=== design 1 ===
### Signal wires on met1, design 1

Supply wires on this layer in gray.
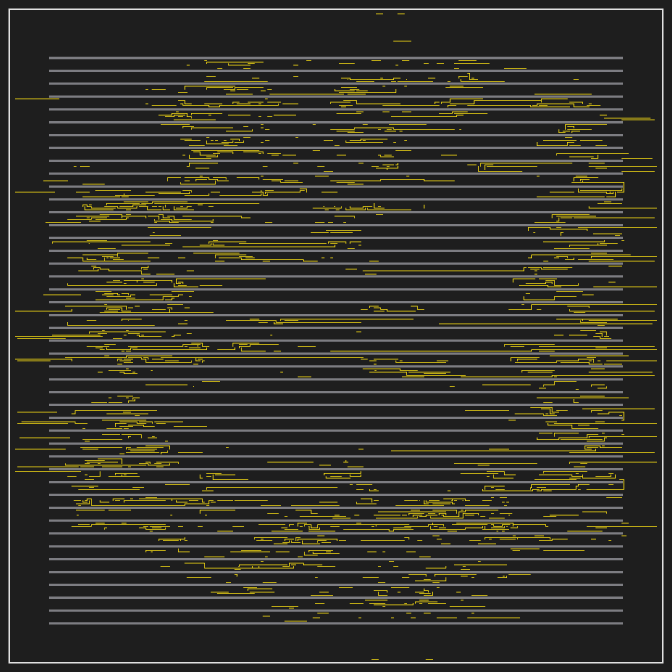
### Wires at chosen ports, followed through buffers, design 1

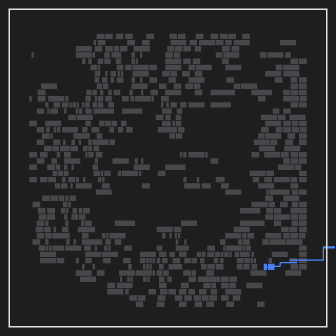
## src/rtl/exc_if.sv

```systemverilog
// MEM-stage exception/interrupt bundle between the pipeline and the exception controller.
interface exc_if;
  logic        mem_valid_i;
  logic [5:0]  mem_exc_i;
  logic [31:0] mem_pc_i;
  logic        mem_is_slot_i;
  logic [31:0] status_i;
  logic [31:0] cause_i;
  logic [31:0] epc_i;
  logic        stallreq_id_i;
  logic        stallreq_ex_i;
  logic        exception_en_o;
  logic        is_exception_o;
  logic        is_interrupt_o;
  logic [4:0]  excepttype_o;
  logic [31:0] pc_next_o;
  logic        is_slot_o;
  logic        flush_o;
  logic [31:0] new_pc_o;
  logic [5:0]  stall_o;

  modport master (
    output mem_valid_i, mem_exc_i, mem_pc_i, mem_is_slot_i,
           status_i, cause_i, epc_i, stallreq_id_i, stallreq_ex_i,
    input  exception_en_o, is_exception_o, is_interrupt_o, excepttype_o,
           pc_next_o, is_slot_o, flush_o, new_pc_o, stall_o
  );

  modport slave (
    input  mem_valid_i, mem_exc_i, mem_pc_i, mem_is_slot_i,
           status_i, cause_i, epc_i, stallreq_id_i, stallreq_ex_i,
    output exception_en_o, is_exception_o, is_interrupt_o, excepttype_o,
           pc_next_o, is_slot_o, flush_o, new_pc_o, stall_o
  );
endinterface

```

## src/rtl/exc_ctrl.sv

```systemverilog
// Exception/interrupt controller: prioritises MEM-stage events, strobes CP0, redirects and flushes the pipe.
//   state | meaning
//   IDLE  | watching MEM stage for an interrupt or exception
//   FLUSH | redirect in progress, flush_o held, new events ignored
module exc_ctrl #(
  parameter logic [31:0] EXC_VECTOR   = 32'h0000_0020,
  parameter int unsigned FLUSH_CYCLES = 2
) (
  input logic clk,
  input logic rst,
  exc_if.slave bus
);

  typedef enum logic {IDLE = 1'b0, FLUSH = 1'b1} state_t;

  localparam logic [3:0] CNT_LOAD = 4'(FLUSH_CYCLES - 1);

  state_t      state_q, state_d;
  logic [3:0]  cnt_q, cnt_d;
  logic        exc_en_q, is_exc_q, is_int_q, flush_q, is_slot_q;
  logic [4:0]  etype_q, etype_d;
  logic [31:0] pc_next_q, new_pc_q, new_pc_d;
  logic [5:0]  stall_q, stall_d;
  logic        ipend, detect, flush_d;
  logic        unused_bits;

  assign ipend = bus.status_i[0] & ~bus.status_i[1] &
                 (|(bus.cause_i[15:8] & bus.status_i[15:8]));

  // Interrupts win; ERET is only chosen when nothing else is flagged.
  always_comb begin
    etype_d  = 5'h1E;
    new_pc_d = EXC_VECTOR;
    if (ipend)                 etype_d = 5'h00;
    else if (bus.mem_exc_i[0]) etype_d = 5'h04;
    else if (bus.mem_exc_i[1]) etype_d = 5'h0A;
    else if (bus.mem_exc_i[2]) etype_d = 5'h0C;
    else if (bus.mem_exc_i[3]) etype_d = 5'h08;
    else if (bus.mem_exc_i[4]) etype_d = 5'h09;
    else                       new_pc_d = bus.epc_i;
  end

  always_comb begin
    state_d = state_q;
    cnt_d   = cnt_q;
    detect  = 1'b0;
    case (state_q)
      IDLE: begin
        detect = bus.mem_valid_i & (ipend | (|bus.mem_exc_i));
        if (detect) begin
          state_d = FLUSH;
          cnt_d   = CNT_LOAD;
        end
      end
      FLUSH: begin
        if (cnt_q == 4'd0) state_d = IDLE;
        else               cnt_d   = cnt_q - 4'd1;
      end
      default: state_d = IDLE;
    endcase
  end

  // Stall is aligned with the registered flush so flush always overrides it.
  always_comb begin
    flush_d = (state_d == FLUSH);
    stall_d = 6'b000000;
    if (!flush_d) begin
      if (bus.stallreq_ex_i)      stall_d = 6'b001111;
      else if (bus.stallreq_id_i) stall_d = 6'b000111;
    end
  end

  always_ff @(posedge clk) begin
    if (rst) begin
      state_q   <= IDLE;
      cnt_q     <= 4'd0;
      exc_en_q  <= 1'b0;
      is_exc_q  <= 1'b0;
      is_int_q  <= 1'b0;
      flush_q   <= 1'b0;
      is_slot_q <= 1'b0;
      etype_q   <= 5'h00;
      pc_next_q <= 32'h0;
      new_pc_q  <= 32'h0;
      stall_q   <= 6'b000000;
    end else begin
      state_q  <= state_d;
      cnt_q    <= cnt_d;
      exc_en_q <= detect;
      is_int_q <= detect & ipend;
      is_exc_q <= detect & ~ipend;
      flush_q  <= flush_d;
      stall_q  <= stall_d;
      if (detect) begin
        etype_q   <= etype_d;
        new_pc_q  <= new_pc_d;
        is_slot_q <= bus.mem_is_slot_i;
        pc_next_q <= bus.mem_is_slot_i ? (bus.mem_pc_i - 32'd4) : bus.mem_pc_i;
      end
    end
  end

  assign bus.exception_en_o = exc_en_q;
  assign bus.is_exception_o = is_exc_q;
  assign bus.is_interrupt_o = is_int_q;
  assign bus.excepttype_o   = etype_q;
  assign bus.pc_next_o      = pc_next_q;
  assign bus.is_slot_o      = is_slot_q;
  assign bus.flush_o        = flush_q;
  assign bus.new_pc_o       = new_pc_q;
  assign bus.stall_o        = stall_q;

  assign unused_bits = ^{bus.status_i[31:16], bus.status_i[7:2],
                         bus.cause_i[31:16], bus.cause_i[7:0]};

endmodule
```

## src/flat_wrapper.sv

```systemverilog
// flat-port wrapper written by rule: the top's interface ports become plain ports
module exc_ctrl_flat 
#(
  parameter logic [31:0] EXC_VECTOR   = 32'h0000_0020,
  parameter int unsigned FLUSH_CYCLES = 2
)
  (clk, rst, bus_mem_valid_i, bus_mem_exc_i, bus_mem_pc_i, bus_mem_is_slot_i, bus_status_i, bus_cause_i, bus_epc_i, bus_stallreq_id_i, bus_stallreq_ex_i, bus_exception_en_o, bus_is_exception_o, bus_is_interrupt_o, bus_excepttype_o, bus_pc_next_o, bus_is_slot_o, bus_flush_o, bus_new_pc_o, bus_stall_o);
  exc_if bus_i ();
  input logic clk;
  input logic rst;
  input wire logic [$bits(bus_i.mem_valid_i)-1:0] bus_mem_valid_i;
  input wire logic [$bits(bus_i.mem_exc_i)-1:0] bus_mem_exc_i;
  input wire logic [$bits(bus_i.mem_pc_i)-1:0] bus_mem_pc_i;
  input wire logic [$bits(bus_i.mem_is_slot_i)-1:0] bus_mem_is_slot_i;
  input wire logic [$bits(bus_i.status_i)-1:0] bus_status_i;
  input wire logic [$bits(bus_i.cause_i)-1:0] bus_cause_i;
  input wire logic [$bits(bus_i.epc_i)-1:0] bus_epc_i;
  input wire logic [$bits(bus_i.stallreq_id_i)-1:0] bus_stallreq_id_i;
  input wire logic [$bits(bus_i.stallreq_ex_i)-1:0] bus_stallreq_ex_i;
  output wire logic [$bits(bus_i.exception_en_o)-1:0] bus_exception_en_o;
  output wire logic [$bits(bus_i.is_exception_o)-1:0] bus_is_exception_o;
  output wire logic [$bits(bus_i.is_interrupt_o)-1:0] bus_is_interrupt_o;
  output wire logic [$bits(bus_i.excepttype_o)-1:0] bus_excepttype_o;
  output wire logic [$bits(bus_i.pc_next_o)-1:0] bus_pc_next_o;
  output wire logic [$bits(bus_i.is_slot_o)-1:0] bus_is_slot_o;
  output wire logic [$bits(bus_i.flush_o)-1:0] bus_flush_o;
  output wire logic [$bits(bus_i.new_pc_o)-1:0] bus_new_pc_o;
  output wire logic [$bits(bus_i.stall_o)-1:0] bus_stall_o;
  assign bus_i.mem_valid_i = bus_mem_valid_i;
  assign bus_i.mem_exc_i = bus_mem_exc_i;
  assign bus_i.mem_pc_i = bus_mem_pc_i;
  assign bus_i.mem_is_slot_i = bus_mem_is_slot_i;
  assign bus_i.status_i = bus_status_i;
  assign bus_i.cause_i = bus_cause_i;
  assign bus_i.epc_i = bus_epc_i;
  assign bus_i.stallreq_id_i = bus_stallreq_id_i;
  assign bus_i.stallreq_ex_i = bus_stallreq_ex_i;
  assign bus_exception_en_o = bus_i.exception_en_o;
  assign bus_is_exception_o = bus_i.is_exception_o;
  assign bus_is_interrupt_o = bus_i.is_interrupt_o;
  assign bus_excepttype_o = bus_i.excepttype_o;
  assign bus_pc_next_o = bus_i.pc_next_o;
  assign bus_is_slot_o = bus_i.is_slot_o;
  assign bus_flush_o = bus_i.flush_o;
  assign bus_new_pc_o = bus_i.new_pc_o;
  assign bus_stall_o = bus_i.stall_o;
  exc_ctrl #(.EXC_VECTOR(EXC_VECTOR), .FLUSH_CYCLES(FLUSH_CYCLES)) u_core (.clk(clk), .rst(rst), .bus(bus_i));
endmodule
```

## config.mk

```make
export PLATFORM = sky130hd
export DESIGN_NAME = exc_ctrl_flat
export DESIGN_NICKNAME = d
export VERILOG_FILES = /design/src/rtl/exc_if.sv /design/src/rtl/exc_ctrl.sv /design/src/flat_wrapper.sv
export SDC_FILE = /design/constraint.sdc
export NUM_CORES = 1
export LEC_CHECK = 0
export CORE_MARGIN = 8
export CORE_UTILIZATION = 23
export CTS_CLUSTER_DIAMETER = 80
export DETAILED_ROUTE_END_ITERATION = 10
export PLACE_DENSITY = 0.55
export RECOVER_POWER = 100
export SLEW_MARGIN = 0
export SYNTH_ARGS = -nofsm -noshare
export SYNTH_HDL_FRONTEND = slang
export SYNTH_SLANG_ARGS = --single-unit
```

## constraint.sdc

```tcl
create_clock -name clk -period 2.44 [get_ports clk]
set_clock_uncertainty 0.2 [all_clocks]
set_input_delay 0.488 -clock clk [delete_from_list [all_inputs] [get_ports clk]]
set_output_delay 0.488 -clock clk [all_outputs]
set_load 0.005 [all_outputs]
```

==> run summary <==
width of the die -> 138 um
Signal buf overhead -> 0.359
NumNets Final -> 696
status -> finished clean
post-synthesis cell area -> 3420 sq um
Total Routing Usage GR -> 0.115
Critical Path Max Stage Delay -> 0.43 ns
YS chip area -> 3420 sq um
pre-CTS worst setup slack -> -0.250 ns
Biggest Area Class -> buffers
Finished Core Util -> 0.406
Unique cell types -> 47
post-synthesis xor/xnor area fraction -> 0.0793
Cell Count, Final, Fillers Out -> 743
Hold Path Stages -> 2
reg2reg start -> u_core.cnt_q[0]
# clock sinks -> 80
critical path fanouts, max -> 32
overall power -> 3.34 mW
Chip Area -> 19,000 sq um
Max Freq -> 0.428 GHz
Die Y -> 138 um
Comb gate area -> 1600 sq um
fraction of registers with async set/reset -> 0
Root Buffer -> clkbuf_16
placed cells -> 727
num rows -> 44
Clk. pwr -> 1.46 mW
layout cells sized above 1 -> 0.141
slowest CP cell -> o41ai_4
#FFs+latches synth -> 80
Final period util -> 0.957
global-route wire length before repair -> 17,900 um
Log Warnings -> 72
CTS buffer count -> 9
combinational power share -> 0.149
## Picture notes: 'Signal wires on met1' of design 1
main direction = horizontal
wire length on this layer = 4,880 um
nets with wire on the layer = 599

## Picture notes: 'Wires at chosen ports, followed through buffers' of design 1
blue -> bus_stallreq_ex_i  # bits 1, direction input, edge right, end cells 2, buffers 1, wire 36.4 um
Port Buf Inserts: 171
IO Pins: 220

-- sequential cells by signal (all words and copies together), names as in the netlist --
| signal | count |
|---|---|
| u_core.bus.stall_o | 2 |
| u_core.bus.new_pc_o | 32 |
| u_core.bus.is_interrupt_o | 1 |
| u_core.bus.exception_en_o | 1 |
| u_core.bus.pc_next_o | 32 |
| u_core.state_q | 1 |
| u_core.bus.excepttype_o | 5 |
| u_core.cnt_q | 4 |
| u_core.bus.is_exception_o | 1 |
| u_core.bus.is_slot_o | 1 |
-- critical path, delay by kind of cell --
kind | cells | cell delay (ns)
compound gates | 3 | 0.86
simple gates | 2 | 0.31
buf+inv | 3 | 0.75
-- worst paths after layout --
| kind | to | slack [ns] |
|---|---|---|
| max | u_core.bus.new_pc_o[27] | 0.10 |
| min | u_core.bus.new_pc_o[5] | 0.25 |
| max reg2reg | u_core.cnt_q[1] | 0.23 |
| min reg2reg | u_core.bus.new_pc_o[5] | 0.25 |
-- per-layer routing --
metal,vias to the layer above,routed length (um),track usage
met5,-,0,0
met4,0,78,0.0275
met3,5,927,0.0572
met2,114,5280,0.191
met1,1466,4880,0.129
li1,1636,-,-

=== design 2 ===
[src/rtl/sched_pkg.sv]
// Shared state encodings and width helpers for the block scheduler slice.
package sched_pkg;

  typedef enum logic [1:0] {
    ST_IDLE     = 2'd0,
    ST_SETUP    = 2'd1,
    ST_DISPATCH = 2'd2,
    ST_DRAIN    = 2'd3
  } sched_state_e;

  typedef enum logic [1:0] {
    CORE_FREE    = 2'd0,
    CORE_RUNNING = 2'd1,
    CORE_RECOVER = 2'd2
  } core_state_e;

  localparam int unsigned CNT_W_DEFAULT = 32'd8;
  localparam int unsigned CNT_W_MIN     = 32'd8;
  localparam int unsigned CNT_W_MAX     = 32'd16;

  // Index width for n items; a single item still needs one bit
  function automatic int unsigned idx_width(input int unsigned n);
    return (n > 32'd1) ? unsigned'($clog2(n)) : 32'd1;
  endfunction

endpackage

[src/rtl/rr_arbiter.sv]
// Round-robin arbiter: one-hot grant, priority starts just after the last grant.
module rr_arbiter
  import sched_pkg::*;
#(
  parameter int unsigned N = 4
) (
  input  logic         clk,
  input  logic         rst_n,
  input  logic [N-1:0] req,
  output logic [N-1:0] grant,
  output logic         grant_valid
);

  localparam int unsigned IW = idx_width(N);

  logic [IW-1:0] ptr_r;
  logic [IW-1:0] grant_idx_s;
  logic [IW-1:0] cand_s;

  // Scan requesters starting at the pointer; the first one found wins
  always_comb begin
    grant       = {N{1'b0}};
    grant_valid = 1'b0;
    grant_idx_s = {IW{1'b0}};
    cand_s      = {IW{1'b0}};
    for (int k = 0; k < N; k++) begin
      cand_s = IW'((int'(ptr_r) + k) % int'(N));
      if (!grant_valid && req[cand_s]) begin
        grant[cand_s] = 1'b1;
        grant_valid   = 1'b1;
        grant_idx_s   = cand_s;
      end else begin
        grant_valid   = grant_valid;
      end
    end
  end

  // Priority pointer moves to the core after the granted one
  always_ff @(posedge clk or negedge rst_n) begin
    if (!rst_n) begin
      ptr_r <= {IW{1'b0}};
    end else if (grant_valid) begin
      if (int'(grant_idx_s) == int'(N) - 1) begin
        ptr_r <= {IW{1'b0}};
      end else begin
        ptr_r <= grant_idx_s + IW'(1'b1);
      end
    end
  end

endmodule

[src/rtl/block_scheduler.sv]
// Kernel block scheduler: splits a thread count into fixed-size blocks and
// hands them to free compute cores, tracking completion and core recovery.
module block_scheduler
  import sched_pkg::*;
#(
  parameter int unsigned NUM_CORES         = 4,
  parameter int unsigned THREADS_PER_BLOCK = 4,
  parameter int unsigned CNT_W             = 8
) (
  input  logic                       clk,
  input  logic                       reset,
  input  logic                       start,
  input  logic                       abort,
  input  logic [CNT_W-1:0]           thread_count,
  input  logic [NUM_CORES-1:0]       core_done,
  output logic [NUM_CORES-1:0]       core_start,
  output logic [NUM_CORES-1:0]       core_reset,
  output logic [NUM_CORES*CNT_W-1:0] core_block_id,
  output logic [NUM_CORES*CNT_W-1:0] core_thread_count,
  output logic                       busy,
  output logic                       done,
  output logic [CNT_W-1:0]           blocks_done
);

  localparam int unsigned    LOG2_TPB = $clog2(THREADS_PER_BLOCK);
  localparam logic [CNT_W:0] TPB_M1   = (CNT_W+1)'(THREADS_PER_BLOCK - 1);
  localparam logic [CNT_W:0] ONE_W1   = {{CNT_W{1'b0}}, 1'b1};
  localparam logic [CNT_W-1:0] TPB_CNT = CNT_W'(THREADS_PER_BLOCK);

  sched_state_e        state_r;
  core_state_e         core_st_r [NUM_CORES];
  logic [CNT_W-1:0]    tc_r;
  logic [CNT_W:0]      total_r;
  logic [CNT_W:0]      next_r;

  logic [NUM_CORES-1:0] ack_s;
  logic [NUM_CORES-1:0] eligible_s;
  logic [NUM_CORES-1:0] req_s;
  logic [NUM_CORES-1:0] grant_s;
  logic                 grant_valid_s;
  logic [CNT_W-1:0]     ack_cnt_s;
  logic [CNT_W:0]       total_calc_s;
  logic [CNT_W-1:0]     last_count_s;
  logic [CNT_W-1:0]     issue_count_s;
  logic                 issue_last_s;

  // Completions, eligible cores and the request vector for this cycle
  always_comb begin
    ack_s      = core_done & core_start;
    ack_cnt_s  = {CNT_W{1'b0}};
    eligible_s = {NUM_CORES{1'b0}};
    for (int i = 0; i < NUM_CORES; i++) begin
      ack_cnt_s     = ack_cnt_s + CNT_W'(ack_s[i]);
      eligible_s[i] = (core_st_r[i] == CORE_FREE) && !core_reset[i];
    end
    if ((state_r == ST_DISPATCH) && (next_r < total_r) && !abort) begin
      req_s = eligible_s;
    end else begin
      req_s = {NUM_CORES{1'b0}};
    end
  end

  // Block count with one spare bit so the largest thread count cannot wrap
  always_comb begin
    total_calc_s = ({1'b0, tc_r} + TPB_M1) >> LOG2_TPB;
    last_count_s = tc_r - (next_r[CNT_W-1:0] << LOG2_TPB);
    issue_last_s = ((next_r + ONE_W1) == total_r);
    if (issue_last_s) begin
      issue_count_s = last_count_s;
    end else begin
      issue_count_s = TPB_CNT;
    end
  end

  rr_arbiter #(
    .N (NUM_CORES)
  ) u_rr (
    .clk         (clk),
    .rst_n       (reset),
    .req         (req_s),
    .grant       (grant_s),
    .grant_valid (grant_valid_s)
  );

  // Kernel FSM with per-core issue, completion and one-cycle recovery
  always_ff @(posedge clk or negedge reset) begin
    if (!reset) begin
      state_r           <= ST_IDLE;
      tc_r              <= {CNT_W{1'b0}};
      total_r           <= {(CNT_W+1){1'b0}};
      next_r            <= {(CNT_W+1){1'b0}};
      core_start        <= {NUM_CORES{1'b0}};
      core_reset        <= {NUM_CORES{1'b1}};
      core_block_id     <= {(NUM_CORES*CNT_W){1'b0}};
      core_thread_count <= {(NUM_CORES*CNT_W){1'b0}};
      busy              <= 1'b0;
      done              <= 1'b0;
      blocks_done       <= {CNT_W{1'b0}};
      for (int i = 0; i < NUM_CORES; i++) begin
        core_st_r[i] <= CORE_FREE;
      end
    end else begin
      done <= 1'b0;
      if (abort && (state_r != ST_IDLE)) begin
        state_r    <= ST_IDLE;
        busy       <= 1'b0;
        core_start <= {NUM_CORES{1'b0}};
        core_reset <= {NUM_CORES{1'b1}};
        for (int i = 0; i < NUM_CORES; i++) begin
          core_st_r[i] <= CORE_FREE;
        end
      end else begin
        case (state_r)
          ST_IDLE: begin
            if (start) begin
              tc_r    <= thread_count;
              busy    <= 1'b1;
              state_r <= ST_SETUP;
            end
          end
          ST_SETUP: begin
            total_r     <= total_calc_s;
            next_r      <= {(CNT_W+1){1'b0}};
            blocks_done <= {CNT_W{1'b0}};
            core_start  <= {NUM_CORES{1'b0}};
            core_reset  <= {NUM_CORES{1'b0}};
            for (int i = 0; i < NUM_CORES; i++) begin
              core_st_r[i] <= CORE_FREE;
            end
            if (total_calc_s == {(CNT_W+1){1'b0}}) begin
              state_r <= ST_IDLE;
              busy    <= 1'b0;
              done    <= 1'b1;
            end else begin
              state_r <= ST_DISPATCH;
            end
          end
          ST_DISPATCH, ST_DRAIN: begin
            for (int i = 0; i < NUM_CORES; i++) begin
              case (core_st_r[i])
                CORE_RUNNING: begin
                  if (ack_s[i]) begin
                    core_start[i] <= 1'b0;
                    core_reset[i] <= 1'b1;
                    core_st_r[i]  <= CORE_RECOVER;
                  end
                end
                CORE_RECOVER: begin
                  core_reset[i] <= 1'b0;
                  core_st_r[i]  <= CORE_FREE;
                end
                CORE_FREE: begin
                  if (grant_s[i]) begin
                    core_start[i]                        <= 1'b1;
                    core_block_id[i*CNT_W +: CNT_W]      <= next_r[CNT_W-1:0];
                    core_thread_count[i*CNT_W +: CNT_W]  <= issue_count_s;
                    core_st_r[i]                         <= CORE_RUNNING;
                  end
                end
                default: core_st_r[i] <= CORE_FREE;
              endcase
            end
            blocks_done <= blocks_done + ack_cnt_s;
            if (grant_valid_s) begin
              next_r <= next_r + ONE_W1;
              if (issue_last_s) begin
                state_r <= ST_DRAIN;
              end
            end
            // Completion is judged on the registered count, so done trails it by a cycle
            if ((state_r == ST_DRAIN) && ({1'b0, blocks_done} == total_r)) begin
              state_r <= ST_IDLE;
              busy    <= 1'b0;
              done    <= 1'b1;
            end
          end
          default: begin
            state_r <= ST_IDLE;
            busy    <= 1'b0;
          end
        endcase
      end
    end
  end

endmodule

[config.mk]
export PLATFORM = sky130hd
export DESIGN_NAME = block_scheduler
export DESIGN_NICKNAME = d
export VERILOG_FILES = /design/src/rtl/sched_pkg.sv /design/src/rtl/rr_arbiter.sv /design/src/rtl/block_scheduler.sv
export SDC_FILE = /design/constraint.sdc
export NUM_CORES = 1
export LEC_CHECK = 0
export CAP_MARGIN = 20
export CORE_ASPECT_RATIO = 0.5
export CORE_MARGIN = 2
export CORE_UTILIZATION = 50
export DETAILED_ROUTE_END_ITERATION = 10
export PLACE_DENSITY = 0.89
export SYNTH_ARGS = -nofsm -noshare
export SYNTH_HDL_FRONTEND = slang
export SYNTH_SLANG_ARGS = --single-unit
[constraint.sdc]
create_clock -name clk -period 2.8 [get_ports clk]
set_input_delay 0.56 -clock clk [delete_from_list [all_inputs] [get_ports clk]]
set_output_delay 0.56 -clock clk [all_outputs]
set_load 0.1 [all_outputs]
### Placed cells, one color a class, design 2

Bar = 50 um. Fill, decap, tap and diode cells in gray.
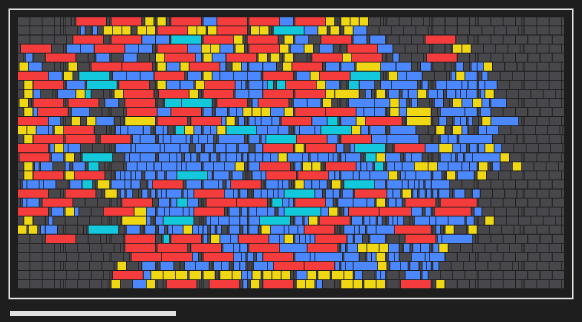
yellow -> remaining buffers and delay cells  # cells 162, share of their area 15%
red -> sequential cells  # cells 118, share of their area 34%
cyan -> clock drivers and dummy loads  # cells 32, share of their area 6.6%
blue -> combinational and other logic  # cells 491, share of their area 44%

### Local utilization, design 2

17 x 9 tiles, from white (low) to dark blue (high), 0 to 100% covered.
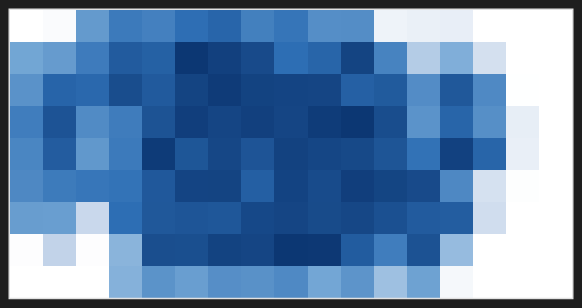
mean over tiles = 60%
fullest tile = 97%
tiles over 75% full = 45%
densest ninth of the die = middle
Finished Core Util: 0.663
FP Core Util: 0.507
core area: 13,400 sq um

==> run summary <==
status -> finished clean
Cells after Synth -> 639
Total Routing Usage GR -> 0.262
area leader, netlist -> dfrtp_1
WL final -> 18,900 um
initial antenna violation count -> 0
Post-CTS Repair Setup Buffers -> 2
Reg2Reg Setup Slack -> 0.03 ns
reg2reg start -> core_reset[2]
n_diodes -> 0
fillers -> 872
ys cells -> 639
post-synthesis cell area -> 6790 sq um
Die Y -> 86.4 um
Critical Path Max Stage Delay -> 0.63 ns
Log Warnings -> 47
TritonCTS clock tree -> yes
vias in the first global route -> 5,858
Final Max Slew Viols -> 0
largest net degree at the start of global routing -> 82
clock-pin slew on the worst setup and hold paths -> 0.06 ns
Clk. pwr -> 2.09 mW
crit path DAT -> 3.07 ns
Setup CP Type -> reg -> reg
Area Overhead vs Synth -> 31.0%
Unique cell types -> 64
-- metrics by stage --
step | util | instance area [sq um]
floorplan | - | 6850
global placement | 0.605 | 8100
detailed placement | 0.605 | 8100
CTS | 0.648 | 8690
global route | 0.663 | 8890
finish | 0.663 | 8890
-- cell families (layout without fill, tap and decap cells) --
| family | Yosys count | in the layout | synth area share |
|---|---|---|---|
| fa+ha+maj | 42 | 42 | 0.0818 |
| simple gates | 158 | 158 | 0.126 |
| compound gates | 144 | 144 | 0.146 |
| xor+xnor | 25 | 25 | 0.0323 |
| mux | 78 | 78 | 0.131 |
| buf+inv | 74 | 238 | 0.0468 |
| flops | 118 | 118 | 0.436 |
-- layer usage --
layer	global-route usage	up-vias	wire, um
met5	0	-	0
met3	0.0571	56	1480
met1	0.328	2867	7780
met2	0.447	283	9180
li1	-	2586	-
met4	0.110	0	482
-- cell type report --
cell class | instances | area share
Sequential cell | 118 | 0.335
Tap cell | 176 | 0.0248
Multi-Input combinational cell | 447 | 0.407
Clock buffer | 18 | 0.0494
Clock inverter | 14 | 0.0145
Timing Repair Buffer | 162 | 0.151
Inverter | 44 | 0.0189

=== design 3 ===
$ cat src/rtl/rom_window_sequencer.sv
// rom_window_sequencer: raster-scans a dual-port image ROM and assembles a
// zero-padded 3x3 window per pixel, two taps per cycle. Each window is
// presented on a valid/ready stream.
module rom_window_sequencer #(
    parameter int IMG_W  = 64,
    parameter int IMG_H  = 64,
    parameter int ADDR_W = 12,
    parameter int DATA_W = 13
) (
    input  logic                       clk,
    input  logic                       rst_n,
    input  logic                       start,
    output logic                       busy,
    output logic                       done,
    output logic [ADDR_W-1:0]          rom_addr1,
    output logic [ADDR_W-1:0]          rom_addr2,
    input  logic [DATA_W-1:0]          rom_data1,
    input  logic [DATA_W-1:0]          rom_data2,
    output logic                       win_valid,
    input  logic                       win_ready,
    output logic [9*DATA_W-1:0]        win_data,
    output logic [$clog2(IMG_W)-1:0]   win_row,
    output logic [$clog2(IMG_W)-1:0]   win_col,
    output logic                       win_last
);

    localparam int CW = $clog2(IMG_W);

    localparam logic [1:0] S_IDLE    = 2'd0;
    localparam logic [1:0] S_FETCH   = 2'd1;
    localparam logic [1:0] S_PRESENT = 2'd2;

    // Signed coordinate limits; one extra bit each side absorbs the -1/+1 offsets
    localparam logic signed [CW+1:0] H_S = (CW+2)'(IMG_H);
    localparam logic signed [CW+1:0] W_S = (CW+2)'(IMG_W);
    localparam logic signed [CW+1:0] ONE = (CW+2)'(1);

    logic [1:0]    state_q, state_d;
    logic [2:0]    f_q, f_d;
    logic [CW-1:0] row_q, row_d;
    logic [CW-1:0] col_q, col_d;
    logic          busy_d, done_d, valid_d, last_d;
    logic          last_pos;

    logic [3:0]        k1, k2;
    logic [ADDR_W:0]   lk1, lk2;
    logic              pad1, pad2, cap2;

    // Returns {pad, addr} for tap k around centre (r, c); padding taps address 0
    function automatic logic [ADDR_W:0] tap_lookup(input logic [3:0]    k,
                                                   input logic [CW-1:0] r,
                                                   input logic [CW-1:0] c);
        logic signed [CW+1:0] dr, dc, rr, cc;
        logic [ADDR_W-1:0]    addr;
        case (k)
            4'd0, 4'd1, 4'd2: dr = '1;
            4'd3, 4'd4, 4'd5: dr = '0;
            default:          dr = ONE;
        endcase
        case (k)
            4'd0, 4'd3, 4'd6: dc = '1;
            4'd1, 4'd4, 4'd7: dc = '0;
            default:          dc = ONE;
        endcase
        rr = $signed({2'b00, r}) + dr;
        cc = $signed({2'b00, c}) + dc;
        if (rr < 0 || rr >= H_S || cc < 0 || cc >= W_S) begin
            tap_lookup = {1'b1, {ADDR_W{1'b0}}};
        end else begin
            addr = (ADDR_W'(rr) << CW) | ADDR_W'(cc[CW-1:0]);
            tap_lookup = {1'b0, addr};
        end
    endfunction

    // Tap selection and ROM address decode from the registered scan position
    always_comb begin
        k1   = {f_q, 1'b0};
        k2   = {f_q, 1'b1};
        cap2 = (f_q != 3'd4);
        lk1  = tap_lookup(k1, row_q, col_q);
        lk2  = tap_lookup(k2, row_q, col_q);
        pad1 = lk1[ADDR_W];
        pad2 = lk2[ADDR_W];
        rom_addr1 = '0;
        rom_addr2 = '0;
        if (state_q == S_FETCH) begin
            rom_addr1 = lk1[ADDR_W-1:0];
            if (cap2) begin
                rom_addr2 = lk2[ADDR_W-1:0];
            end
        end
    end

    // Sequencer next-state: fetch five tap pairs, present, advance raster position
    always_comb begin
        state_d  = state_q;
        f_d      = f_q;
        row_d    = row_q;
        col_d    = col_q;
        done_d   = 1'b0;
        last_pos = (row_q == CW'(IMG_H - 1)) && (col_q == CW'(IMG_W - 1));
        case (state_q)
            S_IDLE: begin
                if (start) begin
                    state_d = S_FETCH;
                    f_d     = '0;
                    row_d   = '0;
                    col_d   = '0;
                end
            end
            S_FETCH: begin
                if (f_q == 3'd4) begin
                    state_d = S_PRESENT;
                end else begin
                    f_d = f_q + 3'd1;
                end
            end
            S_PRESENT: begin
                if (win_ready) begin
                    if (last_pos) begin
                        state_d = S_IDLE;
                        done_d  = 1'b1;
                    end else begin
                        state_d = S_FETCH;
                        f_d     = '0;
                        col_d   = col_q + CW'(1);
                        if (col_q == CW'(IMG_W - 1)) begin
                            row_d = row_q + CW'(1);
                        end
                    end
                end
            end
            default: state_d = S_IDLE;
        endcase
        busy_d  = (state_d != S_IDLE);
        valid_d = (state_d == S_PRESENT);
        // Position does not move between fetch and present, so last is known on entry
        last_d  = (state_d == S_PRESENT) && last_pos;
    end

    // Control state and registered status outputs
    always_ff @(posedge clk or negedge rst_n) begin
        if (!rst_n) begin
            state_q   <= S_IDLE;
            f_q       <= '0;
            row_q     <= '0;
            col_q     <= '0;
            busy      <= 1'b0;
            done      <= 1'b0;
            win_valid <= 1'b0;
            win_last  <= 1'b0;
        end else begin
            state_q   <= state_d;
            f_q       <= f_d;
            row_q     <= row_d;
            col_q     <= col_d;
            busy      <= busy_d;
            done      <= done_d;
            win_valid <= valid_d;
            win_last  <= last_d;
        end
    end

    // Capture the two fetched taps; every tap is rewritten each window, so no clear
    always_ff @(posedge clk or negedge rst_n) begin
        if (!rst_n) begin
            win_data <= '0;
        end else if (state_q == S_FETCH) begin
            for (int k = 0; k < 9; k++) begin
                if (k1 == 4'(k)) begin
                    win_data[k*DATA_W +: DATA_W] <= pad1 ? '0 : rom_data1;
                end else if (cap2 && (k2 == 4'(k))) begin
                    win_data[k*DATA_W +: DATA_W] <= pad2 ? '0 : rom_data2;
                end
            end
        end
    end

    assign win_row = row_q;
    assign win_col = col_q;

endmodule

$ cat config.mk
export PLATFORM = sky130hd
export DESIGN_NAME = rom_window_sequencer
export DESIGN_NICKNAME = d
export VERILOG_FILES = /design/src/rtl/rom_window_sequencer.sv
export SDC_FILE = /design/constraint.sdc
export NUM_CORES = 1
export LEC_CHECK = 0
export CAP_MARGIN = 20
export CORE_MARGIN = 8
export CORE_UTILIZATION = 35
export CTS_BUF_LIST = sky130_fd_sc_hd__clkbuf_16
export DETAILED_ROUTE_END_ITERATION = 7
export PLACE_DENSITY_LB_ADDON = 0.1
export SYNTH_ARGS = -nofsm -noshare
export SYNTH_HDL_FRONTEND = slang
export SYNTH_SLANG_ARGS = --single-unit
$ cat constraint.sdc
create_clock -name clk -period 8.9 [get_ports clk]
set_clock_uncertainty 0.2 [all_clocks]
set_input_delay 1.335 -clock clk [delete_from_list [all_inputs] [get_ports clk]]
set_output_delay 1.335 -clock clk [all_outputs]
set_load 0.1 [all_outputs]
### Routing congestion, design 3

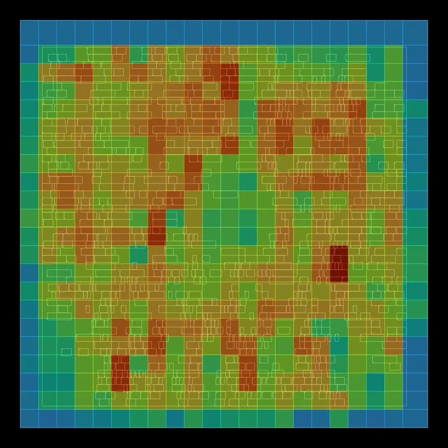
Total Routing Usage GR: 0.191
Finished Core Util: 0.499

### Local utilization, design 3

15 x 15 tiles, from white (low) to dark blue (high), 0 to 100% covered.
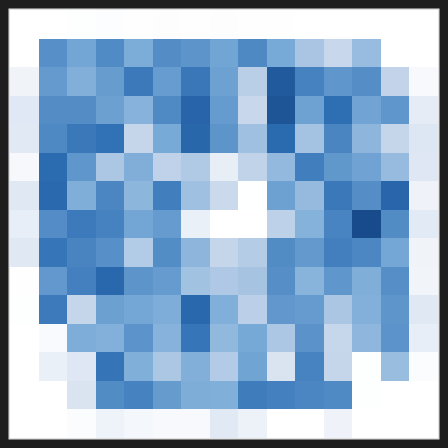
nearly empty tiles = 17%
fullest tile = 89%
tiles over 75% full = 4.9%
mean over tiles = 38%

==> run summary <==
Comb gate area -> 2920 sq um
Via density -> 5.57
setup TNS -> 0 ns
Unique cell types -> 60
num rows -> 50
Max Freq -> 0.144 GHz
Chip Area -> 23,800 sq um
width of the die -> 154 um
Critical Path Start -> f_q[0]
Syn Nets -> 697
largest net degree at the start of global routing -> 76
Hold Crit Class -> reg -> reg
GRT met3 Usage -> 0.0607
crit start category -> flop
WL final -> 22,800 um
TritonCTS clock tree -> yes
comb area leader -> AND-OR/OR-AND gates
Port Buf Inserts -> 186
MUX share of area -> 0.00168
Die Y -> 154 um
status -> finished clean
### Placed cells, one color a class, design 3

Bar = 50 um. Fill, decap, tap and diode cells in gray.
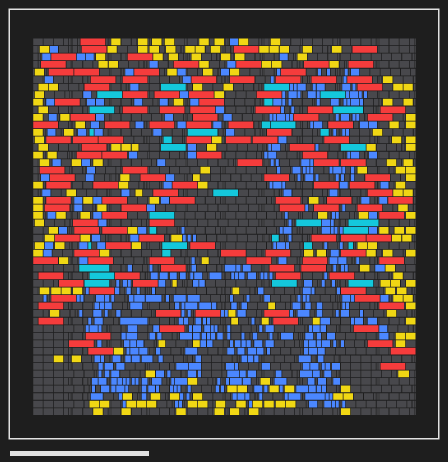
yellow -> remaining buffers and delay cells  # cells 200, share of their area 22%
red -> sequential cells  # cells 138, share of their area 38%
blue -> combinational and other logic  # cells 464, share of their area 33%
cyan -> clock drivers and dummy loads  # cells 32, share of their area 6.9%

-- placed cells by master, fill, tap and decap left out, drive strengths merged, types with 3 or more instances in the layout --
cell type      Yosys  layout
nor3               7       7
nor2              45      45
and3               4       4
xor2              11      11
clkbuf            25      17
bufinv             0       4
a22o              78      78
nor2b              6       6
nand4             10      10
nor4               4       4
nand2b             3       3
o21a               4       4
ha                20      20
o21ai             10      10
nand3             11      11
o221ai            39      39
a21o               3       3
a211oi             3       3
clkinv             0       7
a21oi             13      13
and4               3       3
clkdlybuf4s50      0     185
nand2            109     109
inv               28      30
xnor2             14      14
buf               19      15
nor3b              4       4
dfrtp            138     138
a2bb2oi            3       3
-- worst max-delay path: cells and delay by family, from the launching register on --
kind                     cells  cell delay [ns]
AND/OR/NAND/NOR              4             1.11
AND-OR/OR-AND                4             1.23
buffers and inverters        2             1.29
adder cells (fa/ha/maj)      3             0.93
flip-flops                   1             0.42
-- state kept, by name (all words and copies together) (netlist names) --
signal and count:
win_last 1, state_q 2, win_data 117, win_col 6, win_row 6, done 1, busy 1, f_q 3
win_valid 1

=== design 4 ===
### Placed cells, one color a class, design 4

Bar = 50 um. Fill, decap, tap and diode cells in gray.
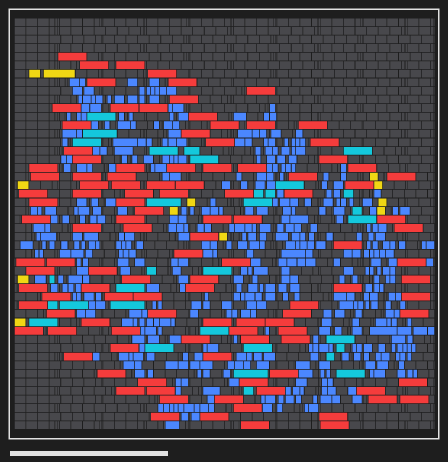
### Signal wires on met1, design 4

Supply wires on this layer in gray.
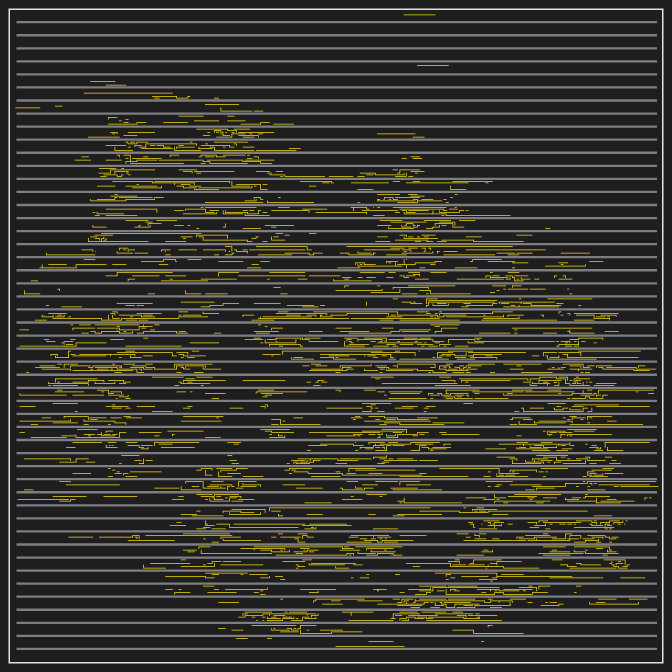
## config.mk

```make
export PLATFORM = sky130hd
export DESIGN_NAME = controle_cronometro_flat
export DESIGN_NICKNAME = d
export VERILOG_FILES = /design/src/rtl/controle_cronometro_if.sv /design/src/rtl/controle_cronometro.sv /design/src/flat_wrapper.sv
export SDC_FILE = /design/constraint.sdc
export NUM_CORES = 1
export LEC_CHECK = 0
export ABC_AREA = 0
export CORE_UTILIZATION = 35
export CTS_CLUSTER_SIZE = 12
export DETAILED_ROUTE_END_ITERATION = 8
export DONT_BUFFER_PORTS = 1
export GPL_ROUTABILITY_DRIVEN = 0
export PLACE_DENSITY = 0.58
export SLEW_MARGIN = 20
export SYNTH_ARGS = -nofsm -noshare
export SYNTH_HDL_FRONTEND = slang
export SYNTH_SLANG_ARGS = --single-unit
```

## constraint.sdc

```tcl
create_clock -name clock -period 3.7 [get_ports clock]
set_clock_uncertainty 0.1 [all_clocks]
set_input_delay 0.37 -clock clock [delete_from_list [all_inputs] [get_ports clock]]
set_output_delay 0.37 -clock clock [all_outputs]
set_load 0.05 [all_outputs]
```

## src/rtl/controle_cronometro_if.sv

```systemverilog
// Control/display bundle of the countdown stopwatch: buttons and preset in, BCD digits and status out.
interface controle_cronometro_if;
   logic       btnIniciaPausa;
   logic       btnCarrega;
   logic       btnZera;
   logic [7:0] presetMinuto;
   logic [7:0] presetSegundo;
   logic [3:0] dezenaMinuto;
   logic [3:0] unidadeMinuto;
   logic [3:0] dezenaSegundos;
   logic [3:0] unidadeSegundos;
   logic [1:0] estado;
   logic       umSegundo;
   logic       alarme;

   modport master (
      output btnIniciaPausa, btnCarrega, btnZera, presetMinuto, presetSegundo,
      input  dezenaMinuto, unidadeMinuto, dezenaSegundos, unidadeSegundos, estado, umSegundo,
             alarme
   );

   modport slave (
      input  btnIniciaPausa, btnCarrega, btnZera, presetMinuto, presetSegundo,
      output dezenaMinuto, unidadeMinuto, dezenaSegundos, unidadeSegundos, estado, umSegundo,
             alarme
   );
endinterface

```

## src/rtl/controle_cronometro.sv

```systemverilog
// Countdown stopwatch sequencer: button conditioning, one-second prescaler and MM:SS BCD digits.
module controle_cronometro #(
   parameter int unsigned TICKS_PER_SECOND = 50000000,
   parameter int unsigned DEBOUNCE_CYCLES  = 500000
) (
   input logic                 clock,
   input logic                 resetN,
   controle_cronometro_if.slave bus
);

   localparam int unsigned PreW  = $clog2(TICKS_PER_SECOND);
   localparam int unsigned LockW = $clog2(DEBOUNCE_CYCLES + 1);
   localparam logic [PreW-1:0]  PreMax   = PreW'(TICKS_PER_SECOND - 1);
   localparam logic [LockW-1:0] LockLoad = LockW'(DEBOUNCE_CYCLES);

   typedef enum logic [1:0] {
      StParado   = 2'd0,
      StContando = 2'd1,
      StPausado  = 2'd2,
      StFim      = 2'd3
   } estado_e;

   // Bit order: 0 iniciaPausa, 1 carrega, 2 zera.
   logic [2:0]       btnRaw, sync1Q, sync2Q, prevQ, eventoQ, aceita;
   logic [LockW-1:0] lockQ [3];

   assign btnRaw = {bus.btnZera, bus.btnCarrega, bus.btnIniciaPausa};

   always_comb begin
      aceita = '0;
      for (int b = 0; b < 3; b++) begin
         aceita[b] = sync2Q[b] & ~prevQ[b] & (lockQ[b] == '0);
      end
   end

   always_ff @(posedge clock or negedge resetN) begin
      if (!resetN) begin
         sync1Q  <= '0;
         sync2Q  <= '0;
         prevQ   <= '0;
         eventoQ <= '0;
         for (int b = 0; b < 3; b++) lockQ[b] <= '0;
      end else begin
         sync1Q  <= btnRaw;
         sync2Q  <= sync1Q;
         prevQ   <= sync2Q;
         eventoQ <= aceita;
         for (int b = 0; b < 3; b++) begin
            if (aceita[b])              lockQ[b] <= LockLoad;
            else if (lockQ[b] != '0)    lockQ[b] <= lockQ[b] - 1'b1;
         end
      end
   end

   logic evZera, evCarrega, evInicia;
   assign evZera    = eventoQ[2];
   assign evCarrega = eventoQ[1] & ~eventoQ[2];
   assign evInicia  = eventoQ[0] & ~eventoQ[1] & ~eventoQ[2];

   estado_e         estadoQ;
   logic [PreW-1:0] preQ;
   logic [3:0]      dmQ, umQ, dsQ, usQ;
   logic            umSegundoQ, alarmeQ;

   function automatic logic [3:0] limita(input logic [3:0] v, input logic [3:0] maximo);
      return (v > maximo) ? maximo : v;
   endfunction

   logic [3:0] dmDec, umDec, dsDec, usDec;
   logic       tick, digitosZero, zeroApos;

   // Borrow chain for one-second decrement.
   always_comb begin
      usDec = (usQ == 4'd0) ? 4'd9 : usQ - 4'd1;
      dsDec = dsQ;
      umDec = umQ;
      dmDec = dmQ;
      if (usQ == 4'd0) begin
         dsDec = (dsQ == 4'd0) ? 4'd5 : dsQ - 4'd1;
         if (dsQ == 4'd0) begin
            umDec = (umQ == 4'd0) ? 4'd9 : umQ - 4'd1;
            if (umQ == 4'd0) dmDec = dmQ - 4'd1;
         end
      end
      tick        = (estadoQ == StContando) && (preQ == PreMax);
      digitosZero = {dmQ, umQ, dsQ, usQ} == 16'h0000;
      zeroApos    = {dmDec, umDec, dsDec, usDec} == 16'h0000;
   end

   always_ff @(posedge clock or negedge resetN) begin
      if (!resetN) begin
         estadoQ    <= StParado;
         preQ       <= '0;
         {dmQ, umQ, dsQ, usQ} <= '0;
         umSegundoQ <= 1'b0;
         alarmeQ    <= 1'b0;
      end else begin
         umSegundoQ <= tick & ~evZera;
         // Alarm trails FIM by one cycle but drops together with the leaving event.
         alarmeQ    <= (estadoQ == StFim) & ~evZera & ~evCarrega;
         if (evZera) begin
            estadoQ <= StParado;
            preQ    <= '0;
            {dmQ, umQ, dsQ, usQ} <= '0;
         end else begin
            unique case (estadoQ)
               StParado: begin
                  if (evCarrega) begin
                     dmQ <= limita(bus.presetMinuto[7:4], 4'd5);
                     umQ <= limita(bus.presetMinuto[3:0], 4'd9);
                     dsQ <= limita(bus.presetSegundo[7:4], 4'd5);
                     usQ <= limita(bus.presetSegundo[3:0], 4'd9);
                  end else if (evInicia && !digitosZero) begin
                     estadoQ <= StContando;
                     preQ    <= '0;
                  end
               end
               StContando: begin
                  if (tick) begin
                     preQ <= '0;
                     {dmQ, umQ, dsQ, usQ} <= {dmDec, umDec, dsDec, usDec};
                     if (zeroApos)      estadoQ <= StFim;
                     else if (evInicia) estadoQ <= StPausado;
                  end else begin
                     preQ <= preQ + 1'b1;
                     if (evInicia) estadoQ <= StPausado;
                  end
               end
               StPausado, StFim: begin
                  if (evInicia && estadoQ == StPausado) begin
                     estadoQ <= StContando;
                  end else if (evCarrega) begin
                     estadoQ <= StParado;
                     dmQ <= limita(bus.presetMinuto[7:4], 4'd5);
                     umQ <= limita(bus.presetMinuto[3:0], 4'd9);
                     dsQ <= limita(bus.presetSegundo[7:4], 4'd5);
                     usQ <= limita(bus.presetSegundo[3:0], 4'd9);
                  end
               end
            endcase
         end
      end
   end

   assign bus.dezenaMinuto    = dmQ;
   assign bus.unidadeMinuto   = umQ;
   assign bus.dezenaSegundos  = dsQ;
   assign bus.unidadeSegundos = usQ;
   assign bus.estado          = estadoQ;
   assign bus.umSegundo       = umSegundoQ;
   assign bus.alarme          = alarmeQ;

endmodule

```

## src/flat_wrapper.sv

```systemverilog
// flat-port wrapper written by rule: the top's interface ports become plain ports
module controle_cronometro_flat 
#(
   parameter int unsigned TICKS_PER_SECOND = 50000000,
   parameter int unsigned DEBOUNCE_CYCLES  = 500000
)
  (clock, resetN, bus_btnIniciaPausa, bus_btnCarrega, bus_btnZera, bus_presetMinuto, bus_presetSegundo, bus_dezenaMinuto, bus_unidadeMinuto, bus_dezenaSegundos, bus_unidadeSegundos, bus_estado, bus_umSegundo, bus_alarme);
  controle_cronometro_if bus_i ();
  input logic clock;
  input logic resetN;
  input wire logic [$bits(bus_i.btnIniciaPausa)-1:0] bus_btnIniciaPausa;
  input wire logic [$bits(bus_i.btnCarrega)-1:0] bus_btnCarrega;
  input wire logic [$bits(bus_i.btnZera)-1:0] bus_btnZera;
  input wire logic [$bits(bus_i.presetMinuto)-1:0] bus_presetMinuto;
  input wire logic [$bits(bus_i.presetSegundo)-1:0] bus_presetSegundo;
  output wire logic [$bits(bus_i.dezenaMinuto)-1:0] bus_dezenaMinuto;
  output wire logic [$bits(bus_i.unidadeMinuto)-1:0] bus_unidadeMinuto;
  output wire logic [$bits(bus_i.dezenaSegundos)-1:0] bus_dezenaSegundos;
  output wire logic [$bits(bus_i.unidadeSegundos)-1:0] bus_unidadeSegundos;
  output wire logic [$bits(bus_i.estado)-1:0] bus_estado;
  output wire logic [$bits(bus_i.umSegundo)-1:0] bus_umSegundo;
  output wire logic [$bits(bus_i.alarme)-1:0] bus_alarme;
  assign bus_i.btnIniciaPausa = bus_btnIniciaPausa;
  assign bus_i.btnCarrega = bus_btnCarrega;
  assign bus_i.btnZera = bus_btnZera;
  assign bus_i.presetMinuto = bus_presetMinuto;
  assign bus_i.presetSegundo = bus_presetSegundo;
  assign bus_dezenaMinuto = bus_i.dezenaMinuto;
  assign bus_unidadeMinuto = bus_i.unidadeMinuto;
  assign bus_dezenaSegundos = bus_i.dezenaSegundos;
  assign bus_unidadeSegundos = bus_i.unidadeSegundos;
  assign bus_estado = bus_i.estado;
  assign bus_umSegundo = bus_i.umSegundo;
  assign bus_alarme = bus_i.alarme;
  controle_cronometro #(.TICKS_PER_SECOND(TICKS_PER_SECOND), .DEBOUNCE_CYCLES(DEBOUNCE_CYCLES)) u_core (.clock(clock), .resetN(resetN), .bus(bus_i));
endmodule
```

==> run summary <==
placed cell area -> 6490 sq um
Worst path depth -> 7
Flop area -> 2880 sq um
Cell Int Power -> 2.84 mW
fraction of area in registers -> 0.400
Via density -> 5.66
# Taps -> 225
Hold Crit Class -> in -> reg
IO Pins -> 41
Final period util -> 0.837
pwr dens -> 549 nW/um^2
comb area leader -> simple AND/OR/NAND/NOR gates
highest-power group -> registers
FF+latch count -> 115
status -> finished clean
About 'Placed cells, one color a class' of design 4:
blue -> combinational and other logic  # cells 489, share of their area 47%
yellow -> remaining buffers and delay cells  # cells 12, share of their area 1.7%
red -> sequential cells  # cells 115, share of their area 42%
cyan -> clock drivers and dummy loads  # cells 32, share of their area 9.3%

About 'Signal wires on met1' of design 4:
nets with wire on the layer = 616
wire length on this layer = 6,220 um
main direction = horizontal
longest straight run = 34.5 um
WL final: 14,000 um
via count: 4,945
GR Util met1: 0.202

## state kept, by name, indices dropped and copies added, names as in the netlist
signal                      count
u_core.bus.alarme               1
u_core.bus.dezenaMinuto         4
u_core.bus.dezenaSegundos       4
u_core.bus.estado               2
u_core.bus.umSegundo            1
u_core.bus.unidadeMinuto        4
u_core.bus.unidadeSegundos      4
u_core.eventoQ                  3
u_core.lockQ                   57
u_core.preQ                    26
u_core.prevQ                    3
u_core.sync1Q                   3
u_core.sync2Q                   3
## cell usage in the layout (no fill, tap or decap), types with 14 or more instances in the layout
| cell | instances |
|---|---|
| a21oi_1 | 20 |
| mux2i_1 | 17 |
| clkbuf_16 | 17 |
| a211oi_1 | 14 |
| nand3_1 | 21 |
| nor4_1 | 14 |
| xor2_1 | 14 |
| o21ai_0 | 36 |
| nand2b_1 | 19 |
| nor3_1 | 38 |
| dfrtp_1 | 115 |
| xnor2_1 | 21 |
| inv_1 | 27 |
| nand2_1 | 16 |
| nor2_1 | 50 |
## per-layer routing
layer	vias to the layer above	wire length, um	global-route usage	part of all wire
met5	-	0	0	0
met4	0	251	0.0618	0.018
met3	23	637	0.0474	0.045
met2	113	6940	0.277	0.49
met1	2438	6220	0.202	0.44
li1	2371	-	-	-

=== design 5 ===
[config.mk]
export PLATFORM = sky130hd
export DESIGN_NAME = uart_rx_ctrl
export DESIGN_NICKNAME = d
export VERILOG_FILES = /design/src/rtl/uart_rx_ctrl.sv
export SDC_FILE = /design/constraint.sdc
export NUM_CORES = 1
export LEC_CHECK = 0
export CAP_MARGIN = 0
export CORE_MARGIN = 4
export CORE_UTILIZATION = 40
export DETAILED_ROUTE_END_ITERATION = 7
export RECOVER_POWER = 100
export SETUP_SLACK_MARGIN = 0.1
export SYNTH_ARGS = -nofsm -noshare
export SYNTH_HDL_FRONTEND = slang
export SYNTH_SLANG_ARGS = --single-unit
[constraint.sdc]
create_clock -name clk -period 5.5 [get_ports clk]
set_input_delay 0.825 -clock clk [delete_from_list [all_inputs] [get_ports clk]]
set_output_delay 0.825 -clock clk [all_outputs]
set_load 0.005 [all_outputs]
[src/rtl/uart_rx_ctrl.sv]
// Receive-side controller for uart_rx: line-idle arming, byte FIFO, error screening, irq.
// Define UART_RX_CTRL_ERR_TAG_EN to store errored frames with tag bits and expose m_err.
module uart_rx_ctrl #(
    parameter int FIFO_DEPTH     = 8,
    parameter int ARM_CYCLES     = 160,
    parameter int TIMEOUT_CYCLES = 1650,
    parameter int IRQ_THRESH     = 4
) (
    input  logic                          clk,
    input  logic                          rst_n,
    input  logic                          ctrl_enable,
    input  logic                          ctrl_flush,
    input  logic                          err_clr,
    input  logic                          i_rx,
    output logic                          rx_en,
    input  logic                          rx_o_data_valid,
    input  logic [7:0]                    rx_o_data,
    input  logic                          rx_parity_err,
    input  logic                          rx_frame_err,
    output logic [7:0]                    m_data,
    output logic                          m_valid,
    input  logic                          m_ready,
    output logic [$clog2(FIFO_DEPTH):0]   fifo_count,
    output logic                          overrun_flag,
    output logic                          timeout_flag,
    output logic [7:0]                    err_cnt,
    output logic                          irq
`ifdef UART_RX_CTRL_ERR_TAG_EN
    ,
    output logic [1:0]                    m_err
`endif
);

    localparam int PW = $clog2(FIFO_DEPTH);
    localparam int CW = PW + 1;
    localparam int AW = $clog2(ARM_CYCLES + 1);
    localparam int TW = $clog2(TIMEOUT_CYCLES + 1);
`ifdef UART_RX_CTRL_ERR_TAG_EN
    localparam int EW = 10;
`else
    localparam int EW = 8;
`endif

    typedef enum logic [1:0] {
        ST_DISABLED,
        ST_ARM,
        ST_ACTIVE
    } state_e;

    state_e        state_q, state_d;
    logic [AW-1:0] arm_cnt_q, arm_cnt_d;
    logic          rx_en_q, rx_en_d;
    logic          valid_q, valid_d;

    logic [EW-1:0] mem_q [FIFO_DEPTH];
    logic [EW-1:0] mem_d [FIFO_DEPTH];
    logic [PW-1:0] wr_ptr_q, wr_ptr_d;
    logic [PW-1:0] rd_ptr_q, rd_ptr_d;
    logic [CW-1:0] count_q, count_d;

    logic          overrun_q, overrun_d;
    logic          timeout_q, timeout_d;
    logic [TW-1:0] tmo_cnt_q, tmo_cnt_d;
    logic [7:0]    err_cnt_q, err_cnt_d;
    logic          irq_q, irq_d;

    logic          push_ev;
    logic          err_ev;
    logic          wr_req;
    logic          full;
    logic          pop;
    logic          do_wr;
    logic          overrun_set;
    logic          timeout_set;
    logic [EW-1:0] entry;

    // Receiver enable sequencing
    always_comb begin
        state_d   = state_q;
        arm_cnt_d = arm_cnt_q;
        unique case (state_q)
            ST_DISABLED: begin
                arm_cnt_d = '0;
                if (ctrl_enable) state_d = ST_ARM;
            end
            ST_ARM: begin
                if (!ctrl_enable) begin
                    state_d   = ST_DISABLED;
                    arm_cnt_d = '0;
                end else if (!i_rx) begin
                    arm_cnt_d = '0;
                end else if (arm_cnt_q == AW'(ARM_CYCLES - 1)) begin
                    state_d   = ST_ACTIVE;
                    arm_cnt_d = '0;
                end else begin
                    arm_cnt_d = arm_cnt_q + AW'(1);
                end
            end
            ST_ACTIVE: begin
                if (!ctrl_enable) state_d = ST_DISABLED;
            end
            default: begin
                state_d   = ST_DISABLED;
                arm_cnt_d = '0;
            end
        endcase
        rx_en_d = (state_d == ST_ACTIVE);
    end

    assign valid_d = rx_o_data_valid;
    assign push_ev = rx_o_data_valid & ~valid_q & (state_q == ST_ACTIVE);
    assign err_ev  = push_ev & (rx_parity_err | rx_frame_err);

`ifdef UART_RX_CTRL_ERR_TAG_EN
    assign wr_req = push_ev;
    assign entry  = {rx_frame_err, rx_parity_err, rx_o_data};
`else
    assign wr_req = push_ev & ~err_ev;
    assign entry  = rx_o_data;
`endif

    assign m_valid = (count_q != '0);
    assign full    = (count_q == CW'(FIFO_DEPTH));
    assign pop     = m_valid & m_ready;
    // A full FIFO still accepts a byte when the head leaves in the same cycle
    assign do_wr       = ~ctrl_flush & wr_req & (~full | pop);
    assign overrun_set = ~ctrl_flush & wr_req & full & ~pop;

    always_comb begin
        mem_d    = mem_q;
        wr_ptr_d = wr_ptr_q;
        rd_ptr_d = rd_ptr_q;
        count_d  = count_q;
        if (ctrl_flush) begin
            wr_ptr_d = '0;
            rd_ptr_d = '0;
            count_d  = '0;
        end else begin
            if (do_wr) begin
                mem_d[wr_ptr_q] = entry;
                wr_ptr_d        = wr_ptr_q + PW'(1);
            end
            if (pop) rd_ptr_d = rd_ptr_q + PW'(1);
            count_d = count_q + CW'(do_wr) - CW'(pop);
        end
    end

    // Counter parks one past the threshold so a cleared flag stays cleared
    always_comb begin
        tmo_cnt_d   = tmo_cnt_q;
        timeout_set = 1'b0;
        if (ctrl_flush | push_ev | pop | ~m_valid) begin
            tmo_cnt_d = '0;
        end else if (tmo_cnt_q != TW'(TIMEOUT_CYCLES)) begin
            tmo_cnt_d   = tmo_cnt_q + TW'(1);
            timeout_set = (tmo_cnt_q == TW'(TIMEOUT_CYCLES - 1));
        end
    end

    always_comb begin
        overrun_d = overrun_set | (overrun_q & ~err_clr);
        timeout_d = timeout_set | (timeout_q & ~err_clr);
        err_cnt_d = err_cnt_q;
        if (err_clr) begin
            err_cnt_d = {7'd0, err_ev};
        end else if (err_ev && err_cnt_q != 8'hFF) begin
            err_cnt_d = err_cnt_q + 8'd1;
        end
        irq_d = (count_q >= CW'(IRQ_THRESH)) | overrun_q | timeout_q;
    end

    always_ff @(posedge clk) begin
        if (!rst_n) begin
            state_q   <= ST_DISABLED;
            arm_cnt_q <= '0;
            rx_en_q   <= 1'b0;
            valid_q   <= 1'b0;
            mem_q     <= '{default: '0};
            wr_ptr_q  <= '0;
            rd_ptr_q  <= '0;
            count_q   <= '0;
            overrun_q <= 1'b0;
            timeout_q <= 1'b0;
            tmo_cnt_q <= '0;
            err_cnt_q <= '0;
            irq_q     <= 1'b0;
        end else begin
            state_q   <= state_d;
            arm_cnt_q <= arm_cnt_d;
            rx_en_q   <= rx_en_d;
            valid_q   <= valid_d;
            mem_q     <= mem_d;
            wr_ptr_q  <= wr_ptr_d;
            rd_ptr_q  <= rd_ptr_d;
            count_q   <= count_d;
            overrun_q <= overrun_d;
            timeout_q <= timeout_d;
            tmo_cnt_q <= tmo_cnt_d;
            err_cnt_q <= err_cnt_d;
            irq_q     <= irq_d;
        end
    end

    assign rx_en        = rx_en_q;
    assign m_data       = mem_q[rd_ptr_q][7:0];
    assign fifo_count   = count_q;
    assign overrun_flag = overrun_q;
    assign timeout_flag = timeout_q;
    assign err_cnt      = err_cnt_q;
    assign irq          = irq_q;

`ifdef UART_RX_CTRL_ERR_TAG_EN
    assign m_err = m_valid ? mem_q[rd_ptr_q][9:8] : 2'b00;
`endif

endmodule

### Signal wires on met1, design 5

Supply wires on this layer in gray.
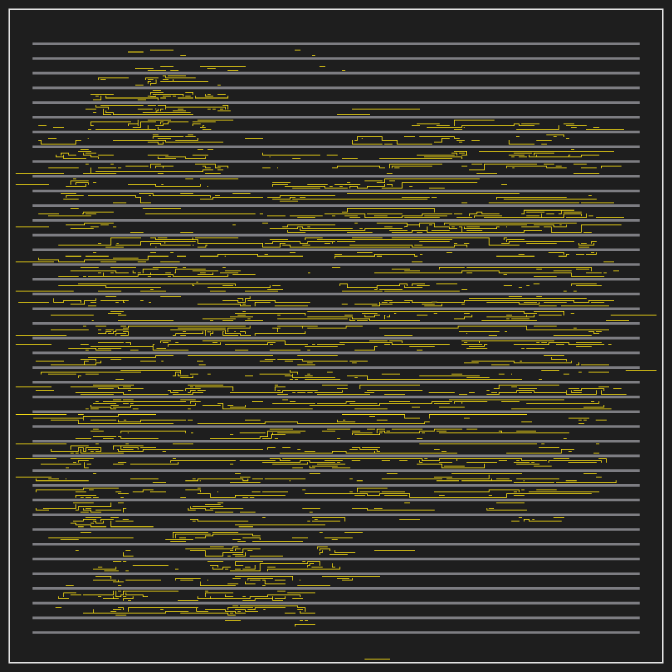
longest straight run = 40.0 um
main direction = horizontal
wire length on this layer = 5,460 um
nets with wire on the layer = 525
GR Util met1: 0.213
WL final: 11,000 um
via count: 3,665

==> run summary <==
worst slew pin tran -> 1.82 ns
Metal-1 WL -> 5460 um
fillers -> 1,201
clock-pin slew on the worst setup and hold paths -> 0.07 ns
PostCTS Resize Cnt -> 0
failing checks -> capacitance limit, slew limit
Log Warnings -> 29
#FFs+latches synth -> 108
# clock sinks -> 108
number of non-clock inverters in the layout -> 15
comb area leader -> multiplexers
Top Metal Used -> met4
CTS buffer count -> 9
Port Buf Inserts -> 42
status -> finished with violations
Layout clock buffers -> 12
Syn Nets -> 529
minimum clock period -> 3.92 ns
critical path fanouts, max -> 15
Unique cell types -> 60
max-capacitance violation count -> 1
largest net degree at the start of global routing -> 83
Cells after Synth -> 497
Synth top area share -> 0.427
Final Max Slew Viols -> 13
global-route layer with the greatest usage -> met2
initial antenna violation count -> 0
RSZ-0062 raised after global routing -> no
worst skew pair latency -> 0.35 ns
NumNets Final -> 564
post-synthesis cell area -> 5060 sq um
max FFs per register -> 64
Biggest Area Class -> multi-input combinational cells
Signal buf overhead -> 0.0730
Most used DFF post-synth -> dfxtp_1
Flop area -> 2160 sq um
FF-to-FF path depth -> 11
### Routing congestion, design 5

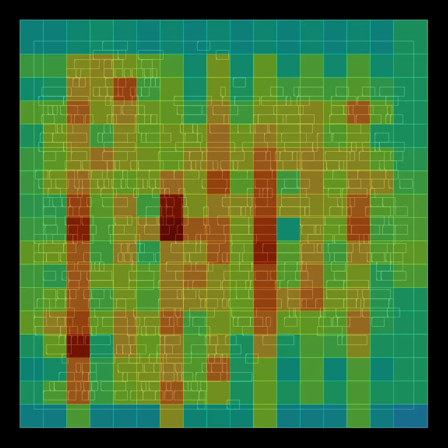
routing usage on met2: 0.251
Total Routing Usage GR: 0.160
GRT met3 Usage: 0.0398
Finished Core Util: 0.478

[placed cells by master, fill, tap and decap left out, types with 8 or more instances in the layout]
cell type,netlist,layout
a21oi_1,11,11
and3_1,8,8
clkbuf_16,0,9
clkdlybuf4s50_1,0,15
dfxtp_1,108,108
dlygate4sd3_1,0,26
ha_1,13,13
inv_1,15,15
mux2i_1,66,66
mux4_2,16,16
nand2_1,86,90
nand3_1,16,20
nor2_1,30,30
o21ai_0,10,11
xor2_1,8,8
[report_power, final]
group	total, mW	switching [mW]	internal (mW)
Clock	0.752	0.282	0.469
Combinational	0.223	0.112	0.111
Sequential	0.819	0.0223	0.796
Total	1.79	0.417	1.38
[path summary, 6_finish.rpt]
check | from | endpoint | slack [ns]
setup / recovery | rd_ptr_q[0] | m_data[4] | 1.58
hold / removal | mem_q[6] | mem_q[6] | 0.46
setup reg to reg | fifo_count[2] | fifo_count[2] | 2.23
hold reg to reg | mem_q[6] | mem_q[6] | 0.46
[worst max-delay path, cell delays in order, from the launching register on]
cell           delay, ns
dfxtp_1             1.01
clkbuf_1            0.33
mux4_2              0.55
mux2_2              0.29
dlygate4sd3_1       0.57

=== design 6 ===
## config.mk

```make
export PLATFORM = sky130hd
export DESIGN_NAME = entropy_decode_ac_level_coefficients_flat
export DESIGN_NICKNAME = d
export VERILOG_FILES = /design/src/rtl/prores_vlc_pkg.sv /design/src/rtl/entropy_decode_ac_level_coefficients_if.sv /design/src/rtl/ac_level_codebook_sel.sv /design/src/rtl/entropy_decode_ac_level_coefficients.sv /design/src/flat_wrapper.sv
export SDC_FILE = /design/constraint.sdc
export NUM_CORES = 1
export LEC_CHECK = 0
export ABC_AREA = 1
export CAP_MARGIN = 20
export CELL_PAD_IN_SITES_DETAIL_PLACEMENT = 0
export CELL_PAD_IN_SITES_GLOBAL_PLACEMENT = 1
export CORE_UTILIZATION = 45
export DETAILED_ROUTE_END_ITERATION = 8
export GPL_TIMING_DRIVEN = 0
export PLACE_DENSITY = 0.83
export SLEW_MARGIN = 30
export SYNTH_ARGS = -nofsm -noshare
export SYNTH_HDL_FRONTEND = slang
export SYNTH_HIERARCHICAL = 1
export SYNTH_SLANG_ARGS = --single-unit
```

## constraint.sdc

```tcl
create_clock -name clk -period 3.15 [get_ports clk]
set_input_delay 0.4725 -clock clk [delete_from_list [all_inputs] [get_ports clk]]
set_output_delay 0.4725 -clock clk [all_outputs]
set_load 0.005 [all_outputs]
```

## src/rtl/prores_vlc_pkg.sv

```systemverilog
// Shared ProRes VLC definitions: decoder FSM states and the AC level codebook
// lookup used by both the AC level encoder and decoder.
package prores_vlc_pkg;

  typedef enum logic [2:0] {
    ST_RICE    = 3'd0,
    ST_EXP_PRE = 3'd1,
    ST_EXP_SUF = 3'd2,
    ST_SIGN    = 3'd3,
    ST_ERR     = 3'd4
  } ac_level_state_t;

  typedef struct packed {
    logic [1:0] l;
    logic [1:0] k;
  } ac_level_cb_t;

  // Rice prefix length l and exp-Golomb order k selected by the previous
  // abs_level_minus_1; only the classes 0,1,2,3,4..7,>=8 are distinct.
  function automatic ac_level_cb_t ac_level_codebook(input logic [3:0] prev);
    ac_level_cb_t cb;
    if (prev == 4'd0)      cb = '{l: 2'd3, k: 2'd2};
    else if (prev == 4'd1) cb = '{l: 2'd2, k: 2'd1};
    else if (prev == 4'd2) cb = '{l: 2'd3, k: 2'd1};
    else if (prev == 4'd3) cb = '{l: 2'd0, k: 2'd0};
    else if (prev < 4'd8)  cb = '{l: 2'd0, k: 2'd1};
    else                   cb = '{l: 2'd0, k: 2'd2};
    return cb;
  endfunction

endpackage

```

## src/rtl/entropy_decode_ac_level_coefficients_if.sv

```systemverilog
// Bit-in / level-out handshake bundle of the AC level decoder.
interface entropy_decode_ac_level_coefficients_if #(
  parameter int LEVEL_W = 20
) ();
  logic                      start;
  logic                      bit_valid;
  logic                      bit_in;
  logic                      bit_ready;
  logic                      level_valid;
  logic signed [LEVEL_W-1:0] level;
  logic                      level_ready;
  logic                      err;

  modport master (
    output start, bit_valid, bit_in, level_ready,
    input  bit_ready, level_valid, level, err
  );

  modport slave (
    input  start, bit_valid, bit_in, level_ready,
    output bit_ready, level_valid, level, err
  );
endinterface

```

## src/rtl/ac_level_codebook_sel.sv

```systemverilog
// Combinational prev -> (l, k) codebook selection for AC level codewords.
module ac_level_codebook_sel
  import prores_vlc_pkg::*;
(
  input  logic [3:0] prev,
  output logic [1:0] l,
  output logic [1:0] k
);
  ac_level_cb_t cb;

  assign cb = ac_level_codebook(prev);
  assign l  = cb.l;
  assign k  = cb.k;
endmodule

```

## src/rtl/entropy_decode_ac_level_coefficients.sv

```systemverilog
// Bit-serial ProRes AC level decoder: hybrid Rice / exp-Golomb magnitude plus
// sign, with the adaptive codebook driven by the previous magnitude.
module entropy_decode_ac_level_coefficients
  import prores_vlc_pkg::*;
#(
  parameter int LEVEL_W       = 20,
  parameter int MAX_EXP_ZEROS = 18
) (
  input logic clk,
  input logic reset_n,
  entropy_decode_ac_level_coefficients_if.slave bus
);
  // y carries up to z+k+1 significant bits, so leave headroom above the prefix limit
  localparam int ACC_W = MAX_EXP_ZEROS + 4;
  localparam int ZW    = $clog2(MAX_EXP_ZEROS + 2);
  localparam int RW    = $clog2(MAX_EXP_ZEROS + 4);

  ac_level_state_t           state_reg, state_next;
  logic [3:0]                prev_reg, prev_next;
  logic [1:0]                l_reg, k_reg, cb_l, cb_k;
  logic [1:0]                c_reg, c_next;
  logic [ZW-1:0]             z_reg, z_next;
  logic [RW-1:0]             r_reg, r_next;
  logic [ACC_W-1:0]          y_reg, y_next, y_shift;
  logic [ACC_W-1:0]          v_reg, v_next;
  logic                      level_valid_reg, level_valid_next;
  logic signed [LEVEL_W-1:0] level_reg, level_next;
  logic [LEVEL_W-1:0]        mag;
  logic                      bit_ready;
  logic                      accept;

  assign bit_ready = !bus.start && !(level_valid_reg && !bus.level_ready);
  assign accept    = bus.bit_valid && bit_ready;
  assign mag       = v_reg[LEVEL_W-1:0] + LEVEL_W'(1);

  always_comb begin
    prev_next = prev_reg;
    if (bus.start)
      prev_next = 4'd1;
    else if (accept && state_reg == ST_SIGN)
      prev_next = (v_reg > ACC_W'(15)) ? 4'd15 : v_reg[3:0];
  end

  // Looked up from prev_next so a finished codeword can pick the next entry state
  ac_level_codebook_sel u_cb_sel (
    .prev (prev_next),
    .l    (cb_l),
    .k    (cb_k)
  );

  always_comb begin
    state_next       = state_reg;
    c_next           = c_reg;
    z_next           = z_reg;
    r_next           = r_reg;
    y_next           = y_reg;
    v_next           = v_reg;
    level_next       = level_reg;
    level_valid_next = level_valid_reg;
    y_shift          = (y_reg << 1) | ACC_W'(bus.bit_in);

    if (level_valid_reg && bus.level_ready)
      level_valid_next = 1'b0;

    if (bus.start) begin
      state_next = ST_RICE;
      c_next     = '0;
      z_next     = '0;
    end else if (accept) begin
      case (state_reg)
        ST_RICE: begin
          if (bus.bit_in) begin
            v_next     = ACC_W'(c_reg);
            state_next = ST_SIGN;
          end else begin
            c_next = c_reg + 2'd1;
            if (c_reg + 2'd1 == l_reg) begin
              z_next     = '0;
              state_next = ST_EXP_PRE;
            end
          end
        end
        ST_EXP_PRE: begin
          if (bus.bit_in) begin
            y_next = ACC_W'(1);
            r_next = RW'(z_reg) + RW'(k_reg);
            if (z_reg == '0 && k_reg == 2'd0) begin
              v_next     = ACC_W'(l_reg);
              state_next = ST_SIGN;
            end else begin
              state_next = ST_EXP_SUF;
            end
          end else begin
            z_next = z_reg + ZW'(1);
            if (z_reg >= ZW'(MAX_EXP_ZEROS))
              state_next = ST_ERR;
          end
        end
        ST_EXP_SUF: begin
          y_next = y_shift;
          r_next = r_reg - RW'(1);
          if (r_reg == RW'(1)) begin
            v_next     = ACC_W'(l_reg) + y_shift - (ACC_W'(1) << k_reg);
            state_next = ST_SIGN;
          end
        end
        ST_SIGN: begin
          level_next       = bus.bit_in ? LEVEL_W'(-mag) : mag;
          level_valid_next = 1'b1;
          c_next           = '0;
          z_next           = '0;
          state_next       = (cb_l == 2'd0) ? ST_EXP_PRE : ST_RICE;
        end
        default: ;
      endcase
    end
  end

  always_ff @(posedge clk or negedge reset_n) begin
    if (!reset_n) begin
      state_reg       <= ST_RICE;
      prev_reg        <= 4'd1;
      l_reg           <= 2'd2;
      k_reg           <= 2'd1;
      c_reg           <= '0;
      z_reg           <= '0;
      r_reg           <= '0;
      y_reg           <= '0;
      v_reg           <= '0;
      level_valid_reg <= 1'b0;
      level_reg       <= '0;
    end else begin
      state_reg       <= state_next;
      prev_reg        <= prev_next;
      l_reg           <= cb_l;
      k_reg           <= cb_k;
      c_reg           <= c_next;
      z_reg           <= z_next;
      r_reg           <= r_next;
      y_reg           <= y_next;
      v_reg           <= v_next;
      level_valid_reg <= level_valid_next;
      level_reg       <= level_next;
    end
  end

  assign bus.bit_ready   = bit_ready;
  assign bus.level_valid = level_valid_reg;
  assign bus.level       = level_reg;
  assign bus.err         = (state_reg == ST_ERR);

endmodule

```

## src/flat_wrapper.sv

```systemverilog
// flat-port wrapper written by rule: the top's interface ports become plain ports
module entropy_decode_ac_level_coefficients_flat import prores_vlc_pkg::*;
#(
  parameter int LEVEL_W       = 20,
  parameter int MAX_EXP_ZEROS = 18
)
  (clk, reset_n, bus_start, bus_bit_valid, bus_bit_in, bus_level_ready, bus_bit_ready, bus_level_valid, bus_level, bus_err);
  entropy_decode_ac_level_coefficients_if #(.LEVEL_W(LEVEL_W)) bus_i ();
  input logic clk;
  input logic reset_n;
  input wire logic [$bits(bus_i.start)-1:0] bus_start;
  input wire logic [$bits(bus_i.bit_valid)-1:0] bus_bit_valid;
  input wire logic [$bits(bus_i.bit_in)-1:0] bus_bit_in;
  input wire logic [$bits(bus_i.level_ready)-1:0] bus_level_ready;
  output wire logic [$bits(bus_i.bit_ready)-1:0] bus_bit_ready;
  output wire logic [$bits(bus_i.level_valid)-1:0] bus_level_valid;
  output wire logic [$bits(bus_i.level)-1:0] bus_level;
  output wire logic [$bits(bus_i.err)-1:0] bus_err;
  assign bus_i.start = bus_start;
  assign bus_i.bit_valid = bus_bit_valid;
  assign bus_i.bit_in = bus_bit_in;
  assign bus_i.level_ready = bus_level_ready;
  assign bus_bit_ready = bus_i.bit_ready;
  assign bus_level_valid = bus_i.level_valid;
  assign bus_level = bus_i.level;
  assign bus_err = bus_i.err;
  entropy_decode_ac_level_coefficients #(.LEVEL_W(LEVEL_W), .MAX_EXP_ZEROS(MAX_EXP_ZEROS)) u_core (.clk(clk), .reset_n(reset_n), .bus(bus_i));
endmodule
```

### Local utilization, design 6

12 x 12 tiles, from white (low) to dark blue (high), 0 to 100% covered.
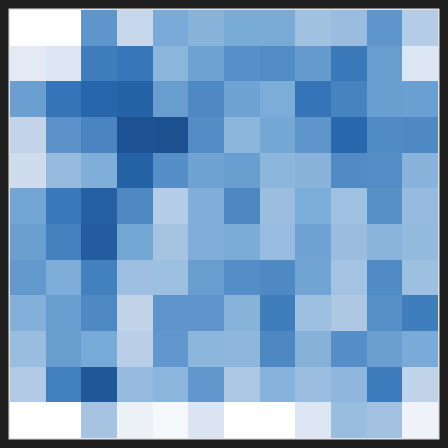
nearly empty tiles = 4.2%
tiles over 75% full = 6.2%
fullest tile = 87%
mean over tiles = 48%

### Placed cells, one color a class, design 6

Bar = 20 um. Fill, decap, tap and diode cells in gray.
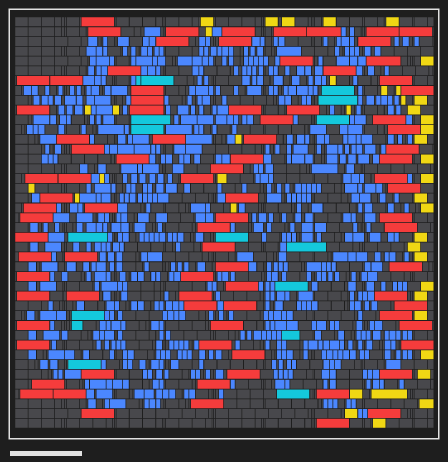
yellow -> remaining buffers and delay cells  # cells 42, share of their area 5.3%
red -> sequential cells  # cells 87, share of their area 32%
cyan -> clock drivers and dummy loads  # cells 16, share of their area 5.4%
blue -> combinational and other logic  # cells 744, share of their area 57%
num rows: 42
fraction of area in registers: 0.309

==> run summary <==
Unique cell types -> 48
Port Buf Inserts -> 27
n_diodes -> 0
Critical Path Start -> u_core/l_reg[1]
critical path fanouts, max -> 4
fillers -> 1,254
Root Buffer -> clkbuf_16
vias in the first global route -> 5,216
dominant logic cell types in the final layout -> nand2_1, inv_1, dfrtp_1, nor2_1, o21ai_0
status -> finished clean
layout cells sized above 1 -> 0.0911
pre-CTS worst setup slack -> -0.646 ns
Area contributors post-synth -> dfrtp_1, nand2_1, ha_1
setup TNS -> 0 ns
PostCTS Resize Cnt -> 3
Area Overhead vs Synth -> 15.0%
GPL Wtd Cong -> 0.901
number of DRC markers in iteration 0 -> 295
overall power -> 7.96 mW
cell area after layout -> 7070 sq um
fraction of registers with async set/reset -> 1.00
ys cells -> 846
Antenna Nets Post-Route -> 0
Final Max Slew Viols -> 0
Slew HR -> 0.598
YS chip area -> 6150 sq um
### Signal wires on met1, design 6

Supply wires on this layer in gray.
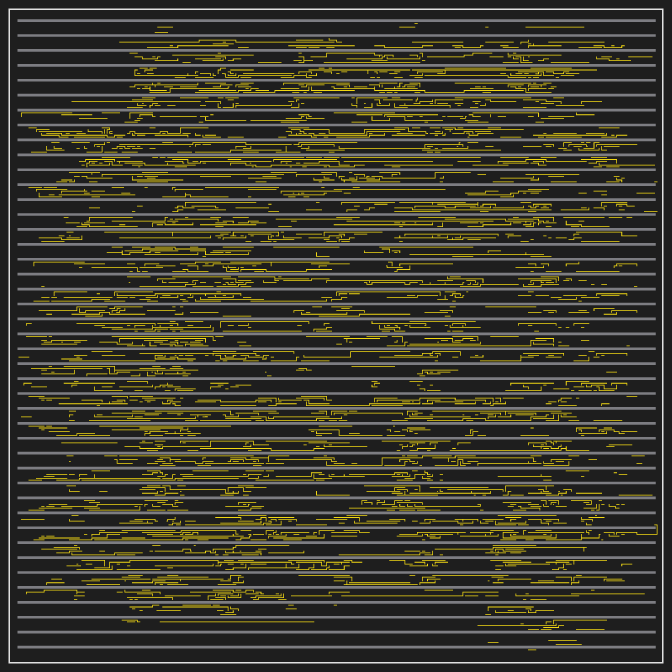
nets with wire on the layer = 859
share of all routed wire = 49%
wire length on this layer = 7,470 um
longest straight run = 33.6 um
main direction = horizontal

[logic make-up after synthesis]
logic type	after synthesis
DFF	87
adders and majority gates	35
muxes	1
buffers and inverters	125
AOI/OAI and AO/OA	158
xor gates and xnor gates	29
and+or+nand+nor	411
[worst max-delay path, stage by stage, from the launching register on]
cell and delay [ns]:
dfstp_2 0.54, inv_1 0.10, fa_1 0.55, inv_1 0.07
ha_1 0.28, nand3_1 0.07, nand2_1 0.16, nand3_1 0.09
nand2_1 0.15, a21boi_0 0.18, o21ai_1 0.29, nand2_1 0.13
nand2_1 0.08, nand2_1 0.05, nand3_1 0.08, nand2_1 0.05
[layout make-up]
class | count | area (sq um) | area share
Clock buffer | 11 | 243 | 0.0343
Timing Repair Buffer | 28 | 299 | 0.0423
Sequential cell | 87 | 2180 | 0.309
Buffer | 14 | 66.3 | 0.00938
Multi-Input combinational cell | 634 | 3510 | 0.497
Clock inverter | 5 | 129 | 0.0182
Inverter | 110 | 415 | 0.0588
Tap cell | 176 | 220 | 0.0312
[where the power goes]
part           leakage [nW]  internal (mW)  total (mW)  switching, mW
clock                 0.180          0.879        1.35          0.467
sequential             1.15           1.52        1.84          0.321
combinational          2.17           1.78        4.77           3.00

=== design 7 ===
### Signal wires on met1, design 7

Supply wires on this layer in gray.
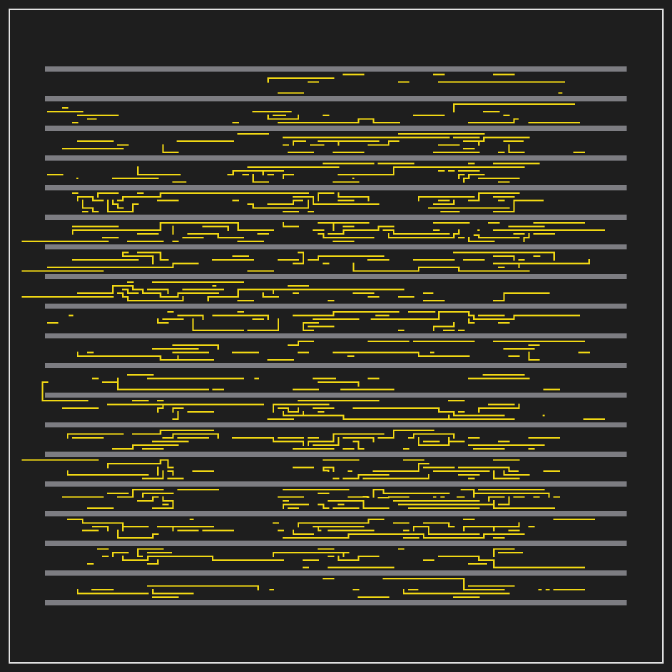
### Placed cells, one color a class, design 7

Bar = 20 um. Fill, decap, tap and diode cells in gray.
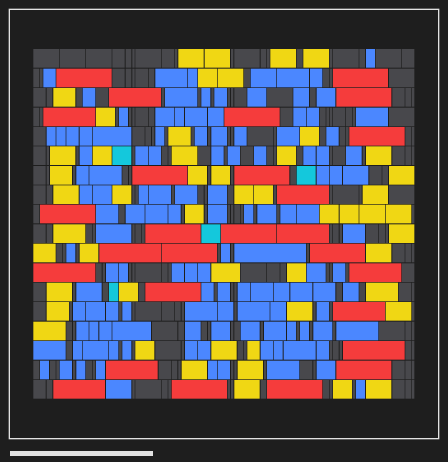
File: src/rtl/bcd_time_counter_if.sv
// rtl/bcd_time_counter_if.sv - control and time-of-day bus between the front panel and bcd_time_counter
interface bcd_time_counter_if;
  logic       en;
  logic       adj_min;
  logic       adj_hour;
  logic [7:0] hour;
  logic [7:0] minute;
  logic [7:0] second;
  logic       min_tick;
  logic       hour_tick;
  logic       day_tick;
  logic       pm;

  modport master (
    output en, adj_min, adj_hour,
    input  hour, minute, second, min_tick, hour_tick, day_tick, pm
  );

  modport slave (
    input  en, adj_min, adj_hour,
    output hour, minute, second, min_tick, hour_tick, day_tick, pm
  );
endinterface

File: src/rtl/bcd_time_counter.sv
// rtl/bcd_time_counter.sv - packed-BCD hh:mm:ss counter with rollover ticks and manual adjust (HOUR12_EN selects 12 h mode)
module bcd_time_counter #(
  parameter logic [7:0] RESET_HOUR   = 8'h00,
  parameter logic [7:0] RESET_MINUTE = 8'h00
) (
  input logic               clk_1hz,
  input logic               cr,
  bcd_time_counter_if.slave bus
);

  // Seconds and minutes share the same 00..59 BCD step.
  function automatic logic [7:0] inc60(input logic [7:0] v);
    if (v == 8'h59)          inc60 = 8'h00;
    else if (v[3:0] == 4'd9) inc60 = {v[7:4] + 4'd1, 4'd0};
    else                     inc60 = {v[7:4], v[3:0] + 4'd1};
  endfunction

`ifdef HOUR12_EN
  // 12 h sequence: 12, 01, 02 ... 11, 12.
  function automatic logic [7:0] inc_hour(input logic [7:0] v);
    if (v == 8'h12)          inc_hour = 8'h01;
    else if (v[3:0] == 4'd9) inc_hour = {v[7:4] + 4'd1, 4'd0};
    else                     inc_hour = {v[7:4], v[3:0] + 4'd1};
  endfunction

  // Midnight is shown as 12 AM, so a zero reset hour means 12.
  localparam logic [7:0] RESET_HOUR_EFF = (RESET_HOUR == 8'h00) ? 8'h12 : RESET_HOUR;
`else
  // 24 h sequence: 00 .. 23, 00.
  function automatic logic [7:0] inc_hour(input logic [7:0] v);
    if (v == 8'h23)          inc_hour = 8'h00;
    else if (v[3:0] == 4'd9) inc_hour = {v[7:4] + 4'd1, 4'd0};
    else                     inc_hour = {v[7:4], v[3:0] + 4'd1};
  endfunction

  localparam logic [7:0] RESET_HOUR_EFF = RESET_HOUR;
`endif

  logic [7:0] hour_q, minute_q, second_q;
  logic       min_tick_q, hour_tick_q, day_tick_q, pm_q;

  logic [7:0] hour_n, minute_n, second_n;
  logic       pm_n, day_n;
  logic       sec_carry, min_carry, hour_step;

  // Next-state: natural carries and adjust requests merge into a single +1 per field.
  always_comb begin
    sec_carry = bus.en && (second_q == 8'h59);
    min_carry = sec_carry && (minute_q == 8'h59);
    hour_step = min_carry || bus.adj_hour;

    second_n  = bus.en ? inc60(second_q) : second_q;
    minute_n  = (sec_carry || bus.adj_min) ? inc60(minute_q) : minute_q;
    hour_n    = hour_step ? inc_hour(hour_q) : hour_q;

`ifdef HOUR12_EN
    // Any 11 -> 12 step flips the half-day; only the natural PM -> AM one ends the day.
    pm_n      = pm_q ^ (hour_step && (hour_q == 8'h11));
    day_n     = min_carry && (hour_q == 8'h11) && pm_q;
`else
    pm_n      = 1'b0;
    day_n     = min_carry && (hour_q == 8'h23);
`endif
  end

  // Time and tick registers; cr overrides everything and drops any pending carry.
  always_ff @(posedge clk_1hz) begin
    if (cr) begin
      hour_q      <= RESET_HOUR_EFF;
      minute_q    <= RESET_MINUTE;
      second_q    <= 8'h00;
      min_tick_q  <= 1'b0;
      hour_tick_q <= 1'b0;
      day_tick_q  <= 1'b0;
      pm_q        <= 1'b0;
    end else begin
      hour_q      <= hour_n;
      minute_q    <= minute_n;
      second_q    <= second_n;
      min_tick_q  <= sec_carry;
      hour_tick_q <= min_carry;
      day_tick_q  <= day_n;
      pm_q        <= pm_n;
    end
  end

  assign bus.hour      = hour_q;
  assign bus.minute    = minute_q;
  assign bus.second    = second_q;
  assign bus.min_tick  = min_tick_q;
  assign bus.hour_tick = hour_tick_q;
  assign bus.day_tick  = day_tick_q;
  assign bus.pm        = pm_q;

endmodule

File: src/flat_wrapper.sv
// flat-port wrapper written by rule: the top's interface ports become plain ports
module bcd_time_counter_flat 
#(
  parameter logic [7:0] RESET_HOUR   = 8'h00,
  parameter logic [7:0] RESET_MINUTE = 8'h00
)
  (clk_1hz, cr, bus_en, bus_adj_min, bus_adj_hour, bus_hour, bus_minute, bus_second, bus_min_tick, bus_hour_tick, bus_day_tick, bus_pm);
  bcd_time_counter_if bus_i ();
  input logic clk_1hz;
  input logic cr;
  input wire logic [$bits(bus_i.en)-1:0] bus_en;
  input wire logic [$bits(bus_i.adj_min)-1:0] bus_adj_min;
  input wire logic [$bits(bus_i.adj_hour)-1:0] bus_adj_hour;
  output wire logic [$bits(bus_i.hour)-1:0] bus_hour;
  output wire logic [$bits(bus_i.minute)-1:0] bus_minute;
  output wire logic [$bits(bus_i.second)-1:0] bus_second;
  output wire logic [$bits(bus_i.min_tick)-1:0] bus_min_tick;
  output wire logic [$bits(bus_i.hour_tick)-1:0] bus_hour_tick;
  output wire logic [$bits(bus_i.day_tick)-1:0] bus_day_tick;
  output wire logic [$bits(bus_i.pm)-1:0] bus_pm;
  assign bus_i.en = bus_en;
  assign bus_i.adj_min = bus_adj_min;
  assign bus_i.adj_hour = bus_adj_hour;
  assign bus_hour = bus_i.hour;
  assign bus_minute = bus_i.minute;
  assign bus_second = bus_i.second;
  assign bus_min_tick = bus_i.min_tick;
  assign bus_hour_tick = bus_i.hour_tick;
  assign bus_day_tick = bus_i.day_tick;
  assign bus_pm = bus_i.pm;
  bcd_time_counter #(.RESET_HOUR(RESET_HOUR), .RESET_MINUTE(RESET_MINUTE)) u_core (.clk_1hz(clk_1hz), .cr(cr), .bus(bus_i));
endmodule
File: config.mk
export PLATFORM = sky130hd
export DESIGN_NAME = bcd_time_counter_flat
export DESIGN_NICKNAME = d
export VERILOG_FILES = /design/src/rtl/bcd_time_counter_if.sv /design/src/rtl/bcd_time_counter.sv /design/src/flat_wrapper.sv
export SDC_FILE = /design/constraint.sdc
export NUM_CORES = 1
export LEC_CHECK = 0
export ABC_AREA = 0
export CAP_MARGIN = 10
export CORE_MARGIN = 3
export CORE_UTILIZATION = 49
export DETAILED_ROUTE_END_ITERATION = 16
export PLACE_DENSITY_LB_ADDON = 0.25
export SLEW_MARGIN = 20
export SYNTH_ARGS = -nofsm -noshare
export SYNTH_HDL_FRONTEND = slang
export SYNTH_SLANG_ARGS = --single-unit
export TNS_END_PERCENT = 20
File: constraint.sdc
create_clock -name clk_1hz -period 1.9 [get_ports clk_1hz]
set_input_delay 0.57 -clock clk_1hz [delete_from_list [all_inputs] [get_ports clk_1hz]]
set_output_delay 0.57 -clock clk_1hz [all_outputs]
set_load 0.01 [all_outputs]
==> run summary <==
fillers -> 216
yosys adder share -> 0.106
hold endpoint -> u_core.bus.hour[1]
Port Buf Inserts -> 31
number of DRC markers in iteration 0 -> 56
Worst path depth -> 7
ys cells -> 159
Post-CTS Repair Setup Buffers -> 0
Synth Seq Share -> 0.381
post-synthesis xor/xnor area fraction -> 0.00617
pwr dens -> 503 nW/um^2
Top Metal Used -> met4
status -> finished clean
Die Y -> 59.8 um
DR WL met3 -> 200 um
H-Tree Level Count -> 1
Final period util -> 0.985
Hold Path Stages -> 2
Antenna Nets Post-Route -> 0
GR Util met1 -> 0.252
Complex Gates by Area -> 0.194
YS chip area -> 1420 sq um
routing usage on met2 -> 0.378
CP required -> 2.15 ns
# clock sinks -> 27
Max Freq -> 0.534 GHz
clock power share -> 0.257
Final Hold Vio Count -> 0
About 'Signal wires on met1' of design 7:
main direction = horizontal
longest straight run = 15.6 um
wire length on this layer = 1,450 um
nets with wire on the layer = 195
share of all routed wire = 41%

About 'Placed cells, one color a class' of design 7:
cyan -> clock drivers and dummy loads  # cells 4, share of their area 1.4%
yellow -> remaining buffers and delay cells  # cells 51, share of their area 24%
red -> sequential cells  # cells 27, share of their area 30%
blue -> combinational and other logic  # cells 125, share of their area 44%
core area: 2610 sq um
num rows: 18
cell area after layout: 1950 sq um
Finished Core Util: 0.745
fraction of area in registers: 0.294

-- through the flow --
stage          utilization  setup TNS, ns  setup WS, ns  area, sq um  std cells
5_1_grt              0.745        -0.0917       -0.0705         1950        237
4_1_cts              0.721       -0.00367      -0.00348         1880        234
3_3_place_gp         0.707          -4.19        -0.339         1850        230
2_1_floorplan            -              0         0.106         1420        159
3_5_place_dp         0.707          -5.48        -0.468         1850        230
6_report             0.745              0        0.0277         1950        237
-- power by group through the flow --
| stage | Combinational (mW) | Clock, mW | Sequential, mW |
|---|---|---|---|
| 4_1_cts | 0.132 | 0.256 | 0.592 |
| 3_3_place_gp | 0.129 | 0 | 0.602 |
| 3_5_place_dp | 0.135 | 0 | 0.604 |
| 2_1_floorplan | 0.0585 | 0 | 0.612 |
| 5_1_grt | 0.155 | 0.279 | 0.591 |
| 6_report | 0.139 | 0.252 | 0.589 |
-- area by class of cell --
| cell class | count | share of cell area |
|---|---|---|
| repair buffers | 51 | 0.238 |
| inverters | 11 | 0.0212 |
| clock buffers | 4 | 0.0135 |
| flip-flops and latches | 27 | 0.294 |
| multi-input cells | 114 | 0.415 |
| well taps | 30 | 0.0193 |

=== design 8 ===
$ cat src/rtl/div_pkg.sv
// Shared definitions for the iterative divider datapath.
//   DIV_W       : default operand/result width, also used by the operand registers
//   div_state_e : divider FSM states
package div_pkg;
  localparam int DIV_W = 4;

  typedef enum logic [1:0] {
    IDLE = 2'd0,
    ITER = 2'd1,
    FIN  = 2'd2,
    ERR  = 2'd3
  } div_state_e;
endpackage

$ cat src/rtl/div_iter_unit_if.sv
// Request/result bundle between the operand side and the divider engine.
//   start, x, y        : request and operands (driven by master)
//   busy, done, dbz, q, r : status and results (driven by slave / engine)
interface div_iter_unit_if import div_pkg::*; #(parameter int W = DIV_W);
  logic         start;
  logic [W-1:0] x;
  logic [W-1:0] y;
  logic         busy;
  logic         done;
  logic         dbz;
  logic [W-1:0] q;
  logic [W-1:0] r;

  modport master (output start, x, y, input busy, done, dbz, q, r);
  modport slave  (input start, x, y, output busy, done, dbz, q, r);
endinterface

$ cat src/rtl/div_step.sv
// One restoring shift-subtract step (combinational).
//   rem_i  : partial remainder, W+1 bits
//   msb_i  : dividend bit shifted into the remainder LSB
//   div_i  : divisor
//   rem_o  : next partial remainder
//   qbit_o : quotient bit produced by this step
module div_step import div_pkg::*; #(parameter int W = DIV_W) (
  input  logic [W:0]   rem_i,
  input  logic         msb_i,
  input  logic [W-1:0] div_i,
  output logic [W:0]   rem_o,
  output logic         qbit_o
);
  logic [W:0] shifted, trial;

  always_comb begin
    shifted = {rem_i[W-1:0], msb_i};
    trial   = shifted - {1'b0, div_i};
    // A set rem MSB means the true shifted value exceeds 2^W > divisor,
    // so the subtract must succeed. Cannot happen while rem < divisor,
    // but keeps the step correct for any input.
    qbit_o  = rem_i[W] | ~trial[W];
    rem_o   = qbit_o ? trial : shifted;
  end
endmodule

$ cat src/rtl/div_iter_unit.sv
// Iterative unsigned restoring divider, one quotient bit per clock.
//   clk, rst_n : clock, async active-low reset
//   bus        : slave side of div_iter_unit_if (start/x/y in, busy/done/dbz/q/r out)
// Latency: W+1 cycles from accepted start to done; 1 cycle for divide-by-zero.
module div_iter_unit import div_pkg::*; #(parameter int W = DIV_W) (
  input  logic          clk,
  input  logic          rst_n,
  div_iter_unit_if.slave bus
);
  localparam int CW = (W > 1) ? $clog2(W) : 1;

  div_state_e   state_q;
  logic [W:0]   rem_q;
  logic [W-1:0] dq_q;   // dividend shifts out the top, quotient bits fill the bottom
  logic [W-1:0] div_q;
  logic [CW-1:0] cnt_q;
  logic         busy_q, done_q, dbz_q;
  logic [W-1:0] q_q, r_q;

  logic [W:0]   rem_d;
  logic         qbit_d;

  div_step #(.W(W)) u_step (
    .rem_i  (rem_q),
    .msb_i  (dq_q[W-1]),
    .div_i  (div_q),
    .rem_o  (rem_d),
    .qbit_o (qbit_d)
  );

  always_ff @(posedge clk or negedge rst_n) begin
    if (!rst_n) begin
      state_q <= IDLE;
      rem_q   <= '0;
      dq_q    <= '0;
      div_q   <= '0;
      cnt_q   <= '0;
      busy_q  <= 1'b0;
      done_q  <= 1'b0;
      dbz_q   <= 1'b0;
      q_q     <= '0;
      r_q     <= '0;
    end else begin
      done_q <= 1'b0;
      case (state_q)
        IDLE: if (bus.start) begin
          dq_q   <= bus.x;
          div_q  <= bus.y;
          rem_q  <= '0;
          cnt_q  <= '0;
          busy_q <= 1'b1;
          dbz_q  <= 1'b0;
          if (bus.y == '0) begin
            // Results are registered on entry so they are valid with done in ERR.
            state_q <= ERR;
            q_q     <= '1;
            r_q     <= bus.x;
            dbz_q   <= 1'b1;
            done_q  <= 1'b1;
          end else begin
            state_q <= ITER;
          end
        end
        ITER: begin
          rem_q <= rem_d;
          dq_q  <= {dq_q[W-2:0], qbit_d};
          cnt_q <= cnt_q + 1'b1;
          if (cnt_q == CW'(W-1)) begin
            state_q <= FIN;
            q_q     <= {dq_q[W-2:0], qbit_d};
            r_q     <= rem_d[W-1:0];
            done_q  <= 1'b1;
          end
        end
        FIN, ERR: begin
          busy_q  <= 1'b0;
          state_q <= IDLE;
        end
        default: state_q <= IDLE;
      endcase
    end
  end

  assign bus.busy = busy_q;
  assign bus.done = done_q;
  assign bus.dbz  = dbz_q;
  assign bus.q    = q_q;
  assign bus.r    = r_q;
endmodule

$ cat src/flat_wrapper.sv
// flat-port wrapper written by rule: the top's interface ports become plain ports
module div_iter_unit_flat import div_pkg::*;
#(parameter int W = DIV_W)
  (clk, rst_n, bus_start, bus_x, bus_y, bus_busy, bus_done, bus_dbz, bus_q, bus_r);
  div_iter_unit_if #(.W(W)) bus_i ();
  input  logic clk;
  input  logic rst_n;
  input wire logic [$bits(bus_i.start)-1:0] bus_start;
  input wire logic [$bits(bus_i.x)-1:0] bus_x;
  input wire logic [$bits(bus_i.y)-1:0] bus_y;
  output wire logic [$bits(bus_i.busy)-1:0] bus_busy;
  output wire logic [$bits(bus_i.done)-1:0] bus_done;
  output wire logic [$bits(bus_i.dbz)-1:0] bus_dbz;
  output wire logic [$bits(bus_i.q)-1:0] bus_q;
  output wire logic [$bits(bus_i.r)-1:0] bus_r;
  assign bus_i.start = bus_start;
  assign bus_i.x = bus_x;
  assign bus_i.y = bus_y;
  assign bus_busy = bus_i.busy;
  assign bus_done = bus_i.done;
  assign bus_dbz = bus_i.dbz;
  assign bus_q = bus_i.q;
  assign bus_r = bus_i.r;
  div_iter_unit #(.W(W)) u_core (.clk(clk), .rst_n(rst_n), .bus(bus_i));
endmodule
$ cat config.mk
export PLATFORM = sky130hd
export DESIGN_NAME = div_iter_unit_flat
export DESIGN_NICKNAME = d
export VERILOG_FILES = /design/src/rtl/div_pkg.sv /design/src/rtl/div_iter_unit_if.sv /design/src/rtl/div_step.sv /design/src/rtl/div_iter_unit.sv /design/src/flat_wrapper.sv
export SDC_FILE = /design/constraint.sdc
export NUM_CORES = 1
export LEC_CHECK = 0
export CORE_MARGIN = 8
export CORE_UTILIZATION = 56
export CTS_CLUSTER_DIAMETER = 200
export DETAILED_ROUTE_END_ITERATION = 16
export PLACE_DENSITY_LB_ADDON = 0.08
export SYNTH_ARGS = -nofsm -noshare
export SYNTH_HDL_FRONTEND = slang
export SYNTH_SLANG_ARGS = --single-unit
$ cat constraint.sdc
create_clock -name clk -period 4.9 [get_ports clk]
set_clock_uncertainty 0.15 [all_clocks]
set_input_delay 0.98 -clock clk [delete_from_list [all_inputs] [get_ports clk]]
set_output_delay 0.98 -clock clk [all_outputs]
set_load 0.01 [all_outputs]
### Wires at chosen ports, followed through buffers, design 8

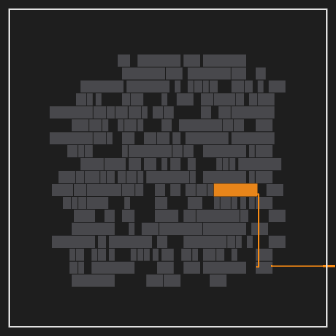
orange -> bus_done  # bits 1, direction output, edge right, end cells 1, buffers 1, wire 27.2 um

### Signal wires on met1, design 8

Supply wires on this layer in gray.
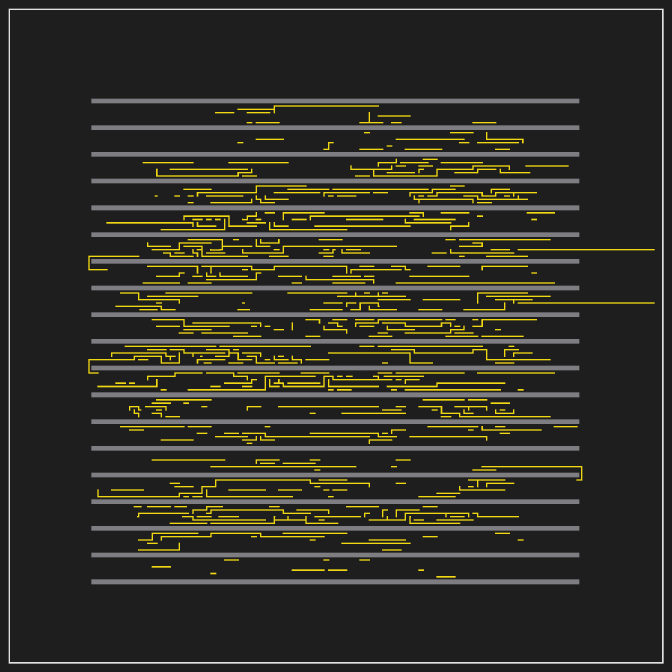
nets with wire on the layer = 173
longest straight run = 16.1 um
share of all routed wire = 41%
wire length on this layer = 1,430 um
main direction = horizontal

==> run summary <==
Final Hold Vio Count -> 0
met2 WL -> 1780 um
combinational power share -> 0.560
Finished Core Util -> 0.693
Port Buf Inserts -> 21
Synth Area per Inst -> 9.35 sq um
DR WL met3 -> 257 um
YS chip area -> 1420 sq um
CTS buffer count -> 3
FP Core Util -> 0.584
PnR worst setup slack -> 2.18 ns
# hold bufs at CTS -> 0
status -> finished clean
via count -> 1,264
Cell Count, Final, Fillers Out -> 202
fillers -> 192
### Placed cells, one color a class, design 8

Bar = 20 um. Fill, decap, tap and diode cells in gray.
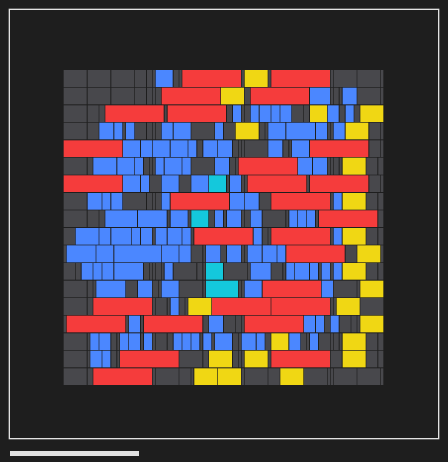
cyan -> clock drivers and dummy loads  # cells 4, share of their area 2.2%
red -> sequential cells  # cells 28, share of their area 43%
blue -> combinational and other logic  # cells 117, share of their area 42%
yellow -> remaining buffers and delay cells  # cells 23, share of their area 14%
fraction of area in registers: 0.416
num rows: 18

## path summary, 6_finish.rpt
check,from,end,slack (ns),cells past startpoint
worst max-delay path,bus_start,u_core.bus.r[3],2.18,5
worst min-delay path,u_core.cnt_q[0],u_core.cnt_q[0],0.36,1
worst max register to register,u_core.dq_q[3],u_core.bus.r[3],2.42,8
worst min register to register,u_core.cnt_q[0],u_core.cnt_q[0],0.36,1
max in group asynchronous,rst_n,u_core.bus.r[1],3.13,2
min in group asynchronous,rst_n,u_core.dq_q[2],0.84,1
## power by group through the flow
stage,combinational [mW],sequential (mW),clock (mW)
final,0.673,0.416,0.113
after global routing,0.746,0.427,0.120
after CTS,0.669,0.413,0.111
after detailed placement,0.662,0.419,0
after global placement,0.628,0.412,0
after floorplan,0.461,0.414,0
## cell usage in the layout, fill, tap and decap left out, drive strengths merged, types with 7 or more instances in the layout
cell and count:
o211ai 8, a31oi 9, nand3 7, o21ai 9
dfrtp 28, nand2 27, clkdlybuf4s50 21, nor2 9
a21oi 9, inv 7
## final cells by class
class                      count  share of cell area
clock buffer                   4              0.0215
multi-input combinational    110               0.391
timing repair buffer          23               0.134
sequential                    28               0.416
tap                           30              0.0223
inverter                       7              0.0156

=== design 9 ===
===== config.mk =====
export PLATFORM = sky130hd
export DESIGN_NAME = piso_serializer
export DESIGN_NICKNAME = d
export VERILOG_FILES = /design/src/rtl/piso_serializer.sv
export SDC_FILE = /design/constraint.sdc
export NUM_CORES = 1
export LEC_CHECK = 0
export ABC_AREA = 0
export CORE_MARGIN = 2
export CORE_UTILIZATION = 54
export CTS_CLUSTER_DIAMETER = 150
export DETAILED_ROUTE_END_ITERATION = 6
export PLACE_DENSITY = 0.83
export SYNTH_ARGS = -nofsm -noshare
export SYNTH_HDL_FRONTEND = slang
export SYNTH_SLANG_ARGS = --single-unit

===== constraint.sdc =====
create_clock -name clk -period 4.25 [get_ports clk]
set_clock_uncertainty 0.1 [all_clocks]
set_input_delay 0.85 -clock clk [delete_from_list [all_inputs] [get_ports clk]]
set_output_delay 0.85 -clock clk [all_outputs]
set_load 0.02 [all_outputs]

===== src/rtl/piso_serializer.sv =====
// piso_serializer: parallel-in/serial-out shifter with a valid/ready load port and a ser_en bit tick.
// Optional feature macro PISO_PARITY_EN appends an even-parity bit after the last data bit.
module piso_serializer #(
  parameter int DATA_W = 8
) (
  input  logic              clk,
  input  logic              rst,
  input  logic              i_load_valid,
  output logic              o_load_ready,
  input  logic [DATA_W-1:0] i_load_data,
  input  logic              i_msb_first,
  input  logic              i_ser_en,
  output logic              o_serial_out,
  output logic              o_serial_valid,
  output logic              o_busy,
  output logic              o_done
);

  localparam int CNT_W = $clog2(DATA_W + 1);
  localparam logic [CNT_W-1:0] FULL_CNT = CNT_W'(DATA_W);

  typedef enum logic {
    S_IDLE  = 1'b0,
    S_SHIFT = 1'b1
  } state_t;

  state_t              r_state;
  state_t              w_state_nxt;
  logic [DATA_W-1:0]   r_shift;
  logic [DATA_W-1:0]   w_shift_nxt;
  logic                r_msb;
  logic                w_msb_nxt;
  logic [CNT_W-1:0]    r_cnt;
  logic [CNT_W-1:0]    w_cnt_nxt;
  logic                r_sout;
  logic                w_sout_nxt;
  logic                r_done;
  logic                w_done_nxt;

`ifdef PISO_PARITY_EN
  // The parity bit is presented while the counter sits at DATA_W, so the frame ends one retire later.
  localparam logic [CNT_W-1:0] LAST_CNT = CNT_W'(DATA_W);
  localparam logic [CNT_W-1:0] PAR_CNT  = CNT_W'(DATA_W - 1);

  function automatic logic f_even_parity(input logic [DATA_W-1:0] d);
    return ^d;
  endfunction

  logic r_par;
  logic w_par_nxt;
`else
  localparam logic [CNT_W-1:0] LAST_CNT = CNT_W'(DATA_W - 1);
`endif

  assign o_load_ready   = (r_state == S_IDLE);
  assign o_busy         = (r_state == S_SHIFT);
  assign o_serial_valid = (r_state == S_SHIFT);
  assign o_serial_out   = r_sout;
  assign o_done         = r_done;

  // Next-state and next-output logic for the IDLE/SHIFT frame controller.
  always_comb begin
    w_state_nxt = r_state;
    w_shift_nxt = r_shift;
    w_msb_nxt   = r_msb;
    w_cnt_nxt   = r_cnt;
    w_sout_nxt  = r_sout;
    w_done_nxt  = 1'b0;
`ifdef PISO_PARITY_EN
    w_par_nxt   = r_par;
`endif
    case (r_state)
      S_IDLE: begin
        w_sout_nxt = 1'b0;
        if (i_load_valid) begin
          w_state_nxt = S_SHIFT;
          w_shift_nxt = i_load_data;
          w_msb_nxt   = i_msb_first;
          w_cnt_nxt   = '0;
          w_sout_nxt  = i_msb_first ? i_load_data[DATA_W-1] : i_load_data[0];
`ifdef PISO_PARITY_EN
          w_par_nxt   = f_even_parity(i_load_data);
`endif
        end else begin
          w_state_nxt = S_IDLE;
        end
      end
      S_SHIFT: begin
        if (i_ser_en) begin
          // Counter saturates at DATA_W; it is cleared again only on the next accept.
          w_cnt_nxt = (r_cnt == FULL_CNT) ? r_cnt : r_cnt + CNT_W'(1);
          if (r_cnt == LAST_CNT) begin
            w_state_nxt = S_IDLE;
            w_sout_nxt  = 1'b0;
            w_done_nxt  = 1'b1;
          end
`ifdef PISO_PARITY_EN
          else if (r_cnt == PAR_CNT) begin
            w_sout_nxt = r_par;
          end
`endif
          else if (r_msb) begin
            w_shift_nxt = {r_shift[DATA_W-2:0], 1'b0};
            w_sout_nxt  = r_shift[DATA_W-2];
          end else begin
            w_shift_nxt = {1'b0, r_shift[DATA_W-1:1]};
            w_sout_nxt  = r_shift[1];
          end
        end else begin
          w_state_nxt = S_SHIFT;
        end
      end
      default: begin
        w_state_nxt = S_IDLE;
        w_sout_nxt  = 1'b0;
      end
    endcase
  end

  // State and output registers; reset abandons any frame in progress.
  always_ff @(posedge clk or posedge rst) begin
    if (rst) begin
      r_state <= S_IDLE;
      r_shift <= '0;
      r_msb   <= 1'b0;
      r_cnt   <= '0;
      r_sout  <= 1'b0;
      r_done  <= 1'b0;
`ifdef PISO_PARITY_EN
      r_par   <= 1'b0;
`endif
    end else begin
      r_state <= w_state_nxt;
      r_shift <= w_shift_nxt;
      r_msb   <= w_msb_nxt;
      r_cnt   <= w_cnt_nxt;
      r_sout  <= w_sout_nxt;
      r_done  <= w_done_nxt;
`ifdef PISO_PARITY_EN
      r_par   <= w_par_nxt;
`endif
    end
  end

endmodule


### Routing congestion, design 9

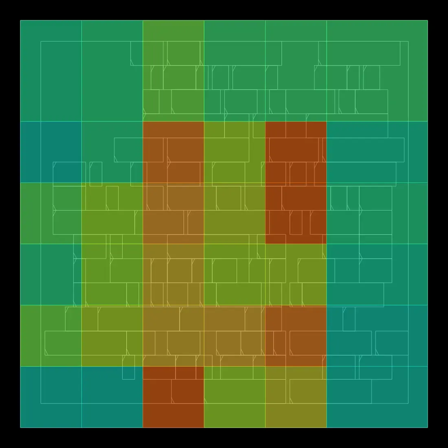
Finished Core Util: 0.673
routing usage on met2: 0.289
GR Util met1: 0.234
GRT met3 Usage: 0.0357

### Placed cells, one color a class, design 9

Bar = 10 um. Fill, decap, tap and diode cells in gray.
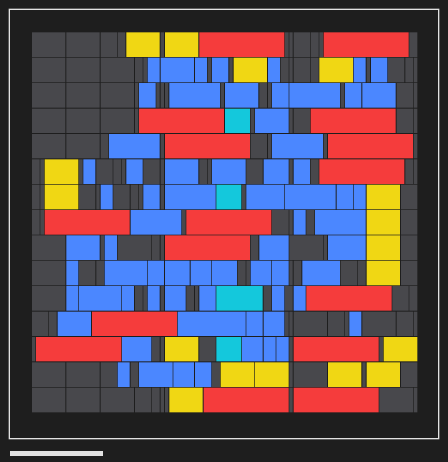
blue -> combinational and other logic  # cells 67, share of their area 46%
cyan -> clock drivers and dummy loads  # cells 4, share of their area 3.3%
red -> sequential cells  # cells 16, share of their area 36%
yellow -> remaining buffers and delay cells  # cells 17, share of their area 15%

==> run summary <==
Complex Gates by Area -> 0.103
status -> finished clean
Sequential Power -> 0.278 mW
vias in the first global route -> 602
RSZ-0062 raised after global routing -> no
CTS buffer count -> 3
total gr overflow -> 0
clock-pin slew on the worst setup and hold paths -> 0.10 ns
biggest regs -> r_shift x8, r_cnt x4
DR WL met3 -> 83 um
overall power -> 0.616 mW
GPL Wtd Cong -> 0.713
Clk. pwr -> 0.103 mW
width of the die -> 45.9 um
CP required -> 3.30 ns
global-route wire length before repair -> 2680 um
worst IR drop on VDD -> 0.318 mV
Critical Path Start -> o_busy
Post-CTS Repair Setup Buffers -> 0
FP Core Util -> 0.561
Worst path depth -> 1
clock power share -> 0.166
via count -> 663
Max Freq -> 0.346 GHz
H-Tree Level Count -> 1
Hold Path Stages -> 1
critical path fanouts, max -> 30
Synth top area share -> 0.423
P_sw -> 0.208 mW
Root Buffer -> clkbuf_4
WL final -> 1660 um
## per-stage QoR
step / std cells / worst slack [ns] / hold slack [ns]
final: 121 / 1.36 / 0.442
after global routing: 121 / 1.23 / 0.459
after CTS: 121 / 1.34 / 0.442
after detailed placement: 117 / 1.62 / 0.420
after global placement: 117 / 1.67 / 0.408
after floorplan: 89 / 2.32 / 0.381
## cell type report
type,instances,area (sq um)
multi-input cells,61,485
inverters,6,22.5
fillers,135,553
clock buffers,4,36.3
well taps,17,21.3
repair buffers,17,170
flip-flops and latches,16,400
## cells by family (layout without fill, tap and decap cells)
group / Yosys count / count (layout)
and+or+nand+nor: 22 / 22
muxes: 20 / 20
AOI/OAI and AO/OA: 17 / 17
DFF: 16 / 16
buffers and inverters: 12 / 27
adders and majority gates: 2 / 2
## synth_stat cells
cell,count
mux2_2,3
buf_6,1
nand4_1,1
nand3b_4,1
a31o_1,1
nand2_1,4
o21ai_0,4
buf_4,1
mux2i_1,9
mux2_4,8
a31oi_1,2
o2bb2ai_1,1
inv_1,6
nand3b_1,2
nand3_1,2
dfrtp_1,16
buf_2,4
ha_1,2
nor2b_1,3
a21boi_0,1
nor2_1,9
a21oi_1,8

=== design 10 ===
### Routing congestion, design 10

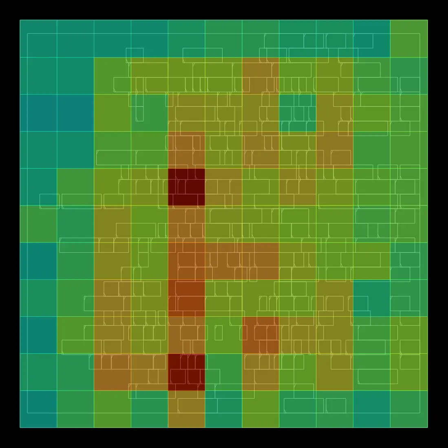
### Local utilization, design 10

8 x 8 tiles, from white (low) to dark blue (high), 0 to 100% covered.
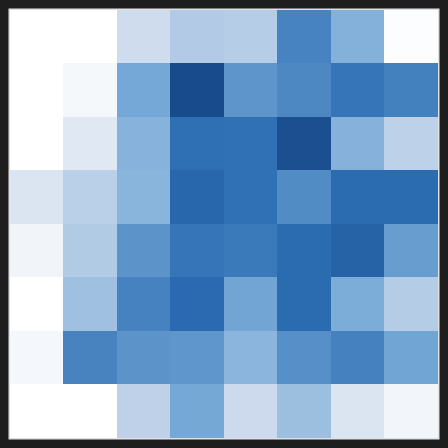
### Placed cells, one color a class, design 10

Bar = 20 um. Fill, decap, tap and diode cells in gray.
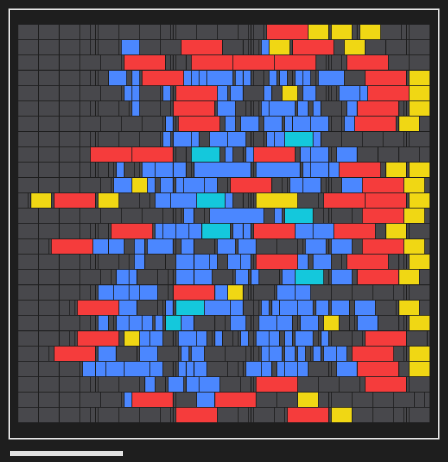
$ cat src/rtl/vga_sync_gen_pkg.sv
// vga_sync_gen_pkg: default 800x600@60 timing constants and region classification shared by the VGA pipeline
package vga_sync_gen_pkg;
  localparam logic [10:0] H_SYNC_D   = 11'd128;
  localparam logic [10:0] H_BP_D     = 11'd88;
  localparam logic [10:0] H_ACTIVE_D = 11'd800;
  localparam logic [10:0] H_FP_D     = 11'd40;
  localparam logic [10:0] V_SYNC_D   = 11'd4;
  localparam logic [10:0] V_BP_D     = 11'd23;
  localparam logic [10:0] V_ACTIVE_D = 11'd600;
  localparam logic [10:0] V_FP_D     = 11'd1;
  localparam logic        SYNC_POL_D = 1'b1;
  typedef enum logic [1:0] {REG_SYNC, REG_BP, REG_ACTIVE, REG_FP} region_e;
  function automatic region_e region_of(input logic [10:0] c, s, b, a);
    return c < s ? REG_SYNC : c < s + b ? REG_BP : c < s + b + a ? REG_ACTIVE : REG_FP;
  endfunction
endpackage

$ cat src/rtl/vga_sync_gen_if.sv
// vga_sync_gen_if: timing bundle from the sync generator to display consumers
// frame_start is only present when VGA_FRAME_TICK_EN is defined
interface vga_sync_gen_if;
  logic        hsync;
  logic        vsync;
  logic        ready_sig;
  logic [10:0] col_addr_sig;
  logic [10:0] row_addr_sig;
`ifdef VGA_FRAME_TICK_EN
  logic        frame_start;
`endif
  modport master(output hsync, vsync, ready_sig, col_addr_sig, row_addr_sig
`ifdef VGA_FRAME_TICK_EN
    , output frame_start
`endif
  );
  modport slave(input hsync, vsync, ready_sig, col_addr_sig, row_addr_sig
`ifdef VGA_FRAME_TICK_EN
    , input frame_start
`endif
  );
endinterface

$ cat src/rtl/vga_line_counter.sv
// vga_line_counter: enabled wrap counter 0..TOTAL-1; wrap flags the enabled terminal-count cycle
module vga_line_counter #(
  parameter logic [10:0] TOTAL = 11'd1056
) (
  input  logic        clk,
  input  logic        rst,
  input  logic        en,
  output logic [10:0] cnt,
  output logic        wrap
);
  assign wrap = en && cnt == TOTAL - 11'd1;
  always_ff @(posedge clk)
    cnt <= rst || wrap ? 11'd0 : en ? cnt + 11'd1 : cnt;
endmodule

$ cat src/rtl/vga_sync_gen.sv
// vga_sync_gen: free-running VGA timing generator; all outputs registered once from the counters
// Define VGA_FRAME_TICK_EN to add the frame_start pulse
module vga_sync_gen
  import vga_sync_gen_pkg::*;
#(
  parameter logic [10:0] H_SYNC   = H_SYNC_D,
  parameter logic [10:0] H_BP     = H_BP_D,
  parameter logic [10:0] H_ACTIVE = H_ACTIVE_D,
  parameter logic [10:0] H_FP     = H_FP_D,
  parameter logic [10:0] V_SYNC   = V_SYNC_D,
  parameter logic [10:0] V_BP     = V_BP_D,
  parameter logic [10:0] V_ACTIVE = V_ACTIVE_D,
  parameter logic [10:0] V_FP     = V_FP_D,
  parameter logic        SYNC_POL = SYNC_POL_D
) (
  input  logic         clk,
  input  logic         rst,
  vga_sync_gen_if.master vga
);
  localparam logic [10:0] H_TOTAL = H_SYNC + H_BP + H_ACTIVE + H_FP;
  localparam logic [10:0] V_TOTAL = V_SYNC + V_BP + V_ACTIVE + V_FP;
  logic [10:0] h_cnt, v_cnt;
  logic        h_wrap, v_wrap_unused;
  region_e     h_reg, v_reg;
  logic        active;
  vga_line_counter #(.TOTAL(H_TOTAL)) u_h (
    .clk(clk), .rst(rst), .en(1'b1), .cnt(h_cnt), .wrap(h_wrap)
  );
  vga_line_counter #(.TOTAL(V_TOTAL)) u_v (
    .clk(clk), .rst(rst), .en(h_wrap), .cnt(v_cnt), .wrap(v_wrap_unused)
  );
  always_comb begin
    h_reg  = region_of(h_cnt, H_SYNC, H_BP, H_ACTIVE);
    v_reg  = region_of(v_cnt, V_SYNC, V_BP, V_ACTIVE);
    active = h_reg == REG_ACTIVE && v_reg == REG_ACTIVE;
  end
  always_ff @(posedge clk) begin
    if (rst) begin
      vga.hsync        <= ~SYNC_POL;
      vga.vsync        <= ~SYNC_POL;
      vga.ready_sig    <= 1'b0;
      vga.col_addr_sig <= 11'd0;
      vga.row_addr_sig <= 11'd0;
    end else begin
      vga.hsync        <= h_reg == REG_SYNC ? SYNC_POL : ~SYNC_POL;
      vga.vsync        <= v_reg == REG_SYNC ? SYNC_POL : ~SYNC_POL;
      vga.ready_sig    <= active;
      vga.col_addr_sig <= active ? h_cnt - (H_SYNC + H_BP) : 11'd0;
      vga.row_addr_sig <= active ? v_cnt - (V_SYNC + V_BP) : 11'd0;
    end
  end
`ifdef VGA_FRAME_TICK_EN
  always_ff @(posedge clk)
    vga.frame_start <= !rst && h_cnt == 11'd0 && v_cnt == 11'd0;
`endif
endmodule
$ cat src/flat_wrapper.sv
// flat-port wrapper written by rule: the top's interface ports become plain ports
module vga_sync_gen_flat import vga_sync_gen_pkg::*;
#(
  parameter logic [10:0] H_SYNC   = H_SYNC_D,
  parameter logic [10:0] H_BP     = H_BP_D,
  parameter logic [10:0] H_ACTIVE = H_ACTIVE_D,
  parameter logic [10:0] H_FP     = H_FP_D,
  parameter logic [10:0] V_SYNC   = V_SYNC_D,
  parameter logic [10:0] V_BP     = V_BP_D,
  parameter logic [10:0] V_ACTIVE = V_ACTIVE_D,
  parameter logic [10:0] V_FP     = V_FP_D,
  parameter logic        SYNC_POL = SYNC_POL_D
)
  (clk, rst, vga_hsync, vga_vsync, vga_ready_sig, vga_col_addr_sig, vga_row_addr_sig);
  vga_sync_gen_if vga_i ();
  input  logic clk;
  input  logic rst;
  output wire logic [$bits(vga_i.hsync)-1:0] vga_hsync;
  output wire logic [$bits(vga_i.vsync)-1:0] vga_vsync;
  output wire logic [$bits(vga_i.ready_sig)-1:0] vga_ready_sig;
  output wire logic [$bits(vga_i.col_addr_sig)-1:0] vga_col_addr_sig;
  output wire logic [$bits(vga_i.row_addr_sig)-1:0] vga_row_addr_sig;
  assign vga_hsync = vga_i.hsync;
  assign vga_vsync = vga_i.vsync;
  assign vga_ready_sig = vga_i.ready_sig;
  assign vga_col_addr_sig = vga_i.col_addr_sig;
  assign vga_row_addr_sig = vga_i.row_addr_sig;
  vga_sync_gen #(.H_SYNC(H_SYNC), .H_BP(H_BP), .H_ACTIVE(H_ACTIVE), .H_FP(H_FP), .V_SYNC(V_SYNC), .V_BP(V_BP), .V_ACTIVE(V_ACTIVE), .V_FP(V_FP), .SYNC_POL(SYNC_POL)) u_core (.clk(clk), .rst(rst), .vga(vga_i));
endmodule
$ cat config.mk
export PLATFORM = sky130hd
export DESIGN_NAME = vga_sync_gen_flat
export DESIGN_NICKNAME = d
export VERILOG_FILES = /design/src/rtl/vga_sync_gen_pkg.sv /design/src/rtl/vga_sync_gen_if.sv /design/src/rtl/vga_line_counter.sv /design/src/rtl/vga_sync_gen.sv /design/src/flat_wrapper.sv
export SDC_FILE = /design/constraint.sdc
export NUM_CORES = 1
export LEC_CHECK = 0
export CAP_MARGIN = 20
export CORE_UTILIZATION = 41
export CTS_CLUSTER_SIZE = 10
export DETAILED_ROUTE_END_ITERATION = 7
export GPL_TIMING_DRIVEN = 1
export PLACE_DENSITY_LB_ADDON = 0.3
export SLEW_MARGIN = 20
export SYNTH_ARGS = -nofsm -noshare
export SYNTH_HDL_FRONTEND = slang
export SYNTH_SLANG_ARGS = --single-unit
export TNS_END_PERCENT = 50
$ cat constraint.sdc
create_clock -name clk -period 2.12 [get_ports clk]
set_input_delay 0.53 -clock clk [delete_from_list [all_inputs] [get_ports clk]]
set_output_delay 0.53 -clock clk [all_outputs]
set_load 0.01 [all_outputs]
==> run summary <==
ys cells -> 246
clock-pin slew on the worst setup and hold paths -> 0.09 ns
Complex Gates by Area -> 0.120
most common cell in the netlist -> dfxtp_1
Final Hold Vio Count -> 0
minimum clock period -> 1.87 ns
logic share of the area -> 0.451
global-route wire length before repair -> 7250 um
Most used DFF post-synth -> dfxtp_1
Final Max Slew Viols -> 0
Synth Seq Share -> 0.419
FF-to-FF path depth -> 5
CP top delay family -> simple AND/OR/NAND/NOR gates
# clock sinks -> 47
number of non-clock inverters in the layout -> 2
Final setup viols -> 0
area leader, netlist -> dfxtp_1
total gr overflow -> 0
# Taps -> 70
CTS buffer count -> 5
vias in the first global route -> 1,520
Unique cell types -> 44
Signal buf overhead -> 0.120
Top cell excl fill/tap -> dfxtp_1
width of the die -> 76.0 um
status -> finished clean
worst IR drop on VDD -> 0.212 mV
Post-CTS Repair Setup Buffers -> 0
Hold Crit Class -> reg -> reg
Clock Skew -> 0.00567 ns
FF+latch count -> 47
Critical Path Max Stage Delay -> 0.39 ns
Die Y -> 76.0 um
CP Cell Sequence -> ha_1, and4_1, nand3_1, nor4_1, nor4b_1
Slew HR -> 0.675
largest net degree at the start of global routing -> 25
comb area leader -> simple AND/OR/NAND/NOR gates
Root Buffer -> clkbuf_8
P_sw -> 0.372 mW
## Picture notes: 'Routing congestion' of design 10
routing usage on met2: 0.226
GRT met3 Usage: 0.0251

## Picture notes: 'Local utilization' of design 10
mean over tiles = 45%
emptiest ninth of the die = top left
tiles over 75% full = 14%
nearly empty tiles = 13%
fullest tile = 89%

## Picture notes: 'Placed cells, one color a class' of design 10
cyan -> clock drivers and dummy loads  # cells 8, share of their area 4.0%
yellow -> remaining buffers and delay cells  # cells 32, share of their area 12%
red -> sequential cells  # cells 47, share of their area 37%
blue -> combinational and other logic  # cells 180, share of their area 47%
num rows: 26
core area: 5170 sq um
cell area after layout: 2660 sq um
fraction of area in registers: 0.354
Finished Core Util: 0.514

==> per-layer routing <==
layer,vias to the layer above,GRT usage,part of all wire
li1,904,-,-
met1,793,0.220,0.51
met2,50,0.226,0.42
met3,10,0.0251,0.043
met4,0,0.0788,0.023
met5,-,0,0
==> through the flow <==
stage,setup slack [ns],power [mW],hold slack (ns),utilization,cells
floorplan,0.349,1.01,0.440,-,246
global placement,0.209,1.03,0.469,0.493,329
detailed placement,0.205,1.03,0.461,0.493,329
CTS,0.220,1.62,0.482,0.514,337
global route,0.0547,1.68,0.511,0.514,337
finish,0.246,1.60,0.476,0.514,337
==> how the worst max path moves through the flow <==
stage | to | slack, ns | startpoint | cells past startpoint
4_1_cts | u_core.u_v.cnt[9] | 0.22 | u_core.u_h.cnt[0] | 5
3_3_place_gp | u_core.vga.vsync | 0.21 | rst | 4
2_1_floorplan | u_core.vga.col_addr_sig[10] | 0.35 | u_core.u_h.cnt[3] | 6
5_1_grt | u_core.vga.col_addr_sig[7] | 0.05 | u_core.u_h.cnt[4] | 6
3_5_place_dp | u_core.vga.vsync | 0.21 | rst | 4
6_report | u_core.u_v.cnt[9] | 0.25 | u_core.u_h.cnt[0] | 5


==> layout pictures side by side <==
Wires at chosen ports, followed through buffers.
Plate I
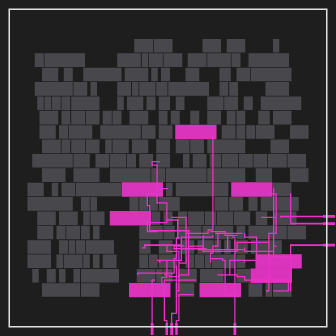
Plate II
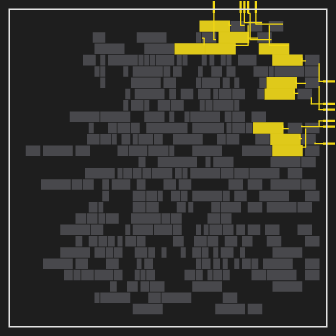
Plate III
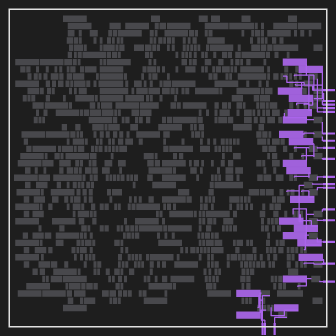
Plate IV
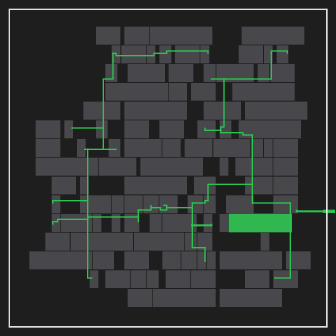
- most cells: Plate III
- fewest cells: Plate IV
Design 9 is Plate IV.
Design 6 is Plate III.
Design 7 is Plate I.
Design 10 is Plate II.

Key to Plate IV:
green -> o_serial_valid  # bits 1, direction output, edge right, end cells 1, buffers 1, wire 178 um


==> gallery <==
Routing congestion.
panel A
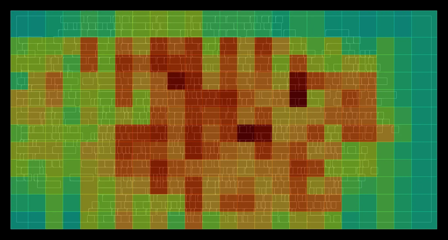
panel B
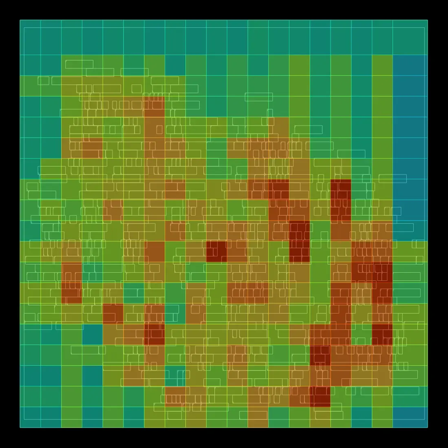
panel C
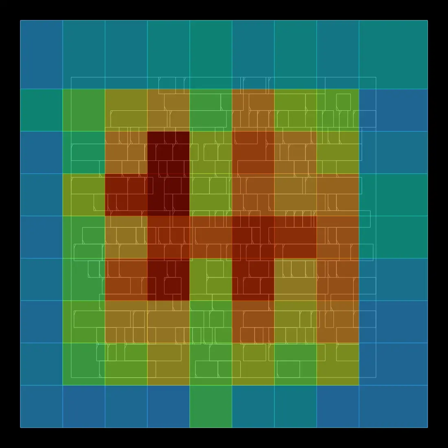
panel D
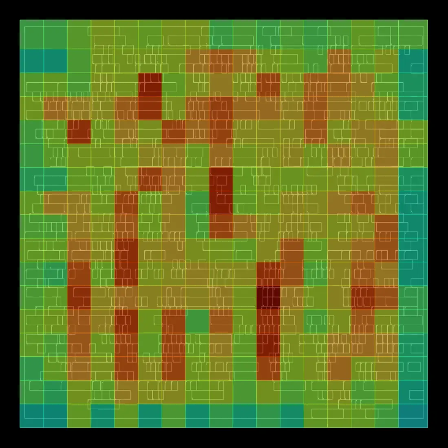
panel E
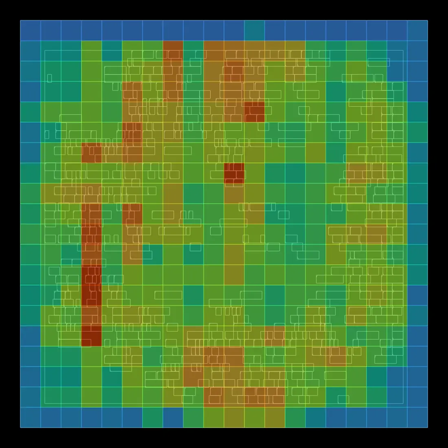
panel F
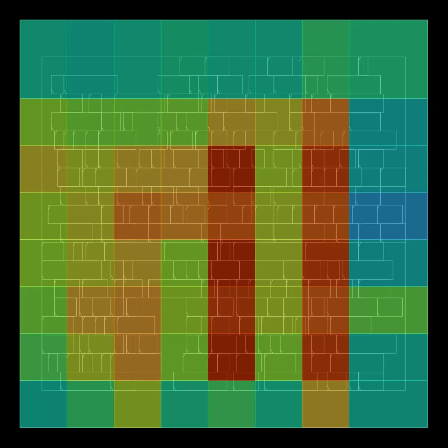
| from | picture |
|---|---|
| design 2 | panel A |
| design 7 | panel F |
| design 6 | panel D |
| design 8 | panel C |
| design 4 | panel B |
| design 1 | panel E |
- lowest track usage: panel E

Power figures rest on the tool's default switching activity, not on a simulated workload.
